# ---- design 1 ----
### Pin placement, design 1

The bar under the picture is 50 um long. Pins as bars across the die edge, other pins in gray.
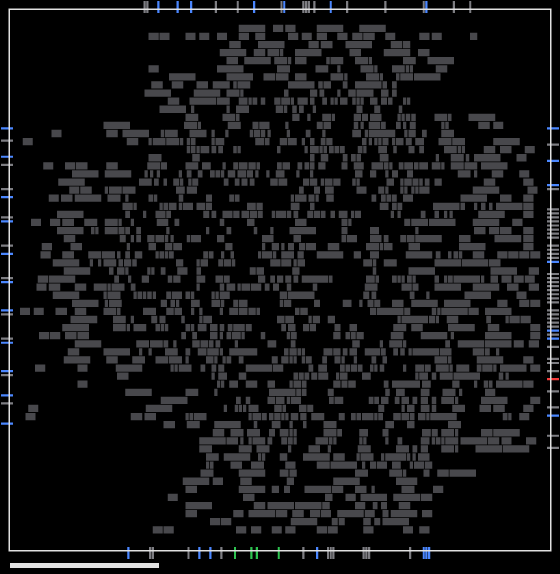

File: src/rtl/alu_execute_stage.sv
// Two-stage pipelined integer ALU sitting between the ALU control decoder and
// writeback/branch logic. Stage 1 captures the operation, stage 2 registers the
// result and flags. Valid/ready on both sides with full backpressure.
module alu_execute_stage #(
   parameter int WIDTH = 32
) (
   input  logic             Clock,
   input  logic             Reset_N,
   input  logic             In_Valid,
   output logic             In_Ready,
   input  logic [3:0]       Control,
   input  logic [WIDTH-1:0] Operand_A,
   input  logic [WIDTH-1:0] Operand_B,
   output logic             Out_Valid,
   input  logic             Out_Ready,
   output logic [WIDTH-1:0] Result,
   output logic             Zero,
   output logic             Overflow,
   output logic             Illegal
);

   localparam logic [3:0] OP_NOP = 4'b0000;
   localparam logic [3:0] OP_ADD = 4'b0010;
   localparam logic [3:0] OP_AND = 4'b0011;
   localparam logic [3:0] OP_OR  = 4'b0100;
   localparam logic [3:0] OP_XOR = 4'b0101;
   localparam logic [3:0] OP_SUB = 4'b0110;
   localparam logic [3:0] OP_SLT = 4'b0111;

   // stage 1 capture register
   logic             s1_valid;
   logic [3:0]       s1_ctrl;
   logic [WIDTH-1:0] s1_a;
   logic [WIDTH-1:0] s1_b;

   // stage 2 output register
   logic             s2_valid;
   logic [WIDTH-1:0] s2_result;
   logic             s2_zero;
   logic             s2_ovf;
   logic             s2_ill;

   // handshake terms
   logic s2_free;
   logic s1_adv;
   logic accept;

   assign s2_free  = !s2_valid || Out_Ready;
   assign s1_adv   = s1_valid && s2_free;
   assign In_Ready = !s1_valid || s2_free;
   assign accept   = In_Valid && In_Ready;

   // datapath on the stage 1 contents
   logic [WIDTH-1:0] sum;
   logic [WIDTH-1:0] diff;
   logic [WIDTH-1:0] alu_res;
   logic             alu_ovf;
   logic             alu_ill;
   logic             alu_zero;

   assign sum  = s1_a + s1_b;
   assign diff = s1_a - s1_b;

   // operation select; unsupported codes yield zero and flag Illegal
   always_comb begin
      alu_res = '0;
      alu_ovf = 1'b0;
      alu_ill = 1'b0;
      case (s1_ctrl)
         OP_NOP: ;
         OP_ADD: begin
            alu_res = sum;
            alu_ovf = (s1_a[WIDTH-1] == s1_b[WIDTH-1]) && (sum[WIDTH-1] != s1_a[WIDTH-1]);
         end
         OP_SUB: begin
            alu_res = diff;
            alu_ovf = (s1_a[WIDTH-1] != s1_b[WIDTH-1]) && (diff[WIDTH-1] != s1_a[WIDTH-1]);
         end
         OP_AND: alu_res = s1_a & s1_b;
         OP_OR:  alu_res = s1_a | s1_b;
         OP_XOR: alu_res = s1_a ^ s1_b;
         OP_SLT: alu_res = {{(WIDTH-1){1'b0}}, ($signed(s1_a) < $signed(s1_b))};
         default: alu_ill = 1'b1;
      endcase
   end

   // Zero follows the final result, so NOP and illegal codes report Zero=1
   assign alu_zero = (alu_res == '0);

   // stage 1: load on accept, empty when it advances without a refill
   always_ff @(posedge Clock or negedge Reset_N) begin
      if (!Reset_N) begin
         s1_valid <= 1'b0;
         s1_ctrl  <= '0;
         s1_a     <= '0;
         s1_b     <= '0;
      end else if (accept) begin
         s1_valid <= 1'b1;
         s1_ctrl  <= Control;
         s1_a     <= Operand_A;
         s1_b     <= Operand_B;
      end else if (s1_adv) begin
         s1_valid <= 1'b0;
      end
   end

   // stage 2: load on advance, drop valid when drained with nothing behind it;
   // contents hold while stalled
   always_ff @(posedge Clock or negedge Reset_N) begin
      if (!Reset_N) begin
         s2_valid  <= 1'b0;
         s2_result <= '0;
         s2_zero   <= 1'b0;
         s2_ovf    <= 1'b0;
         s2_ill    <= 1'b0;
      end else if (s1_adv) begin
         s2_valid  <= 1'b1;
         s2_result <= alu_res;
         s2_zero   <= alu_zero;
         s2_ovf    <= alu_ovf;
         s2_ill    <= alu_ill;
      end else if (s2_valid && Out_Ready) begin
         s2_valid  <= 1'b0;
      end
   end

   assign Out_Valid = s2_valid;
   assign Result    = s2_result;
   assign Zero      = s2_zero;
   assign Overflow  = s2_ovf;
   assign Illegal   = s2_ill;

endmodule

File: config.mk
export PLATFORM = sky130hd
export DESIGN_NAME = alu_execute_stage
export DESIGN_NICKNAME = d
export VERILOG_FILES = /design/src/rtl/alu_execute_stage.sv
export SDC_FILE = /design/constraint.sdc
export NUM_CORES = 1
export LEC_CHECK = 0
export CORE_MARGIN = 3
export CORE_UTILIZATION = 31
export CTS_CLUSTER_SIZE = 28
export DETAILED_ROUTE_END_ITERATION = 6
export PLACE_DENSITY = 0.54
export SETUP_SLACK_MARGIN = 0.15
export SLEW_MARGIN = 20
export SYNTH_ARGS = -nofsm -noshare
export SYNTH_HDL_FRONTEND = slang
export SYNTH_SLANG_ARGS = --single-unit
File: constraint.sdc
create_clock -name Clock -period 5.2 [get_ports Clock]
set_input_delay 1.56 -clock Clock [delete_from_list [all_inputs] [get_ports Clock]]
set_output_delay 1.56 -clock Clock [all_outputs]
set_load 0.02 [all_outputs]
# ---- design 2 ----
==> src/rtl/snn_lif_array.sv <==
// snn_lif_array: array of leaky integrate-and-fire neurons.
//
// Each accepted timestep (active && in_valid) integrates one input current
// per channel into an unsigned membrane state. A channel fires when the
// saturated sum reaches the threshold. After firing, the channel is held
// at 0 for a programmable number of refractory timesteps.
//
// Ports:
//   wb_clk_i     system clock
//   reset        asynchronous, active-high reset
//   active       enable; when low, neurons hold and outputs idle
//   in_valid     one-cycle strobe: apply in_data as one timestep
//   in_data      per-channel input current, channel i at [i*IN_W +: IN_W]
//   cfg_we       config write strobe
//   cfg_addr     0 threshold, 1 leak_shift, 2 refr_len, 3 mode / count clear
//   cfg_data     config write data
//   spike_out    registered per-channel spike pulse
//   state_out    registered membrane state, channel i at [i*STATE_W +: STATE_W]
//   spike_count  total spikes across all channels, saturating
//   out_valid    high one cycle after each accepted timestep
module snn_lif_array #(
    parameter int N_NEURONS      = 4,
    parameter int IN_W           = 8,
    parameter int STATE_W        = 8,
    parameter int THRESH_DEFAULT = 128,
    parameter int CNT_W          = 16
) (
    input  logic                           wb_clk_i,
    input  logic                           reset,
    input  logic                           active,
    input  logic                           in_valid,
    input  logic [N_NEURONS*IN_W-1:0]      in_data,
    input  logic                           cfg_we,
    input  logic [1:0]                     cfg_addr,
    input  logic [31:0]                    cfg_data,
    output logic [N_NEURONS-1:0]           spike_out,
    output logic [N_NEURONS*STATE_W-1:0]   state_out,
    output logic [CNT_W-1:0]               spike_count,
    output logic                           out_valid
);

    localparam int POP_W = $clog2(N_NEURONS + 1);

    logic [STATE_W-1:0]   thresh_q;
    logic [2:0]           leak_shift_q;
    logic [3:0]           refr_len_q;
    logic                 mode_q;

    logic [STATE_W-1:0]   state_q [N_NEURONS];
    logic [STATE_W-1:0]   state_d [N_NEURONS];
    logic [3:0]           refr_q  [N_NEURONS];
    logic [3:0]           refr_d  [N_NEURONS];
    logic [N_NEURONS-1:0] spike_q, spike_d;
    logic                 valid_q;
    logic [CNT_W-1:0]     count_q, count_d;

    logic [STATE_W-1:0]   leak_v  [N_NEURONS];
    logic [STATE_W:0]     sum_w   [N_NEURONS];
    logic [STATE_W-1:0]   sum_s   [N_NEURONS];
    logic [POP_W-1:0]     pop;
    logic [CNT_W:0]       cnt_sum;

    logic                 step;
    logic                 cnt_clr;
    logic                 unused_cfg;

    assign step       = active && in_valid;
    assign cnt_clr    = cfg_we && (cfg_addr == 2'd3) && cfg_data[1];
    assign unused_cfg = ^cfg_data;

    // Per-channel integrate / fire / refractory logic.
    always_comb begin
        for (int i = 0; i < N_NEURONS; i++) begin
            // A shift of 0 means "no leak", not "leak everything".
            leak_v[i]  = (leak_shift_q == 3'd0) ? '0 : (state_q[i] >> leak_shift_q);
            // leak never exceeds state, so the subtraction cannot underflow.
            sum_w[i]   = {1'b0, state_q[i]} - {1'b0, leak_v[i]}
                         + (STATE_W+1)'(in_data[i*IN_W +: IN_W]);
            sum_s[i]   = sum_w[i][STATE_W] ? '1 : sum_w[i][STATE_W-1:0];
            state_d[i] = state_q[i];
            refr_d[i]  = refr_q[i];
            spike_d[i] = 1'b0;
            if (step) begin
                if (refr_q[i] != 4'd0) begin
                    refr_d[i]  = refr_q[i] - 4'd1;
                    state_d[i] = '0;
                end else if (sum_s[i] >= thresh_q) begin
                    spike_d[i] = 1'b1;
                    state_d[i] = mode_q ? (sum_s[i] - thresh_q) : '0;
                    refr_d[i]  = refr_len_q;
                end else begin
                    state_d[i] = sum_s[i];
                end
            end
        end
    end

    // Saturating spike counter; a clear in the same cycle discards that
    // cycle's spikes.
    always_comb begin
        pop = '0;
        for (int i = 0; i < N_NEURONS; i++) begin
            pop = pop + POP_W'(spike_d[i]);
        end
        cnt_sum = {1'b0, count_q} + (CNT_W+1)'(pop);
        if (cnt_clr) begin
            count_d = '0;
        end else if (cnt_sum[CNT_W]) begin
            count_d = '1;
        end else begin
            count_d = cnt_sum[CNT_W-1:0];
        end
    end

    always_ff @(posedge wb_clk_i or posedge reset) begin
        if (reset) begin
            for (int i = 0; i < N_NEURONS; i++) begin
                state_q[i] <= '0;
                refr_q[i]  <= '0;
            end
            spike_q      <= '0;
            valid_q      <= 1'b0;
            count_q      <= '0;
            thresh_q     <= STATE_W'(THRESH_DEFAULT);
            leak_shift_q <= '0;
            refr_len_q   <= '0;
            mode_q       <= 1'b0;
        end else begin
            for (int i = 0; i < N_NEURONS; i++) begin
                state_q[i] <= state_d[i];
                refr_q[i]  <= refr_d[i];
            end
            spike_q <= spike_d;
            valid_q <= step;
            count_q <= count_d;
            // Config registers update on the same edge as the timestep, so
            // the timestep in flight still sees the old values.
            if (cfg_we) begin
                case (cfg_addr)
                    2'd0: thresh_q     <= cfg_data[STATE_W-1:0];
                    2'd1: leak_shift_q <= cfg_data[2:0];
                    2'd2: refr_len_q   <= cfg_data[3:0];
                    2'd3: mode_q       <= cfg_data[0];
                endcase
            end
        end
    end

    always_comb begin
        state_out = '0;
        for (int i = 0; i < N_NEURONS; i++) begin
            state_out[i*STATE_W +: STATE_W] = state_q[i];
        end
    end

    assign spike_out   = spike_q;
    assign out_valid   = valid_q;
    assign spike_count = count_q;

endmodule

==> config.mk <==
export PLATFORM = sky130hd
export DESIGN_NAME = snn_lif_array
export DESIGN_NICKNAME = d
export VERILOG_FILES = /design/src/rtl/snn_lif_array.sv
export SDC_FILE = /design/constraint.sdc
export NUM_CORES = 1
export LEC_CHECK = 0
export ABC_AREA = 1
export ABC_CLOCK_PERIOD_IN_PS = 7300
export CORE_UTILIZATION = 45
export CTS_BUF_LIST = sky130_fd_sc_hd__clkbuf_8
export CTS_CLUSTER_SIZE = 14
export DETAILED_ROUTE_END_ITERATION = 12
export GPL_TIMING_DRIVEN = 0
export PLACE_DENSITY = 0.67
export SLEW_MARGIN = 40
export SYNTH_ARGS = -nofsm -noshare
export SYNTH_HDL_FRONTEND = slang
export SYNTH_SLANG_ARGS = --single-unit
==> constraint.sdc <==
create_clock -name wb_clk_i -period 7.3 [get_ports wb_clk_i]
set_input_delay 1.095 -clock wb_clk_i [delete_from_list [all_inputs] [get_ports wb_clk_i]]
set_output_delay 1.095 -clock wb_clk_i [all_outputs]
set_load 0.01 [all_outputs]
# ---- design 3 ----
File: config.mk
export PLATFORM = sky130hd
export DESIGN_NAME = fir_interp
export DESIGN_NICKNAME = d
export VERILOG_FILES = /design/src/rtl/fm_radio_pkg.sv /design/src/rtl/fir_interp_mac.sv /design/src/rtl/fir_interp.sv
export SDC_FILE = /design/constraint.sdc
export NUM_CORES = 2
export LEC_CHECK = 0
export CAP_MARGIN = 10
export CORE_MARGIN = 4
export CORE_UTILIZATION = 58
export DETAILED_ROUTE_END_ITERATION = 10
export PLACE_DENSITY = 0.75
export SLEW_MARGIN = 0
export SYNTH_ARGS = -nofsm -noshare
export SYNTH_HDL_FRONTEND = slang
export SYNTH_SLANG_ARGS = --single-unit
File: constraint.sdc
create_clock -name clock -period 24.6 [get_ports clock]
set_clock_uncertainty 0.1 [all_clocks]
set_input_delay 4.92 -clock clock [delete_from_list [all_inputs] [get_ports clock]]
set_output_delay 4.92 -clock clock [all_outputs]
set_load 0.01 [all_outputs]
File: src/rtl/fm_radio_pkg.sv
// Shared FM radio definitions: quantisation scale, dequantise helper and the
// interpolator FSM state type.
package fm_radio_pkg;

    localparam int QUANT_BITS = 10;
    localparam int DEQ_W      = 64;

    typedef enum logic [1:0] {
        READ    = 2'd0,
        COMPUTE = 2'd1,
        WRITE   = 2'd2
    } fir_state_t;

    // Arithmetic shift that rounds toward zero instead of toward minus infinity.
    function automatic logic signed [DEQ_W-1:0] DEQUANTIZE(input logic signed [DEQ_W-1:0] v);
        if (v < 0)
            return -((-v) >>> QUANT_BITS);
        return v >>> QUANT_BITS;
    endfunction

endpackage

File: src/rtl/fir_interp_mac.sv
// Combinational multiply-accumulate step: truncate product, dequantise, add.
module fir_interp_mac
    import fm_radio_pkg::*;
#(
    parameter int DATA_SIZE = 32
) (
    input  logic signed [DATA_SIZE-1:0] coeff,
    input  logic signed [DATA_SIZE-1:0] x,
    input  logic signed [DATA_SIZE-1:0] acc_in,
    output logic signed [DATA_SIZE-1:0] acc_out
);

    // A DATA_SIZE-wide multiply keeps exactly the low DATA_SIZE product bits.
    logic signed [DATA_SIZE-1:0] prod_trunc;

    assign prod_trunc = coeff * x;
    assign acc_out    = acc_in + DATA_SIZE'(DEQUANTIZE(DEQ_W'(prod_trunc)));

endmodule

File: src/rtl/fir_interp.sv
// Polyphase FIR interpolator: one FIFO sample in, INTERP filtered samples out.
// Define FIR_INTERP_GAIN_EN to scale outputs by INTERP (zero-stuffing gain).
module fir_interp
    import fm_radio_pkg::*;
#(
    parameter int TAPS      = 32,
    parameter int INTERP    = 4,
    parameter int DATA_SIZE = 32,
    parameter logic signed [DATA_SIZE-1:0] GLOBAL_COEFF [0:TAPS-1] = '{
        -3, -6, -12, -19, -27, -33, -30, -13,
        21, 78, 155, 249, 349, 446, 526, 579,
        579, 526, 446, 349, 249, 155, 78, 21,
        -13, -30, -33, -27, -19, -12, -6, -3
    }
) (
    input  logic                        clock,
    input  logic                        reset,
    input  logic signed [DATA_SIZE-1:0] x_in,
    output logic                        x_rd_en,
    input  logic                        x_empty,
    output logic signed [DATA_SIZE-1:0] y_out,
    output logic                        y_wr_en,
    input  logic                        y_out_full
);

    localparam int K     = TAPS / INTERP;
    localparam int K_W   = (K > 1) ? $clog2(K) : 1;
    localparam int P_W   = $clog2(INTERP);
    localparam int IDX_W = $clog2(TAPS);

    if ((TAPS % INTERP) != 0 || INTERP < 2 || (INTERP & (INTERP - 1)) != 0) begin : g_bad_params
        $error("fir_interp: INTERP must be a power of two >= 2 dividing TAPS");
    end

    fir_state_t                  state_reg, state_next;
    logic [P_W-1:0]              phase_reg, phase_next;
    logic [K_W-1:0]              k_reg, k_next;
    logic signed [DATA_SIZE-1:0] acc_reg, acc_next;
    logic signed [DATA_SIZE-1:0] y_out_reg, y_out_next;
    logic                        y_wr_en_reg, y_wr_en_next;
    logic signed [DATA_SIZE-1:0] x_hist      [0:K-1];
    logic signed [DATA_SIZE-1:0] x_hist_next [0:K-1];
    logic                        shift_en;

    logic [IDX_W-1:0]            coeff_idx;
    logic signed [DATA_SIZE-1:0] coeff_sel;
    logic signed [DATA_SIZE-1:0] x_sel;
    logic signed [DATA_SIZE-1:0] mac_acc;
    logic signed [DATA_SIZE-1:0] y_scaled;

    // Polyphase ordering: phase selects the sub-filter, k walks its taps.
    assign coeff_idx = (IDX_W'(k_reg) << P_W) | IDX_W'(phase_reg);
    assign coeff_sel = GLOBAL_COEFF[coeff_idx];
    assign x_sel     = x_hist[k_reg];

    fir_interp_mac #(
        .DATA_SIZE(DATA_SIZE)
    ) u_mac (
        .coeff  (coeff_sel),
        .x      (x_sel),
        .acc_in (acc_reg),
        .acc_out(mac_acc)
    );

`ifdef FIR_INTERP_GAIN_EN
    assign y_scaled = acc_reg <<< P_W;
`else
    assign y_scaled = acc_reg;
`endif

    genvar gi;
    generate
        for (gi = 0; gi < K; gi++) begin : g_hist
            if (gi == 0) begin : g_head
                assign x_hist_next[gi] = shift_en ? x_in : x_hist[gi];
            end else begin : g_tail
                assign x_hist_next[gi] = shift_en ? x_hist[gi-1] : x_hist[gi];
            end
        end
    endgenerate

    always_comb begin
        state_next   = state_reg;
        phase_next   = phase_reg;
        k_next       = k_reg;
        acc_next     = acc_reg;
        y_out_next   = y_out_reg;
        y_wr_en_next = 1'b0;
        shift_en     = 1'b0;
        x_rd_en      = 1'b0;
        case (state_reg)
            READ: begin
                if (!x_empty) begin
                    x_rd_en    = 1'b1;
                    shift_en   = 1'b1;
                    phase_next = '0;
                    k_next     = '0;
                    acc_next   = '0;
                    state_next = COMPUTE;
                end
            end
            COMPUTE: begin
                acc_next = mac_acc;
                k_next   = k_reg + 1'b1;
                if (k_reg == K_W'(K - 1)) begin
                    k_next     = '0;
                    state_next = WRITE;
                end
            end
            WRITE: begin
                if (!y_out_full) begin
                    y_wr_en_next = 1'b1;
                    y_out_next   = y_scaled;
                    if (phase_reg == P_W'(INTERP - 1)) begin
                        state_next = READ;
                    end else begin
                        phase_next = phase_reg + 1'b1;
                        k_next     = '0;
                        acc_next   = '0;
                        state_next = COMPUTE;
                    end
                end
            end
            default: state_next = READ;
        endcase
    end

    always_ff @(posedge clock or posedge reset) begin
        if (reset) begin
            state_reg   <= READ;
            phase_reg   <= '0;
            k_reg       <= '0;
            acc_reg     <= '0;
            y_out_reg   <= '0;
            y_wr_en_reg <= 1'b0;
            x_hist      <= '{default: '0};
        end else begin
            state_reg   <= state_next;
            phase_reg   <= phase_next;
            k_reg       <= k_next;
            acc_reg     <= acc_next;
            y_out_reg   <= y_out_next;
            y_wr_en_reg <= y_wr_en_next;
            x_hist      <= x_hist_next;
        end
    end

    assign y_out   = y_out_reg;
    assign y_wr_en = y_wr_en_reg;

endmodule

# ---- design 4 ----
File: src/rtl/phy_tx_ctrl.sv
// Link-level TX controller: link bring-up FSM plus a small word FIFO feeding the phy_TX recirculator.
// Latency: a word accepted at edge N on an idle, up link appears on tx_data/tx_valid after edge N+1.
// Backpressure: o_ready_out drops when the FIFO is full; a word offered while not ready is dropped and flags o_overflow_err.
module phy_tx_ctrl #(
   parameter int BW          = 32,
   parameter int DEPTH       = 4,
   parameter int INIT_CYCLES = 8
) (
   input  logic                     i_clk_2f,
   input  logic                     i_reset,
   input  logic                     i_link_en,
   input  logic [BW-1:0]            i_data_in,
   input  logic                     i_valid_in,
   output logic                     o_ready_out,
   output logic [BW-1:0]            o_tx_data,
   output logic                     o_tx_valid,
   output logic                     o_active,
   output logic [1:0]               o_state,
   output logic [$clog2(DEPTH):0]   o_fifo_count,
   output logic                     o_overflow_err
);

   localparam int AW = $clog2(DEPTH);
   localparam int CW = $clog2(INIT_CYCLES + 1);
   localparam logic [CW-1:0] C_INIT_LAST = CW'(INIT_CYCLES - 1);
   localparam logic [AW:0]   C_DEPTH     = (AW + 1)'(DEPTH);

   typedef enum logic [1:0] {
      S_RESET  = 2'd0,
      S_INIT   = 2'd1,
      S_IDLE   = 2'd2,
      S_ACTIVE = 2'd3
   } state_t;

   state_t          r_state;
   state_t          w_state_nxt;
   logic [CW-1:0]   r_init_cnt;
   logic [CW-1:0]   w_init_cnt_nxt;
   logic [AW-1:0]   r_wptr;
   logic [AW-1:0]   r_rptr;
   logic [AW:0]     r_count;
   logic [BW-1:0]   r_mem [DEPTH];
   logic [BW-1:0]   r_tx_data;
   logic            r_tx_valid;
   logic            r_overflow;

   logic            w_link_up;
   logic            w_ready;
   logic            w_push;
   logic            w_pop;
   logic            w_reject;

   // Ready depends only on registered state so a same-cycle pop never frees a slot for a push.
   assign w_link_up = (r_state == S_IDLE) || (r_state == S_ACTIVE);
   assign w_ready   = !i_reset && (r_state != S_RESET) && (r_count < C_DEPTH);
   assign w_push    = i_valid_in && w_ready;
   assign w_pop     = !i_reset && w_link_up && i_link_en && (r_count != '0);
   assign w_reject  = !i_reset && i_valid_in && !w_ready && (r_state != S_RESET);

   assign o_ready_out    = w_ready;
   assign o_active       = !i_reset && w_link_up;
   assign o_state        = r_state;
   assign o_fifo_count   = r_count;
   assign o_tx_data      = r_tx_data;
   assign o_tx_valid     = r_tx_valid;
   assign o_overflow_err = r_overflow;

   // Next-state and INIT counter: link_en must stay high INIT_CYCLES cycles in a row to bring the link up.
   always_comb begin
      w_state_nxt    = r_state;
      w_init_cnt_nxt = '0;
      case (r_state)
         S_RESET: begin
            w_state_nxt = S_INIT;
         end
         S_INIT: begin
            if (!i_link_en) begin
               w_state_nxt = S_INIT;
            end else if (r_init_cnt == C_INIT_LAST) begin
               w_state_nxt = S_IDLE;
            end else begin
               w_init_cnt_nxt = r_init_cnt + CW'(1);
            end
         end
         default: begin
            if (!i_link_en) begin
               w_state_nxt = S_INIT;
            end else if (w_pop) begin
               w_state_nxt = S_ACTIVE;
            end else begin
               w_state_nxt = S_IDLE;
            end
         end
      endcase
   end

   // State register and INIT counter.
   always_ff @(posedge i_clk_2f) begin
      if (i_reset) begin
         r_state    <= S_RESET;
         r_init_cnt <= '0;
      end else begin
         r_state    <= w_state_nxt;
         r_init_cnt <= w_init_cnt_nxt;
      end
   end

   // FIFO storage; contents need no reset because the pointers and count define validity.
   always_ff @(posedge i_clk_2f) begin
      if (w_push) begin
         r_mem[r_wptr] <= i_data_in;
      end
   end

   // FIFO pointers/count, output word register and sticky overflow flag.
   always_ff @(posedge i_clk_2f) begin
      if (i_reset) begin
         r_wptr     <= '0;
         r_rptr     <= '0;
         r_count    <= '0;
         r_tx_data  <= '0;
         r_tx_valid <= 1'b0;
         r_overflow <= 1'b0;
      end else begin
         if (w_push) begin
            r_wptr <= r_wptr + AW'(1);
         end
         if (w_pop) begin
            r_rptr    <= r_rptr + AW'(1);
            r_tx_data <= r_mem[r_rptr];
         end
         r_tx_valid <= w_pop;
         case ({w_push, w_pop})
            2'b10:   r_count <= r_count + (AW + 1)'(1);
            2'b01:   r_count <= r_count - (AW + 1)'(1);
            default: r_count <= r_count;
         endcase
         if (w_reject) begin
            r_overflow <= 1'b1;
         end
      end
   end

endmodule

File: config.mk
export PLATFORM = sky130hd
export DESIGN_NAME = phy_tx_ctrl
export DESIGN_NICKNAME = d
export VERILOG_FILES = /design/src/rtl/phy_tx_ctrl.sv
export SDC_FILE = /design/constraint.sdc
export NUM_CORES = 1
export LEC_CHECK = 0
export CORE_MARGIN = 4
export CORE_UTILIZATION = 59
export DETAILED_ROUTE_END_ITERATION = 10
export GPL_TIMING_DRIVEN = 0
export PLACE_DENSITY_LB_ADDON = 0.3
export SYNTH_ARGS = -nofsm -noshare
export SYNTH_HDL_FRONTEND = slang
export SYNTH_SLANG_ARGS = --single-unit
export TNS_END_PERCENT = 1
File: constraint.sdc
create_clock -name i_clk_2f -period 6.7 [get_ports i_clk_2f]
set_clock_uncertainty 0.2 [all_clocks]
set_input_delay 1.005 -clock i_clk_2f [delete_from_list [all_inputs] [get_ports i_clk_2f]]
set_output_delay 1.005 -clock i_clk_2f [all_outputs]
set_load 0.01 [all_outputs]
### A small window of the routed layout, design 1

The bar under the picture is 20 um long. Region (66, 102) to (116, 152) um. Cells in gray, sequential cells in the stronger gray; small squares are vias.
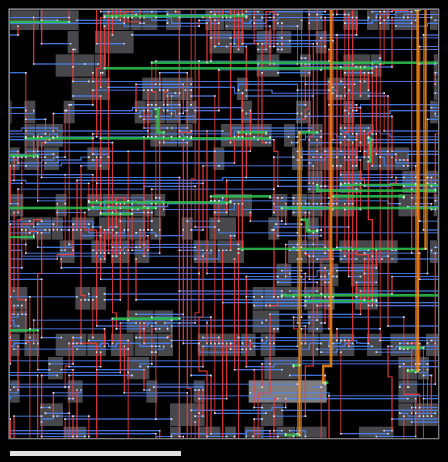
| color | layer |
|---|---|
| orange | M4 |
| blue | M1 |
| red | M2 |
| green | M3 |
sequential cells in the window: 1
netlist names of flops here include: Result (1)
cells with their middle in the window: 162
most frequent: a21oi_1 (23), nor2_1 (22), nand2_1 (15)

### The clock network, design 1

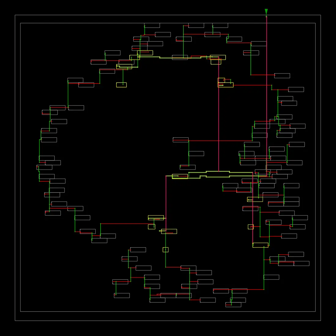
Setup Skew: 13.6 ps
clk ins delay skew pair: 380 ps
total CTS buffers: 9
CTS Sinks: 105

Notes on 'Pin placement' of design 1 above:
| color | port | pins | direction | edge |
|---|---|---|---|---|
| blue | Operand_B | 32 | input | 11 west, 7 south, 7 north, 7 east |
| green | Control | 4 | input | south |
| red | Illegal | 1 | output | east |
all pins by edge: 44 east, 23 south, 21 north, 21 west
chip width: 182 um
Port Buf Inserts: 108
Die H: 182 um

==> qor.csv, design 1 <==
stage;metric;value;unit
synth;yosys_warnings;0;
cells_and_area;num_antenna_cells;0;
synth;netlist_instances;1124;
timing;max_freq;0.217;GHz
synth;ys_ff;105;
worst_setup_path;worst-r2r-cell-count;16;
global_routing;grtUsageTotal;18.4;%
global_routing;globalRoute.totalOverflow;0;
cells_and_area;finish.utilization;37.6;%
synth;fa_ha_area_share;13.5;%
synth;edf_count;0;
clock_network;clk_path_buf_depth;2;
route;ant_nets;0;
hold_path;min_from;Result[10]$_DFFE_PN0P_;
route;drt-initial-drc-count;690;
cells_and_area;instances_no_fill;1596;
synth;synthArstFlopShare;100;%
synth;ys_top_cells_by_count;dfrtp_1 (105), nor2_1 (104), ha_1 (100), inv_1 (91);
clock_network;htree_num_levels;3;
global_routing;grt_pass1_wl;48.5;mm
timing;fin_crit_sh;88.6;%
worst_setup_path;rrSetupSlack;590;ps
cells_and_area;nets;1375;
synth;simple_gate_area_share;16.8;%
synth;synth.top_cell.area_share;27.5;%
clock_network;cts_tree;yes;
synth;ys_cells;1124;
synth;syn_area_per_cell;8.51;um2
global_routing;grt_pass1_vias;8337;
synth;yosysUniqueCellTypes;97;
outcome;status;completed;
route;drt-vias-per-instance;5.51;
die;io_pins;109;
[design 1: layer usage]
| layer | track usage [%] | up-vias | wire, um |
|---|---|---|---|
| met5 | 0 | - | 0 |
| met4 | 5.27 | 0 | 639 |
| met3 | 3.25 | 44 | 1950 |
| met2 | 26.6 | 311 | 13100 |
| met1 | 27.7 | 4231 | 15500 |
| li1 | - | 4200 | - |
[design 1: layout make-up]
cell class                      count  area share, %
Sequential cell                   105           23.3
Tap cell                          390           4.33
Multi-Input combinational cell    865           55.7
Clock buffer                        9           2.00
Inverter                           93           3.09
Timing Repair Buffer              127           10.8
Clock inverter                      7          0.787
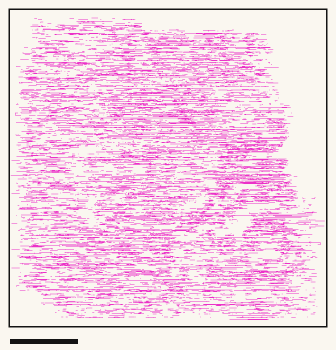
*Signal wires on met1, design 3*
The bar under the picture is 50 um long.
share of all routed wire: 42%
nets with wire on the layer: 2961
longest straight run: 77.7 um
wire length on this layer: 27.7 mm
met1 Usage GRT: 33.4%
WL final: 65.3 mm
via total after detailed routing: 19.4k

==> qor.csv, design 3 <==
stage;metric;value;unit
synth;simple_gate_area_share;9.09;%
placed_design;dpl-instance-area;30200;um2
synth;synth.top_cell.area_share;28.5;%
synth;mux_share;17.4;%
clock_network;path_clk_slew;60;ps
cells_and_area;largest_register_ff_count;256;
global_routing;met3_usage;3.85;%
global_routing;top_usage_layer;met2;
hold_path;hold_depth;1;
cells_and_area;areaGrowthSynthToFinish;8.89;%
cells_and_area;post-route-cell-area;31300;um2
cells_and_area;layout-drive-gt1-share;18.2;%
timing;worst_slack;10180;ps
worst_setup_path;endpoint;acc_reg[31]$_DFFE_PP0P_;
outcome;status;completed;
cells_and_area;clk_share;3.57;%
cells_and_area;lay_top_count;inv_1;
synth;ys_top_cells_by_count;inv_1 (338), dfrtp_1 (328), fa_1 (305), mux2_2 (300), nor2_1 (240);
global_routing;met2_usage;43.0;%
cells_and_area;buffers;111;
cells_and_area;sh_seq_area;26.2;%
placed_design;pre_cts_ws;10280;ps
synth;top_cell;inv_1;
global_routing;antenna_found_initial;0;
clock_network;post_cts_buffers;0;
-- design 3: through the flow --
stage	hold slack [ps]	instances
global placement	384	3273
detailed placement	391	3273
finish	401	3334
global route	414	3334
floorplan	372	2618
CTS	405	3333
-- design 3: routing by layer --
layer  vias to the layer above  wire length [um]
met3                       129              3090
met5                         -                 0
met4                         0              1990
li1                       8815                 -
met1                      9959             27700
met2                       470             32600
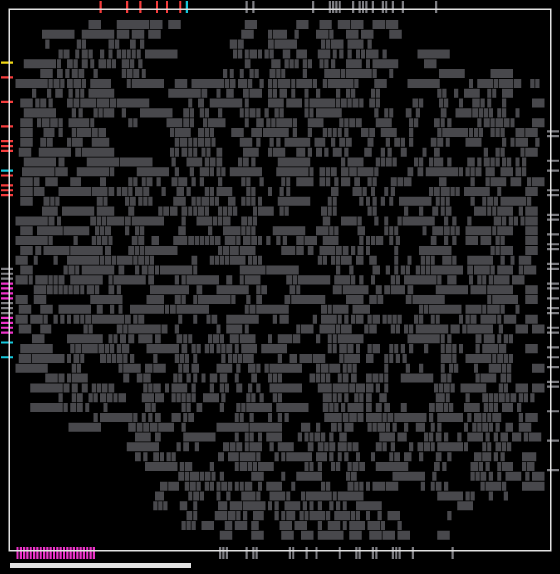
*Pin placement, design 2*
The bar under the picture is 50 um long. Pins as bars across the die edge, other pins in gray.
| color | port | pins | direction | edge |
|---|---|---|---|---|
| cyan | spike_out | 4 | output | 3 west, 1 north |
| yellow | wb_clk_i | 1 | input | west |
| red | spike_count | 16 | output | 10 west, 6 north |
| magenta | cfg_data | 32 | input | 24 south, 8 west |
Die H: 150 um
Port Buf Inserts: 99
chip width: 150 um

==> qor.csv, design 2 <==
stage;metric;value;unit
outcome;status;completed;
synth;xor_share;1.07;%
cells_and_area;num_antenna_cells;0;
die;rows;53;
timing;setup_viol;0;
synth;ys.flop_type;dfrtp_1;
clock_network;cts_sinks;85;
global_routing;grtUsageMet1;35.5;%
route;remaining_drc_errors;0;
global_routing;met3_usage;3.32;%
hold_path;min_delay_worst_endpoint;refr_len_q[3]$_DFFE_PP0P_;
synth;synth.top_cell.area_share;21.5;%
worst_setup_path;worstSetupPathType;flop to flop;
worst_setup_path;critical_path_buf_inv_count;9;
flow_run;tool_warnings;50;
worst_setup_path;cpPeakStageDelay;490;ps
route;met3_length;1.85;mm
clock_network;cts_tree;yes;
timing;skew;9.46;ps
route;drt-initial-drc-count;668;
global_routing;top_usage_layer;met2;
hold_path;min_from;refr_len_q[3]$_DFFE_PP0P_;
synth;mux_share;0;%
timing;timing.final.hold_violations;0;
clock_network;htree_num_levels;3;
-- design 2: worst min-delay path: cells and delay by family (launching register included) --
kind,cells,cell delay [ps]
DFF,1,350
AOI/OAI and AO/OA,1,60
and+or+nand+nor,1,50
-- design 2: layout make-up --
type / instances / area (um2) / area share, %
repair buffers: 102 / 1030 / 9.07
inverters: 333 / 1250 / 11.0
clock buffers: 11 / 151 / 1.33
plain buffers: 22 / 113 / 0.989
well taps: 275 / 344 / 3.02
multi-input cells: 1062 / 6300 / 55.4
clock inverters: 5 / 58.8 / 0.516
flip-flops and latches: 85 / 2130 / 18.7
### Register map, names as in the netlist, design 4

The bar under the picture is 20 um long. Other sequential cells in the stronger gray, the rest of the logic in the fainter gray.
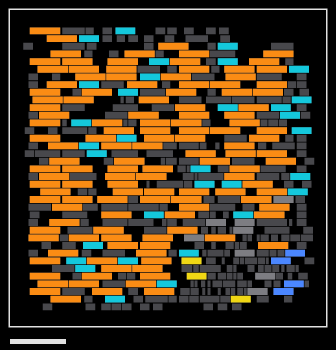
| color | netlist name | placed flops |
|---|---|---|
| blue | r_init_cnt | 4 |
| cyan | o_tx_data | 32 |
| orange | r_mem | 128 |
| yellow | o_fifo_count | 3 |
final core utilization: 75.7%

==> qor.csv, design 4 <==
stage;metric;value;unit
hold_path;min_delay_worst_endpoint;r_init_cnt[0]$_SDFF_PP0_;
worst_setup_path;cpPeakStageDelay;530;ps
cells_and_area;largest_register_ff_count;128;
global_routing;grt_max_degree;33;
global_routing;grtUsageTotal;19.9;%
placed_design;pre_cts_ws;2760;ps
worst_setup_path;endpoint;o_ready_out;
synth;synth.top_cell.area_share;60.1;%
synth;netlist_instances;319;
clock_network;path_clk_slew;70;ps
outcome;status;completed;
synth;ys_cells;319;
route;drt-vias-per-instance;5.80;
synth;synth_top_cell_by_area;edfxtp_1;
global_routing;antenna_found_initial;0;
clock_network;cts_sinks;175;
worst_setup_path;path_common_cell;clkdlybuf4s50_1;
synth;ys_seq_share;74.8;%
route;met3_length;781;um
clock_network;clock_latency;530;ps
timing;whs;276;ps
timing;tightest_slew;901;ps
timing;fin_setup_tns;0;ps
timing;max_freq;0.255;GHz
cells_and_area;lay_top_count;edfxtp_1;
cells_and_area;num_antenna_cells;0;
die;core;10500;um2
die;rows;37;
## design 4: cell families (layout without fill, tap and decap cells)
logic type | Yosys count | after routing | synth area share (%)
muxes | 34 | 34 | 11.9
DFF | 175 | 175 | 74.8
adders and majority gates | 7 | 7 | 1.49
xor gates and xnor gates | 3 | 3 | 0.411
AOI/OAI and AO/OA | 49 | 49 | 6.41
buffers and inverters | 21 | 129 | 2.50
and+or+nand+nor | 30 | 30 | 2.56
## design 4: metrics by stage
step                      cell area (um2)  util, %
after floorplan                      6400        -
after global placement               7330     70.1
after detailed placement             7340     70.1
after CTS                            7920     75.7
after global routing                 7920     75.7
final                                7920     75.7

# ---- design 5 ----
### A small window of the routed layout, design 5

The bar under the picture is 20 um long. Region (50, 80) to (100, 130) um. Cells in gray, sequential cells in the stronger gray; small squares are vias.
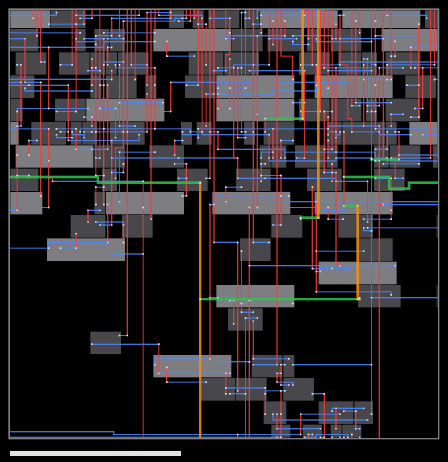

File: src/rtl/alu_issue_if.sv
// Issue-stage bundle: instruction intake, regfile read port, ALU operand output and writeback notify.
// The slave modport is the issue stage; the master modport is its environment.
interface alu_issue_if #(
    parameter int XLEN = 64
);
    logic            in_valid;
    logic            in_ready;
    logic [31:0]     in_instr;
    logic [4:0]      rs1_addr;
    logic [4:0]      rs2_addr;
    logic [XLEN-1:0] rs1_data;
    logic [XLEN-1:0] rs2_data;
    logic            out_valid;
    logic            out_ready;
    logic [XLEN-1:0] out_a;
    logic [XLEN-1:0] out_b;
    logic [2:0]      out_funct3;
    logic [6:0]      out_funct7;
    logic [4:0]      out_rd;
    logic            out_illegal;
    logic            wb_valid;
    logic [4:0]      wb_rd;

    modport slave (
        input  in_valid, in_instr, rs1_data, rs2_data, out_ready, wb_valid, wb_rd,
        output in_ready, rs1_addr, rs2_addr, out_valid, out_a, out_b,
               out_funct3, out_funct7, out_rd, out_illegal
    );

    modport master (
        output in_valid, in_instr, rs1_data, rs2_data, out_ready, wb_valid, wb_rd,
        input  in_ready, rs1_addr, rs2_addr, out_valid, out_a, out_b,
               out_funct3, out_funct7, out_rd, out_illegal
    );
endinterface

File: src/rtl/alu_issue_stage.sv
// RV64I OP/OP-IMM issue stage: decodes, reads operands, and presents a one-entry registered ALU op.
// A 32-bit busy scoreboard stalls read-after-write hazards until the destination is written back.
module alu_issue_stage #(
    parameter int XLEN       = 64,
    parameter bit SCOREBOARD = 1'b1
) (
    input logic        clk,
    input logic        rst,
    alu_issue_if.slave bus
);
    localparam logic [6:0] OPC_OP     = 7'b0110011;
    localparam logic [6:0] OPC_OP_IMM = 7'b0010011;
    localparam logic [6:0] F7_ZERO    = 7'b0000000;
    localparam logic [6:0] F7_ALT     = 7'b0100000;

    logic [6:0]      opcode;
    logic [2:0]      funct3;
    logic [6:0]      funct7;
    logic [5:0]      shamt_hi;
    logic [4:0]      rd;
    logic [4:0]      rs1;
    logic [4:0]      rs2;
    logic [XLEN-1:0] imm_sext;

    logic            dec_legal;
    logic [XLEN-1:0] dec_b_raw;
    logic [6:0]      dec_f7_raw;
    logic [XLEN-1:0] dec_a;
    logic [XLEN-1:0] dec_b;
    logic [2:0]      dec_f3;
    logic [6:0]      dec_f7;
    logic [4:0]      dec_rd;

    logic            slot_free;
    logic            hazard;
    logic            accept;

    logic            out_valid_q, out_valid_d;
    logic [XLEN-1:0] out_a_q, out_a_d;
    logic [XLEN-1:0] out_b_q, out_b_d;
    logic [2:0]      out_f3_q, out_f3_d;
    logic [6:0]      out_f7_q, out_f7_d;
    logic [4:0]      out_rd_q, out_rd_d;
    logic            out_ill_q, out_ill_d;
    logic [31:0]     busy_q, busy_d;

    assign opcode   = bus.in_instr[6:0];
    assign rd       = bus.in_instr[11:7];
    assign funct3   = bus.in_instr[14:12];
    assign rs1      = bus.in_instr[19:15];
    assign rs2      = bus.in_instr[24:20];
    assign funct7   = bus.in_instr[31:25];
    assign shamt_hi = bus.in_instr[31:26];
    assign imm_sext = {{(XLEN-12){bus.in_instr[31]}}, bus.in_instr[31:20]};

    assign bus.rs1_addr = rs1;
    assign bus.rs2_addr = rs2;

    always_comb begin
        dec_legal  = 1'b0;
        dec_b_raw  = '0;
        dec_f7_raw = F7_ZERO;
        case (opcode)
            OPC_OP: begin
                dec_b_raw  = bus.rs2_data;
                dec_f7_raw = funct7;
                dec_legal  = (funct7 == F7_ZERO) ||
                             ((funct7 == F7_ALT) && ((funct3 == 3'b000) || (funct3 == 3'b101)));
            end
            OPC_OP_IMM: begin
                dec_b_raw = imm_sext;
                case (funct3)
                    3'b001: dec_legal = (shamt_hi == 6'b000000);
                    3'b101: begin
                        if (shamt_hi == 6'b000000) begin
                            dec_legal = 1'b1;
                        end else if (shamt_hi == 6'b010000) begin
                            dec_legal  = 1'b1;
                            dec_f7_raw = F7_ALT;
                        end
                    end
                    // immediate bits never reach funct7 here, so ADDI cannot alias SUB
                    default: dec_legal = 1'b1;
                endcase
            end
            default: dec_legal = 1'b0;
        endcase
    end

    always_comb begin
        dec_a  = '0;
        dec_b  = '0;
        dec_f3 = '0;
        dec_f7 = '0;
        dec_rd = '0;
        if (dec_legal) begin
            dec_a  = bus.rs1_data;
            dec_b  = dec_b_raw;
            dec_f3 = funct3;
            dec_f7 = dec_f7_raw;
            dec_rd = rd;
        end
    end

    // Hazard sees busy bits before this cycle's writeback clear: no bypass.
    assign slot_free    = !out_valid_q || bus.out_ready;
    assign hazard       = SCOREBOARD && bus.in_valid &&
                          (busy_q[rs1] || ((opcode == OPC_OP) && busy_q[rs2]));
    assign bus.in_ready = slot_free && !hazard;
    assign accept       = bus.in_valid && bus.in_ready;

    always_comb begin
        out_valid_d = out_valid_q;
        out_a_d     = out_a_q;
        out_b_d     = out_b_q;
        out_f3_d    = out_f3_q;
        out_f7_d    = out_f7_q;
        out_rd_d    = out_rd_q;
        out_ill_d   = out_ill_q;
        if (accept) begin
            out_valid_d = 1'b1;
            out_a_d     = dec_a;
            out_b_d     = dec_b;
            out_f3_d    = dec_f3;
            out_f7_d    = dec_f7;
            out_rd_d    = dec_rd;
            out_ill_d   = !dec_legal;
        end else if (bus.out_ready) begin
            out_valid_d = 1'b0;
        end
    end

    always_comb begin
        busy_d = busy_q;
        if (bus.wb_valid) begin
            busy_d[bus.wb_rd] = 1'b0;
        end
        if (SCOREBOARD && accept && dec_legal && (dec_rd != 5'd0)) begin
            busy_d[dec_rd] = 1'b1;
        end
        busy_d[0] = 1'b0;
    end

    always_ff @(posedge clk or posedge rst) begin
        if (rst) begin
            out_valid_q <= 1'b0;
            out_a_q     <= '0;
            out_b_q     <= '0;
            out_f3_q    <= '0;
            out_f7_q    <= '0;
            out_rd_q    <= '0;
            out_ill_q   <= 1'b0;
            busy_q      <= '0;
        end else begin
            out_valid_q <= out_valid_d;
            out_a_q     <= out_a_d;
            out_b_q     <= out_b_d;
            out_f3_q    <= out_f3_d;
            out_f7_q    <= out_f7_d;
            out_rd_q    <= out_rd_d;
            out_ill_q   <= out_ill_d;
            busy_q      <= busy_d;
        end
    end

    assign bus.out_valid   = out_valid_q;
    assign bus.out_a       = out_a_q;
    assign bus.out_b       = out_b_q;
    assign bus.out_funct3  = out_f3_q;
    assign bus.out_funct7  = out_f7_q;
    assign bus.out_rd      = out_rd_q;
    assign bus.out_illegal = out_ill_q;
endmodule
File: src/flat_wrapper.sv
// flat-port wrapper written by rule: the top's interface ports become plain ports
module alu_issue_stage_flat 
#(
    parameter int XLEN       = 64,
    parameter bit SCOREBOARD = 1'b1
)
  (clk, rst, bus_in_valid, bus_in_instr, bus_rs1_data, bus_rs2_data, bus_out_ready, bus_wb_valid, bus_wb_rd, bus_in_ready, bus_rs1_addr, bus_rs2_addr, bus_out_valid, bus_out_a, bus_out_b, bus_out_funct3, bus_out_funct7, bus_out_rd, bus_out_illegal);
  alu_issue_if #(.XLEN(XLEN)) bus_i ();
  input logic clk;
  input logic rst;
  input wire logic [$bits(bus_i.in_valid)-1:0] bus_in_valid;
  input wire logic [$bits(bus_i.in_instr)-1:0] bus_in_instr;
  input wire logic [$bits(bus_i.rs1_data)-1:0] bus_rs1_data;
  input wire logic [$bits(bus_i.rs2_data)-1:0] bus_rs2_data;
  input wire logic [$bits(bus_i.out_ready)-1:0] bus_out_ready;
  input wire logic [$bits(bus_i.wb_valid)-1:0] bus_wb_valid;
  input wire logic [$bits(bus_i.wb_rd)-1:0] bus_wb_rd;
  output wire logic [$bits(bus_i.in_ready)-1:0] bus_in_ready;
  output wire logic [$bits(bus_i.rs1_addr)-1:0] bus_rs1_addr;
  output wire logic [$bits(bus_i.rs2_addr)-1:0] bus_rs2_addr;
  output wire logic [$bits(bus_i.out_valid)-1:0] bus_out_valid;
  output wire logic [$bits(bus_i.out_a)-1:0] bus_out_a;
  output wire logic [$bits(bus_i.out_b)-1:0] bus_out_b;
  output wire logic [$bits(bus_i.out_funct3)-1:0] bus_out_funct3;
  output wire logic [$bits(bus_i.out_funct7)-1:0] bus_out_funct7;
  output wire logic [$bits(bus_i.out_rd)-1:0] bus_out_rd;
  output wire logic [$bits(bus_i.out_illegal)-1:0] bus_out_illegal;
  assign bus_i.in_valid = bus_in_valid;
  assign bus_i.in_instr = bus_in_instr;
  assign bus_i.rs1_data = bus_rs1_data;
  assign bus_i.rs2_data = bus_rs2_data;
  assign bus_i.out_ready = bus_out_ready;
  assign bus_i.wb_valid = bus_wb_valid;
  assign bus_i.wb_rd = bus_wb_rd;
  assign bus_in_ready = bus_i.in_ready;
  assign bus_rs1_addr = bus_i.rs1_addr;
  assign bus_rs2_addr = bus_i.rs2_addr;
  assign bus_out_valid = bus_i.out_valid;
  assign bus_out_a = bus_i.out_a;
  assign bus_out_b = bus_i.out_b;
  assign bus_out_funct3 = bus_i.out_funct3;
  assign bus_out_funct7 = bus_i.out_funct7;
  assign bus_out_rd = bus_i.out_rd;
  assign bus_out_illegal = bus_i.out_illegal;
  alu_issue_stage #(.XLEN(XLEN), .SCOREBOARD(SCOREBOARD)) u_core (.clk(clk), .rst(rst), .bus(bus_i));
endmodule
File: config.mk
export PLATFORM = sky130hd
export DESIGN_NAME = alu_issue_stage_flat
export DESIGN_NICKNAME = d
export VERILOG_FILES = /design/src/rtl/alu_issue_if.sv /design/src/rtl/alu_issue_stage.sv /design/src/flat_wrapper.sv
export SDC_FILE = /design/constraint.sdc
export NUM_CORES = 1
export LEC_CHECK = 0
export CAP_MARGIN = 25
export CORE_UTILIZATION = 40
export CTS_BUF_LIST = sky130_fd_sc_hd__clkbuf_2 sky130_fd_sc_hd__clkbuf_4 sky130_fd_sc_hd__clkbuf_8
export DETAILED_ROUTE_END_ITERATION = 7
export PLACE_DENSITY = 0.82
export SETUP_SLACK_MARGIN = 0.1
export SLEW_MARGIN = 20
export SYNTH_ARGS = -nofsm -noshare
export SYNTH_HDL_FRONTEND = slang
export SYNTH_SLANG_ARGS = --single-unit
File: constraint.sdc
create_clock -name clk -period 7.1 [get_ports clk]
set_input_delay 1.42 -clock clk [delete_from_list [all_inputs] [get_ports clk]]
set_output_delay 1.42 -clock clk [all_outputs]
set_load 0.02 [all_outputs]
# ---- design 6 ----
$ cat src/rtl/alu.sv
// 18-bit datapath ALU: add / sub / mul / div with registered result and
// OverFlow, Carry, Zero, Negative flags. Single-cycle combinational ops,
// one register stage, asynchronous active-high reset.
module alu #(
  parameter int WIDTH = 18
) (
  input  logic             clk,
  input  logic             rst,
  input  logic [WIDTH-1:0] A,
  input  logic [WIDTH-1:0] B,
  input  logic [1:0]       ALUControl,
  output logic [WIDTH-1:0] Result,
  output logic             OverFlow,
  output logic             Carry,
  output logic             Zero,
  output logic             Negative
);

  typedef enum logic [1:0] {
    OP_ADD = 2'b00,
    OP_SUB = 2'b01,
    OP_MUL = 2'b10,
    OP_DIV = 2'b11
  } op_e;

  typedef struct packed {
    logic [WIDTH-1:0] res;
    logic             ovf;
    logic             cy;
  } rsp_t;

  localparam logic [WIDTH-1:0] ALL_ONES = '1;

  op_e              op;
  logic [WIDTH:0]   sum;
  logic [WIDTH:0]   dif;
  logic [2*WIDTH-1:0] prod;
  logic [WIDTH-1:0] quo;
  rsp_t             nxt;

  assign op = op_e'(ALUControl);

  // Shared arithmetic: 19-bit add, A + ~B + 1 subtract (carry-out = no borrow),
  // full-width unsigned product, and a divide guarded against B == 0.
  always_comb begin
    sum  = {1'b0, A} + {1'b0, B};
    dif  = {1'b0, A} + {1'b0, ~B} + {{WIDTH{1'b0}}, 1'b1};
    prod = {{WIDTH{1'b0}}, A} * {{WIDTH{1'b0}}, B};
    quo  = (B == '0) ? ALL_ONES : (A / B);
  end

  // Select the result and the op-specific OverFlow/Carry for this cycle.
  always_comb begin
    nxt = '0;
    unique case (op)
      OP_ADD: begin
        nxt.res = sum[WIDTH-1:0];
        nxt.cy  = sum[WIDTH];
        nxt.ovf = (A[WIDTH-1] == B[WIDTH-1]) && (sum[WIDTH-1] != A[WIDTH-1]);
      end
      OP_SUB: begin
        nxt.res = dif[WIDTH-1:0];
        nxt.cy  = dif[WIDTH];
        nxt.ovf = (A[WIDTH-1] != B[WIDTH-1]) && (dif[WIDTH-1] != A[WIDTH-1]);
      end
      OP_MUL: begin
        nxt.res = prod[WIDTH-1:0];
        nxt.cy  = |prod[2*WIDTH-1:WIDTH];
        nxt.ovf = |prod[2*WIDTH-1:WIDTH];
      end
      OP_DIV: begin
        // Divide-by-zero saturates to all ones and raises OverFlow.
        nxt.res = quo;
        nxt.cy  = 1'b0;
        nxt.ovf = (B == '0);
      end
      default: nxt = '0;
    endcase
  end

  // Output register; Zero/Negative derive from the registered-next result.
  always_ff @(posedge clk or posedge rst) begin
    if (rst) begin
      Result   <= '0;
      OverFlow <= 1'b0;
      Carry    <= 1'b0;
      Zero     <= 1'b0;
      Negative <= 1'b0;
    end else begin
      Result   <= nxt.res;
      OverFlow <= nxt.ovf;
      Carry    <= nxt.cy;
      Zero     <= (nxt.res == '0);
      Negative <= nxt.res[WIDTH-1];
    end
  end

endmodule

$ cat config.mk
export PLATFORM = sky130hd
export DESIGN_NAME = alu
export DESIGN_NICKNAME = d
export VERILOG_FILES = /design/src/rtl/alu.sv
export SDC_FILE = /design/constraint.sdc
export NUM_CORES = 1
export LEC_CHECK = 0
export ABC_AREA = 1
export CAP_MARGIN = 20
export CORE_MARGIN = 2
export CORE_UTILIZATION = 55
export CTS_CLUSTER_SIZE = 12
export DETAILED_ROUTE_END_ITERATION = 16
export HOLD_SLACK_MARGIN = 0.06
export PLACE_DENSITY = 0.71
export SLEW_MARGIN = 10
export SYNTH_ARGS = -nofsm -noshare
export SYNTH_HDL_FRONTEND = slang
export SYNTH_SLANG_ARGS = --single-unit
$ cat constraint.sdc
create_clock -name clk -period 1 [get_ports clk]
set_clock_uncertainty 0.2 [all_clocks]
set_input_delay 0.3 -clock clk [delete_from_list [all_inputs] [get_ports clk]]
set_output_delay 0.3 -clock clk [all_outputs]
set_load 0.005 [all_outputs]
# ---- design 7 ----
`src/rtl/tff_pkg.sv`:
```
// ---------------------------------------------------------------------------
// tff_pkg
// Shared definitions for the T flip-flop counter slice.
//   state_t     : controller states (IDLE, RUN, DONE)
//   next_count  : next value of a modulo-M up/down count
//   is_wrap     : whether the current value is the wrap point of a count
// Both helpers work on MAX_W-bit zero-extended values so that one package
// serves every counter width up to MAX_W. Callers pass "last" = M-1 already
// reduced to their own width, which makes M = 0 (full range) come out as
// all ones and so wrap naturally.
// ---------------------------------------------------------------------------
package tff_pkg;

    localparam int MAX_W = 32;

    localparam logic [MAX_W-1:0] ONE_EXT = MAX_W'(1);

    typedef enum logic [1:0] {
        IDLE = 2'd0,
        RUN  = 2'd1,
        DONE = 2'd2
    } state_t;

    function automatic logic [MAX_W-1:0] next_count(
        input logic [MAX_W-1:0] cur,
        input logic             up,
        input logic [MAX_W-1:0] last
    );
        logic [MAX_W-1:0] nxt;
        if (up) begin
            nxt = (cur == last) ? '0 : cur + ONE_EXT;
        end else begin
            nxt = (cur == '0) ? last : cur - ONE_EXT;
        end
        return nxt;
    endfunction

    function automatic logic is_wrap(
        input logic [MAX_W-1:0] cur,
        input logic             up,
        input logic [MAX_W-1:0] last
    );
        return up ? (cur == last) : (cur == '0);
    endfunction

endpackage

```
`src/rtl/tff_bank.sv`:
```
// ---------------------------------------------------------------------------
// tff_bank
// A bank of WIDTH independent T flip-flops with synchronous active-high reset.
// Ports:
//   clk  : rising-edge clock
//   rst  : synchronous active-high reset, clears every bit
//   t    : per-bit toggle enables
//   q    : flip-flop outputs
//   qn   : complement of q
// ---------------------------------------------------------------------------
module tff_bank #(
    parameter int WIDTH = 4
) (
    input  logic             clk,
    input  logic             rst,
    input  logic [WIDTH-1:0] t,
    output logic [WIDTH-1:0] q,
    output logic [WIDTH-1:0] qn
);

    logic [WIDTH-1:0] q_q;
    logic [WIDTH-1:0] q_d;

    // Each bit flips where its toggle enable is set and holds otherwise.
    always_comb begin
        q_d = q_q ^ t;
    end

    always_ff @(posedge clk) begin
        if (rst) begin
            q_q <= '0;
        end else begin
            q_q <= q_d;
        end
    end

    assign q  = q_q;
    assign qn = ~q_q;

endmodule

```
`src/rtl/tff_count_ctrl.sv`:
```
// ---------------------------------------------------------------------------
// tff_count_ctrl
// Drives a tff_bank as a programmable modulo-M up/down counter with
// start/stop control, one-shot or free-running mode and registered
// terminal-count / done pulses. The count itself lives only in the bank;
// the controller works out the next value and toggles exactly the bits
// that differ (t = q ^ q_next).
// Parameters:
//   WIDTH   : counter width, 2 .. tff_pkg::MAX_W
// Ports:
//   clk     : rising-edge clock
//   rst     : synchronous active-high reset
//   start   : begin a run (looked at only in IDLE)
//   stop    : abort a run (looked at only in RUN)
//   up      : direction, 1 = up, captured at start
//   oneshot : 1 = finish after the first wrap, captured at start
//   mod_val : modulus M, captured at start, 0 means 2^WIDTH
//   q, qn   : current count and its complement
//   busy    : high while in RUN
//   tc      : one-cycle pulse in the cycle showing the wrapped value
//   done    : one-cycle pulse marking the end of a one-shot run
// ---------------------------------------------------------------------------
module tff_count_ctrl
    import tff_pkg::*;
#(
    parameter int WIDTH = 4
) (
    input  logic             clk,
    input  logic             rst,
    input  logic             start,
    input  logic             stop,
    input  logic             up,
    input  logic             oneshot,
    input  logic [WIDTH-1:0] mod_val,
    output logic [WIDTH-1:0] q,
    output logic [WIDTH-1:0] qn,
    output logic             busy,
    output logic             tc,
    output logic             done
);

    state_t           state_q, state_d;
    logic             up_q, up_d;
    logic             oneshot_q, oneshot_d;
    logic [WIDTH-1:0] mod_q, mod_d;
    logic             tc_q, tc_d;
    logic             done_q, done_d;

    logic [WIDTH-1:0] t;
    logic [WIDTH-1:0] last_run;
    logic [WIDTH-1:0] init_val;
    logic [WIDTH-1:0] q_next;
    logic [MAX_W-1:0] q_ext;
    logic [MAX_W-1:0] last_ext;
    logic [MAX_W-1:0] next_ext;
    logic             wrap;
    logic             stepping;
    logic             unused_next_hi;

    tff_bank #(
        .WIDTH (WIDTH)
    ) u_bank (
        .clk (clk),
        .rst (rst),
        .t   (t),
        .q   (q),
        .qn  (qn)
    );

    // M-1 in WIDTH bits: M = 0 underflows to all ones, which is exactly the
    // last value of a full-range count, so no special case is needed.
    assign last_run = mod_q - WIDTH'(1);
    assign init_val = up ? '0 : (mod_val - WIDTH'(1));

    // Zero-extend into the package's working width and evaluate the step.
    always_comb begin
        q_ext                 = '0;
        last_ext              = '0;
        q_ext[WIDTH-1:0]      = q;
        last_ext[WIDTH-1:0]   = last_run;
        next_ext              = next_count(q_ext, up_q, last_ext);
        wrap                  = is_wrap(q_ext, up_q, last_ext);
    end

    assign q_next         = next_ext[WIDTH-1:0];
    assign unused_next_hi = ^next_ext;

    // A RUN cycle only counts when stop is low; stop overrides a wrap.
    assign stepping = (state_q == RUN) && !stop;

    // State register together with the capture and pulse registers.
    always_ff @(posedge clk) begin
        if (rst) begin
            state_q   <= IDLE;
            up_q      <= 1'b0;
            oneshot_q <= 1'b0;
            mod_q     <= '0;
            tc_q      <= 1'b0;
            done_q    <= 1'b0;
        end else begin
            state_q   <= state_d;
            up_q      <= up_d;
            oneshot_q <= oneshot_d;
            mod_q     <= mod_d;
            tc_q      <= tc_d;
            done_q    <= done_d;
        end
    end

    // Next-state logic.
    always_comb begin
        state_d = state_q;
        case (state_q)
            IDLE: begin
                if (start) begin
                    state_d = RUN;
                end
            end
            RUN: begin
                if (stop) begin
                    state_d = IDLE;
                end else if (wrap && oneshot_q) begin
                    state_d = DONE;
                end
            end
            DONE: begin
                state_d = IDLE;
            end
            default: begin
                state_d = IDLE;
            end
        endcase
    end

    // Output logic: toggle drive, pulse preparation and run-parameter capture.
    // The pulses are prepared on the wrap cycle and registered so they line
    // up with the cycle that shows the wrapped value.
    always_comb begin
        t         = '0;
        tc_d      = 1'b0;
        done_d    = 1'b0;
        up_d      = up_q;
        oneshot_d = oneshot_q;
        mod_d     = mod_q;
        if (state_q == IDLE && start) begin
            t         = q ^ init_val;
            up_d      = up;
            oneshot_d = oneshot;
            mod_d     = mod_val;
        end else if (stepping) begin
            t      = q ^ q_next;
            tc_d   = wrap;
            done_d = wrap && oneshot_q;
        end
    end

    assign busy = (state_q == RUN);
    assign tc   = tc_q;
    assign done = done_q;

endmodule
```
`config.mk`:
```
export PLATFORM = sky130hd
export DESIGN_NAME = tff_count_ctrl
export DESIGN_NICKNAME = d
export VERILOG_FILES = /design/src/rtl/tff_pkg.sv /design/src/rtl/tff_bank.sv /design/src/rtl/tff_count_ctrl.sv
export SDC_FILE = /design/constraint.sdc
export NUM_CORES = 1
export LEC_CHECK = 0
export CAP_MARGIN = 25
export CELL_PAD_IN_SITES_DETAIL_PLACEMENT = 1
export CELL_PAD_IN_SITES_GLOBAL_PLACEMENT = 1
export CORE_UTILIZATION = 25
export CTS_BUF_LIST = sky130_fd_sc_hd__clkbuf_4 sky130_fd_sc_hd__clkbuf_8 sky130_fd_sc_hd__clkbuf_16
export DETAILED_ROUTE_END_ITERATION = 10
export PLACE_DENSITY = 0.6
export SLEW_MARGIN = 30
export SYNTH_ARGS = -nofsm -noshare
export SYNTH_HDL_FRONTEND = slang
export SYNTH_SLANG_ARGS = --single-unit
export TNS_END_PERCENT = 30
```
`constraint.sdc`:
```
create_clock -name clk -period 2.1 [get_ports clk]
set_input_delay 0.525 -clock clk [delete_from_list [all_inputs] [get_ports clk]]
set_output_delay 0.525 -clock clk [all_outputs]
set_load 0.02 [all_outputs]
```
# ---- design 8 ----
--- config.mk ---
export PLATFORM = sky130hd
export DESIGN_NAME = fetch_stage
export DESIGN_NICKNAME = d
export VERILOG_FILES = /design/src/rtl/fetch_stage.sv
export SDC_FILE = /design/constraint.sdc
export NUM_CORES = 1
export LEC_CHECK = 0
export CORE_MARGIN = 5
export CORE_UTILIZATION = 47
export DETAILED_ROUTE_END_ITERATION = 8
export PLACE_DENSITY = 0.9
export SYNTH_ARGS = -nofsm -noshare
export SYNTH_HDL_FRONTEND = slang
export SYNTH_SLANG_ARGS = --single-unit
--- constraint.sdc ---
create_clock -name clk -period 7.6 [get_ports clk]
set_input_delay 1.52 -clock clk [delete_from_list [all_inputs] [get_ports clk]]
set_output_delay 1.52 -clock clk [all_outputs]
set_load 0.05 [all_outputs]
--- src/rtl/fetch_stage.sv ---
// Instruction-fetch stage: PC register, next-PC select with branch/jump redirects,
// the IF/ID pipeline register and a saturating hazard-stall cycle counter.
module fetch_stage #(
  parameter logic [31:0] RESET_PC = 32'h0000_0000,
  parameter int          CNT_W    = 16
) (
  input  logic             clk,
  input  logic             reset,
  input  logic             pc_en,
  input  logic             if_en,
  input  logic             br_taken,
  input  logic [31:0]      br_target,
  input  logic             jmp,
  input  logic [31:0]      jmp_target,
  input  logic             jr,
  input  logic [31:0]      jr_target,
  output logic [31:0]      imem_addr,
  input  logic [31:0]      imem_rdata,
  output logic [31:0]      ifid_instr,
  output logic [31:0]      ifid_pc4,
  output logic             ifid_valid,
  output logic [CNT_W-1:0] stall_cnt
);

  localparam logic [31:0] RESET_PC_ALIGNED = {RESET_PC[31:2], 2'b00};

  logic [31:0]      pcReg;
  logic [31:0]      pcPlus4;
  logic [31:0]      nextPc;
  logic             redirect;
  logic             stallCycle;
  logic [CNT_W-1:0] stallCount;

  assign pcPlus4    = pcReg + 32'd4;
  assign redirect   = br_taken | jmp | jr;
  assign stallCycle = ~pc_en & ~redirect;
  assign imem_addr  = pcReg;
  assign stall_cnt  = stallCount;

  // Branch resolves in EX and belongs to the older instruction, so it beats ID jumps;
  // redirects load regardless of pc_en.
  always_comb begin
    nextPc = pcReg;
    if (br_taken) begin
      nextPc = {br_target[31:2], 2'b00};
    end else if (jr) begin
      nextPc = {jr_target[31:2], 2'b00};
    end else if (jmp) begin
      nextPc = {jmp_target[31:2], 2'b00};
    end else if (pc_en) begin
      nextPc = pcPlus4;
    end
  end

  always_ff @(posedge clk or posedge reset) begin
    if (reset) begin
      pcReg <= RESET_PC_ALIGNED;
    end else begin
      pcReg <= nextPc;
    end
  end

  // A redirect squashes the word fetched down the wrong path; pc4 is left as is.
  always_ff @(posedge clk or posedge reset) begin
    if (reset) begin
      ifid_instr <= 32'h0;
      ifid_pc4   <= 32'h0;
      ifid_valid <= 1'b0;
    end else if (redirect) begin
      ifid_instr <= 32'h0;
      ifid_valid <= 1'b0;
    end else if (if_en) begin
      ifid_instr <= imem_rdata;
      ifid_pc4   <= pcPlus4;
      ifid_valid <= 1'b1;
    end
  end

  always_ff @(posedge clk or posedge reset) begin
    if (reset) begin
      stallCount <= '0;
    end else if (stallCycle && (stallCount != {CNT_W{1'b1}})) begin
      stallCount <= stallCount + 1'b1;
    end
  end

endmodule


## Gallery

Register map, names as in the netlist.
Plate I
The bar under the picture is 20 um long. Other sequential cells in the stronger gray, the rest of the logic in the fainter gray.
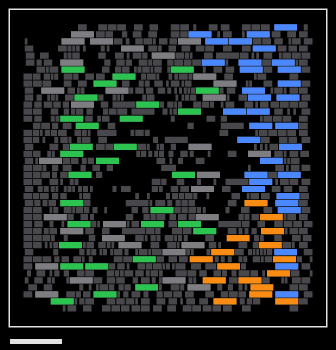
Plate II
The bar under the picture is 20 um long. Other sequential cells in the stronger gray, the rest of the logic in the fainter gray.
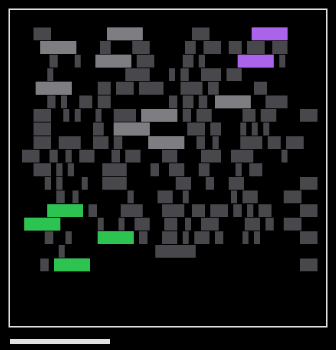
Plate III
The bar under the picture is 50 um long. Other sequential cells in the stronger gray, the rest of the logic in the fainter gray.
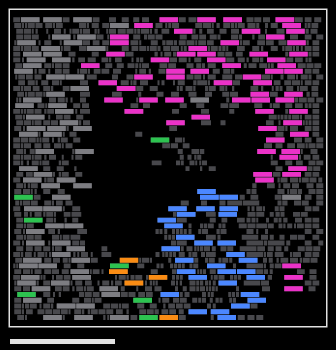
Plate III -> design 5
Plate I -> design 8
Plate II -> design 7

### Signal wires on met1, design 7

The bar under the picture is 20 um long.
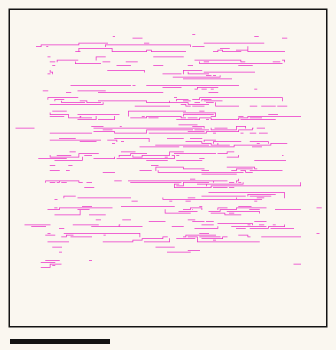
longest straight run: 21.6 um
share of all routed wire: 53%
met1 Usage GRT: 18.9%
WL final: 2.51 mm
via total after detailed routing: 912

### The clock network, design 7

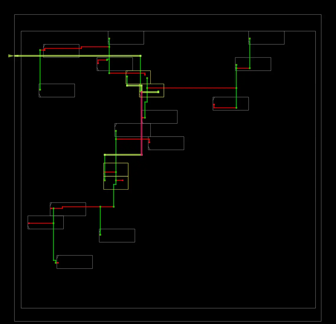
total CTS buffers: 3
clk ins delay skew pair: 250 ps
clk pwr: 0.269 mW

==> qor.csv, design 7 <==
stage;metric;value;unit
outcome;status;completed;
timing;max_freq;0.514;GHz
worst_setup_path;crit_path_max_fanout;5;
worst_setup_path;r2r_start;mod_q[0]$_SDFFE_PP0P_;
global_routing;antenna_found_initial;0;
cells_and_area;num_antenna_cells;0;
cells_and_area;nets;157;
die;core;3470;um2
hold_path;min_delay_worst_endpoint;oneshot_q$_SDFFE_PP0P_;
synth;yosys_area;938;um2
route;drt-vias-per-instance;4.85;
synth;ys_top_cells_by_count;nand2_1 (19), dfxtp_1 (14), a21oi_1 (11), inv_1 (9), xnor2_1 (8);
clock_network;htree_num_levels;1;
synth;yosysUniqueCellTypes;38;
clock_network;clk_path_buf_depth;2;
timing;min_period;1950;ps
synth;ys_top_logic_family;AND-OR/OR-AND gates;
pwr;power.combinational.total;0.359;mW
cells_and_area;nFillCells;439;
synth;synthArstFlopShare;0;%
global_routing;grt_pass1_vias;935;
synth;synth.top_cell.area_share;29.9;%
route;drt-initial-drc-count;58;
global_routing;met2_usage;22.2;%
cells_and_area;comb.multi_input.count;86;
route;ant_nets;0;
die;io_pins;21;
cells_and_area;regArea;280;um2
synth;syn_area_per_cell;8.23;um2
worst_setup_path;r2r-end;state_q[1]$_SDFFE_PP0P_;
clock_network;root_buffer;clkbuf_8;
design 7: cells in the final DEF, fill, tap and decap left out, types with 2 or more instances in the layout:
cell	synthesis	final
clkdlybuf4s50_1	0	20
nand2_1	19	19
dfxtp_1	14	14
a21oi_1	11	11
inv_1	9	9
buf_4	0	9
xnor2_1	8	8
nor2_1	6	6
o21ai_0	5	5
ha_1	4	4
clkbuf_8	0	4
and2_1	3	3
nor3_1	2	2
nand3_1	2	2
a211oi_2	2	2
nor4_1	2	2
o311ai_0	2	2
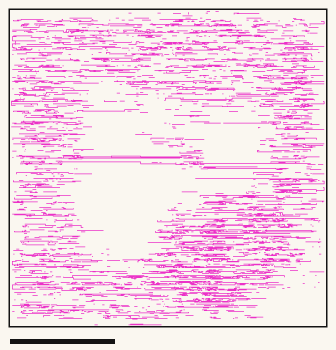
*Signal wires on met1, design 5*
The bar under the picture is 50 um long.
share of all routed wire: 40%
wire length on this layer: 10200 um
nets with wire on the layer: 1119
via total after detailed routing: 7397
met1 Usage GRT: 27.2%
WL final: 25.4 mm

Notes on 'A small window of the routed layout' of design 5 above:
| color | layer |
|---|---|
| green | M3 |
| red | M2 |
| blue | M1 |
| orange | M4 |
netlist names of flops here include: u_core.bus.out_b (15)
sequential cells in the window: 17
most frequent: clkdlybuf4s50_1 (26), dfrtp_1 (17), mux2_2 (16)
cells with their middle in the window: 99

==> qor.csv, design 5 <==
stage;metric;value;unit
worst_setup_path;worstPathRequired;5680;ps
clock_network;root_buffer;clkbuf_8;
timing;whs;493;ps
flow_run;tool_warnings;28;
pwr;leakage;5.40;nW
synth;synth_top_cell_by_area;dfrtp_1;
timing;fin_setup_tns;0;ps
worst_setup_path;cpPeakStageDelay;830;ps
timing;skew;18.7;ps
route;met3_length;2.42;mm
placed_design;port_buffers;325;
outcome;status;completed;
placed_design;gp_congestion;0.913;
timing;timing.final.hold_violations;0;
placed_design;dpl-instance-area;12100;um2
die;core;21300;um2
clock_network;cts_resized;0;
clock_network;clock_latency;450;ps
synth;fp_nets;1035;
synth;edf_count;0;
synth;syn_area;8780;um2
cells_and_area;nets;1317;
global_routing;top_usage_layer;met2;
worst_setup_path;worstSetupPathType;input port to output port;
clock_network;cts_tree;yes;
hold_path;hold_depth;1;
clock_network;htree_num_levels;4;
synth;syn_area_per_cell;10.2;um2
global_routing;grt_max_degree;108;
route;drtPass1Iterations;5;
hold_path;hold_class;flop to flop;
timing;tightest_slew;976;ps
global_routing;grtUsageTotal;22.5;%
worst_setup_path;r2r_start;u_core.busy_q[13]$_DFF_PP0_;
placed_design;dp.cells;1403;
timing;rsz0062_at_grt;no;
==> design 5: layout make-up <==
type                       count  area [um2]  area share, %
multi-input combinational    542        3760           30.1
clock buffer                  20         263           2.10
tap                          275         344           2.75
timing repair buffer         334        3330           26.7
sequential                   176        4400           35.2
inverter                      76         290           2.32
clock inverter                12         113          0.900
==> design 5: power by group <==
part	switching (mW)	internal, mW	leakage (nW)
clock	0.407	0.276	0.190
sequential	0.00249	1.01	2.45
combinational	0.124	0.141	2.76
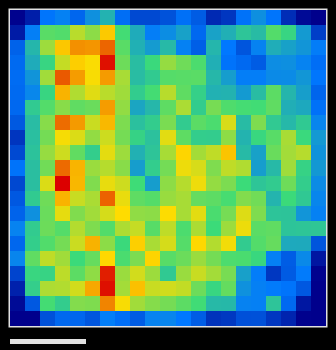
*Routed metal per tile, design 6*
The bar under the picture is 50 um long. 21 x 21 tiles, from dark blue (low) to red (high), scaled to the fullest tile. Values are wire area over tile area, all layers added.
nearly empty tiles: 2.0%
mean over tiles: 0.42
tiles over half the peak: 50%
fullest tile: 0.90
Total GRT Usage: 39.3%
Wirelength per Cell: 20.5 um

==> qor.csv, design 6 <==
stage;metric;value;unit
outcome;status;finished, violations left;
outcome;violations;setup timing;
cells_and_area;clk_share;0.227;%
timing;worst_slack;-27420;ps
global_routing;globalRoute.totalOverflow;0;
cells_and_area;comb_area_share;61.7;%
timing;max_slew_margin;56.9;%
die;die_y;207;um
worst_setup_path;endpoint;Zero$_DFF_PP0_;
synth;yosys_warnings;0;
die;die_w;207;um
cells_and_area;largest_register_ff_count;17;
clock_network;cts_sinks;21;
placed_design;port_buffers;61;
route;num_vias;28800;
route;drtPass1Iterations;7;
cells_and_area;nets;5000;
synth;synthTopCellsByArea;fa_1 (23%), ha_1 (18%), nand2_1 (13%);
timing;drv_slew;0;
worst_setup_path;worstSetupPathType;input port to flop;
cells_and_area;num_antenna_cells;3;
worst_setup_path;critical_path.top_delay_family;simple AND/OR/NAND/NOR gates;
global_routing;grt_pass1_wl;137;mm
hold_path;hold_class;input port to asynchronous set/reset pin;
pwr;p_switching;41.2;mW
synth;ys_sh_aoi;10.9;%
timing;setup_viol;43;
synth;netlist_instances;3358;
die;chipArea;43000;um2
worst_setup_path;startpoint;A[3];
worst_setup_path;cp.depth;212;
pwr;p_per_area;2330;nW/um2
synth;ys_ff;21;
pwr;power.total;80.9;mW
design 6: stage by stage:
step | utilization (%) | setup slack, ps | cells | setup TNS, ps
after global routing | 85.0 | -28550 | 4913 | -298250
after CTS | 78.8 | -25340 | 4809 | -274580
after floorplan | - | -24240 | 3358 | -243780
final | 85.0 | -27420 | 4916 | -287140
after global placement | 75.7 | -26250 | 4718 | -285760
after detailed placement | 75.7 | -27320 | 4718 | -295870
design 6: layer usage:
layer / share of wire, % / global-route usage [%]
met2: 46 / 68.7
met5: 0.014 / 0
met3: 11 / 5.07
met4: 9.4 / 21.5
met1: 34 / 46.7
### Signal wires on met1, design 8

The bar under the picture is 20 um long.
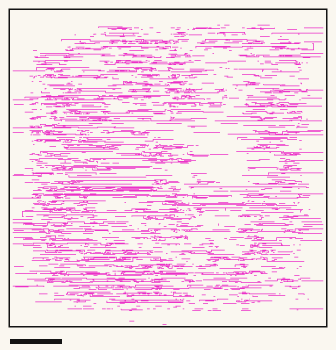
nets with wire on the layer: 842
wire length on this layer: 8010 um
share of all routed wire: 42%
main direction: horizontal
via total after detailed routing: 5645
WL final: 19.0 mm
met1 Usage GRT: 31.6%

### Pin placement, design 8

The bar under the picture is 20 um long. Pins as bars across the die edge, other pins in gray.
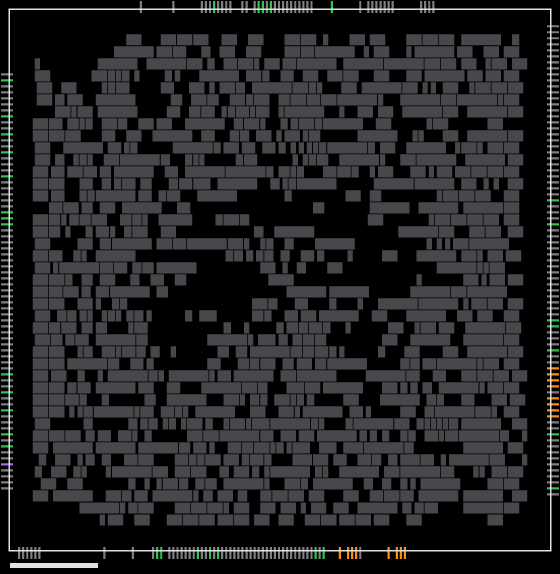
| color | port | pins | direction | edge |
|---|---|---|---|---|
| orange | stall_cnt | 16 | output | 8 south, 8 east |
| purple | clk | 1 | input | west |
| green | imem_addr | 32 | output | 13 west, 7 east, 7 south, 5 north |
all pins by edge: 79 east, 70 west, 59 south, 40 north
chip width: 122 um
Die H: 122 um

==> qor.csv, design 8 <==
stage;metric;value;unit
clock_network;path_clk_slew;70;ps
die;core;12500;um2
clock_network;cts_tree;yes;
worst_setup_path;startpoint_type;input port;
outcome;status;completed;
cells_and_area;nFillCells;1027;
global_routing;grtUsageTotal;24.7;%
synth;ys_sh_aoi;16.9;%
cells_and_area;finish.utilization;68.6;%
worst_setup_path;endpoint;imem_addr[23]$_DFFE_PP0N_;
global_routing;grt_pass1_vias;5606;
timing;fin_crit_sh;49.7;%
placed_design;dp.cells;988;
pwr;sw_frac_of_total;38.5;%
synth;top_cell;dfrtp_1;
timing;timing.final.hold_violations;0;
synth;ys_top_cells_by_count;dfrtp_1 (109), nor2_1 (86), a21oi_1 (41), nand2_1 (37), mux2i_1 (34);
timing;tightest_slew;1010;ps
pwr;seqPwrFrac;39.4;%
==> design 8: metal layers <==
metal	wire length [um]	global-route usage, %	up-vias
met2	8860	41.2	261
met4	474	9.17	0
met1	8010	31.6	2711
met5	0	0	-
met3	1630	5.39	32
li1	-	-	2641
==> design 8: final cells by class <==
cell class / count / area share [%]
clock buffers: 9 / 2.62
clock inverters: 6 / 0.568
inverters: 6 / 0.291
multi-input cells: 458 / 34.3
flip-flops and latches: 109 / 31.7
well taps: 172 / 2.50
repair buffers: 243 / 28.0


==> layout pictures side by side <==
A small window of the routed layout.
picture 1
The bar under the picture is 20 um long. Region (31, 54) to (81, 104) um. Cells in gray, sequential cells in the stronger gray; small squares are vias.
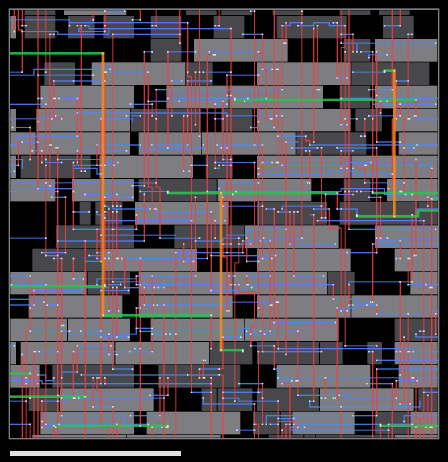
picture 2
The bar under the picture is 20 um long. Region (50, 80) to (100, 130) um. Cells in gray, sequential cells in the stronger gray; small squares are vias.
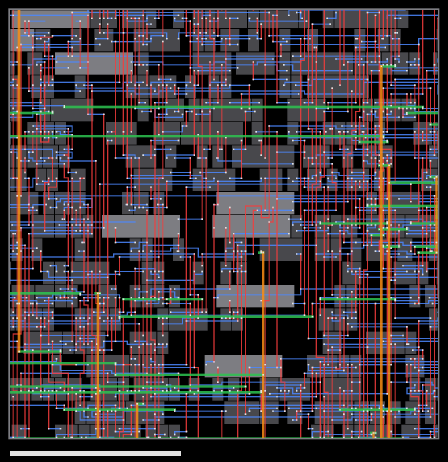
picture 3
The bar under the picture is 20 um long. Region (79, 120) to (129, 170) um. Cells in gray, sequential cells in the stronger gray; small squares are vias.
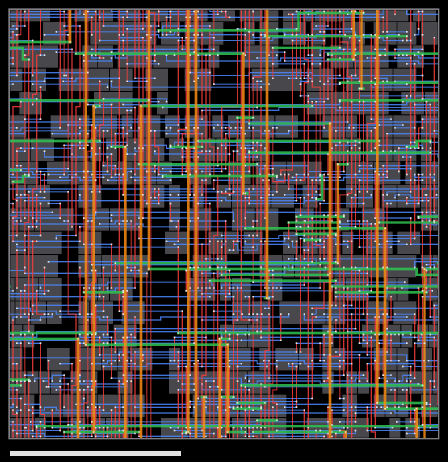
picture 4
The bar under the picture is 20 um long. Region (90, 136) to (140, 186) um. Cells in gray, sequential cells in the stronger gray; small squares are vias.
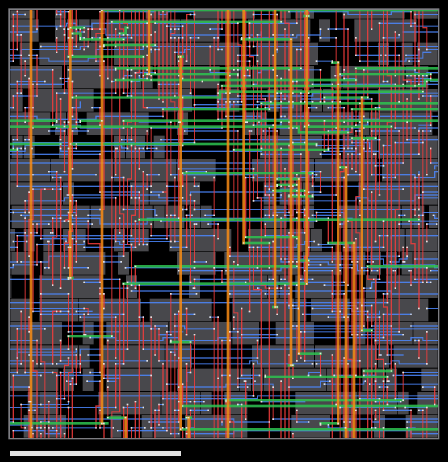
picture 5
The bar under the picture is 20 um long. Region (36, 61) to (86, 111) um. Cells in gray, sequential cells in the stronger gray; small squares are vias.
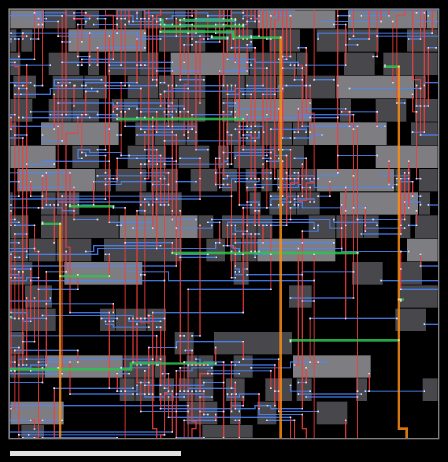
Design 8 is picture 5.
Design 6 is picture 3.
Design 4 is picture 1.
Design 3 is picture 4.
Design 2 is picture 2.
Of these, smallest die: picture 1
Of these, largest die: picture 4

Key to picture 1:
| color | layer |
|---|---|
| orange | M4 |
| blue | M1 |
| red | M2 |
| green | M3 |
sequential cells in the window: 43
cells with their middle in the window: 88
netlist names of flops here include: r_mem (35), o_tx_data (8)
most frequent: edfxtp_1 (35), clkdlybuf4s50_1 (10), a22o_1 (9)


==> layout pictures side by side <==
Register map, names as in the netlist.
The bar under the picture is 50 um long. Other sequential cells in the stronger gray, the rest of the logic in the fainter gray.
(a)
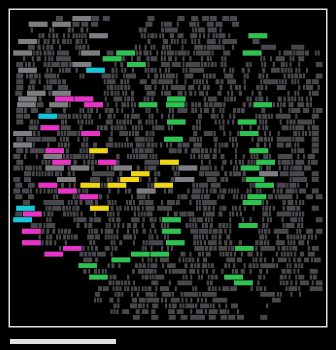
(b)
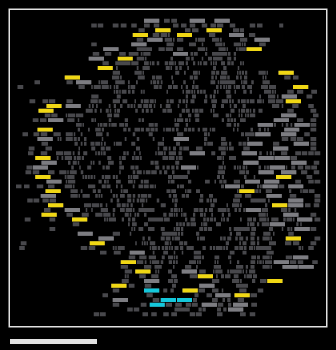
(c)
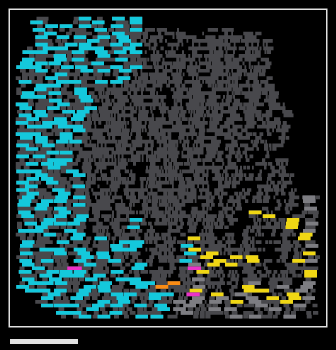
(c) is design 3.
(b) is design 1.
(a) is design 2.
- fewest cells: (b)

Key to (c):
| color | netlist name | placed flops |
|---|---|---|
| yellow | acc_reg | 32 |
| cyan | x_hist | 256 |
| magenta | k_reg | 3 |
| orange | phase_reg | 2 |
not colored: 35

Power is estimated from default activity; no workload was simulated.
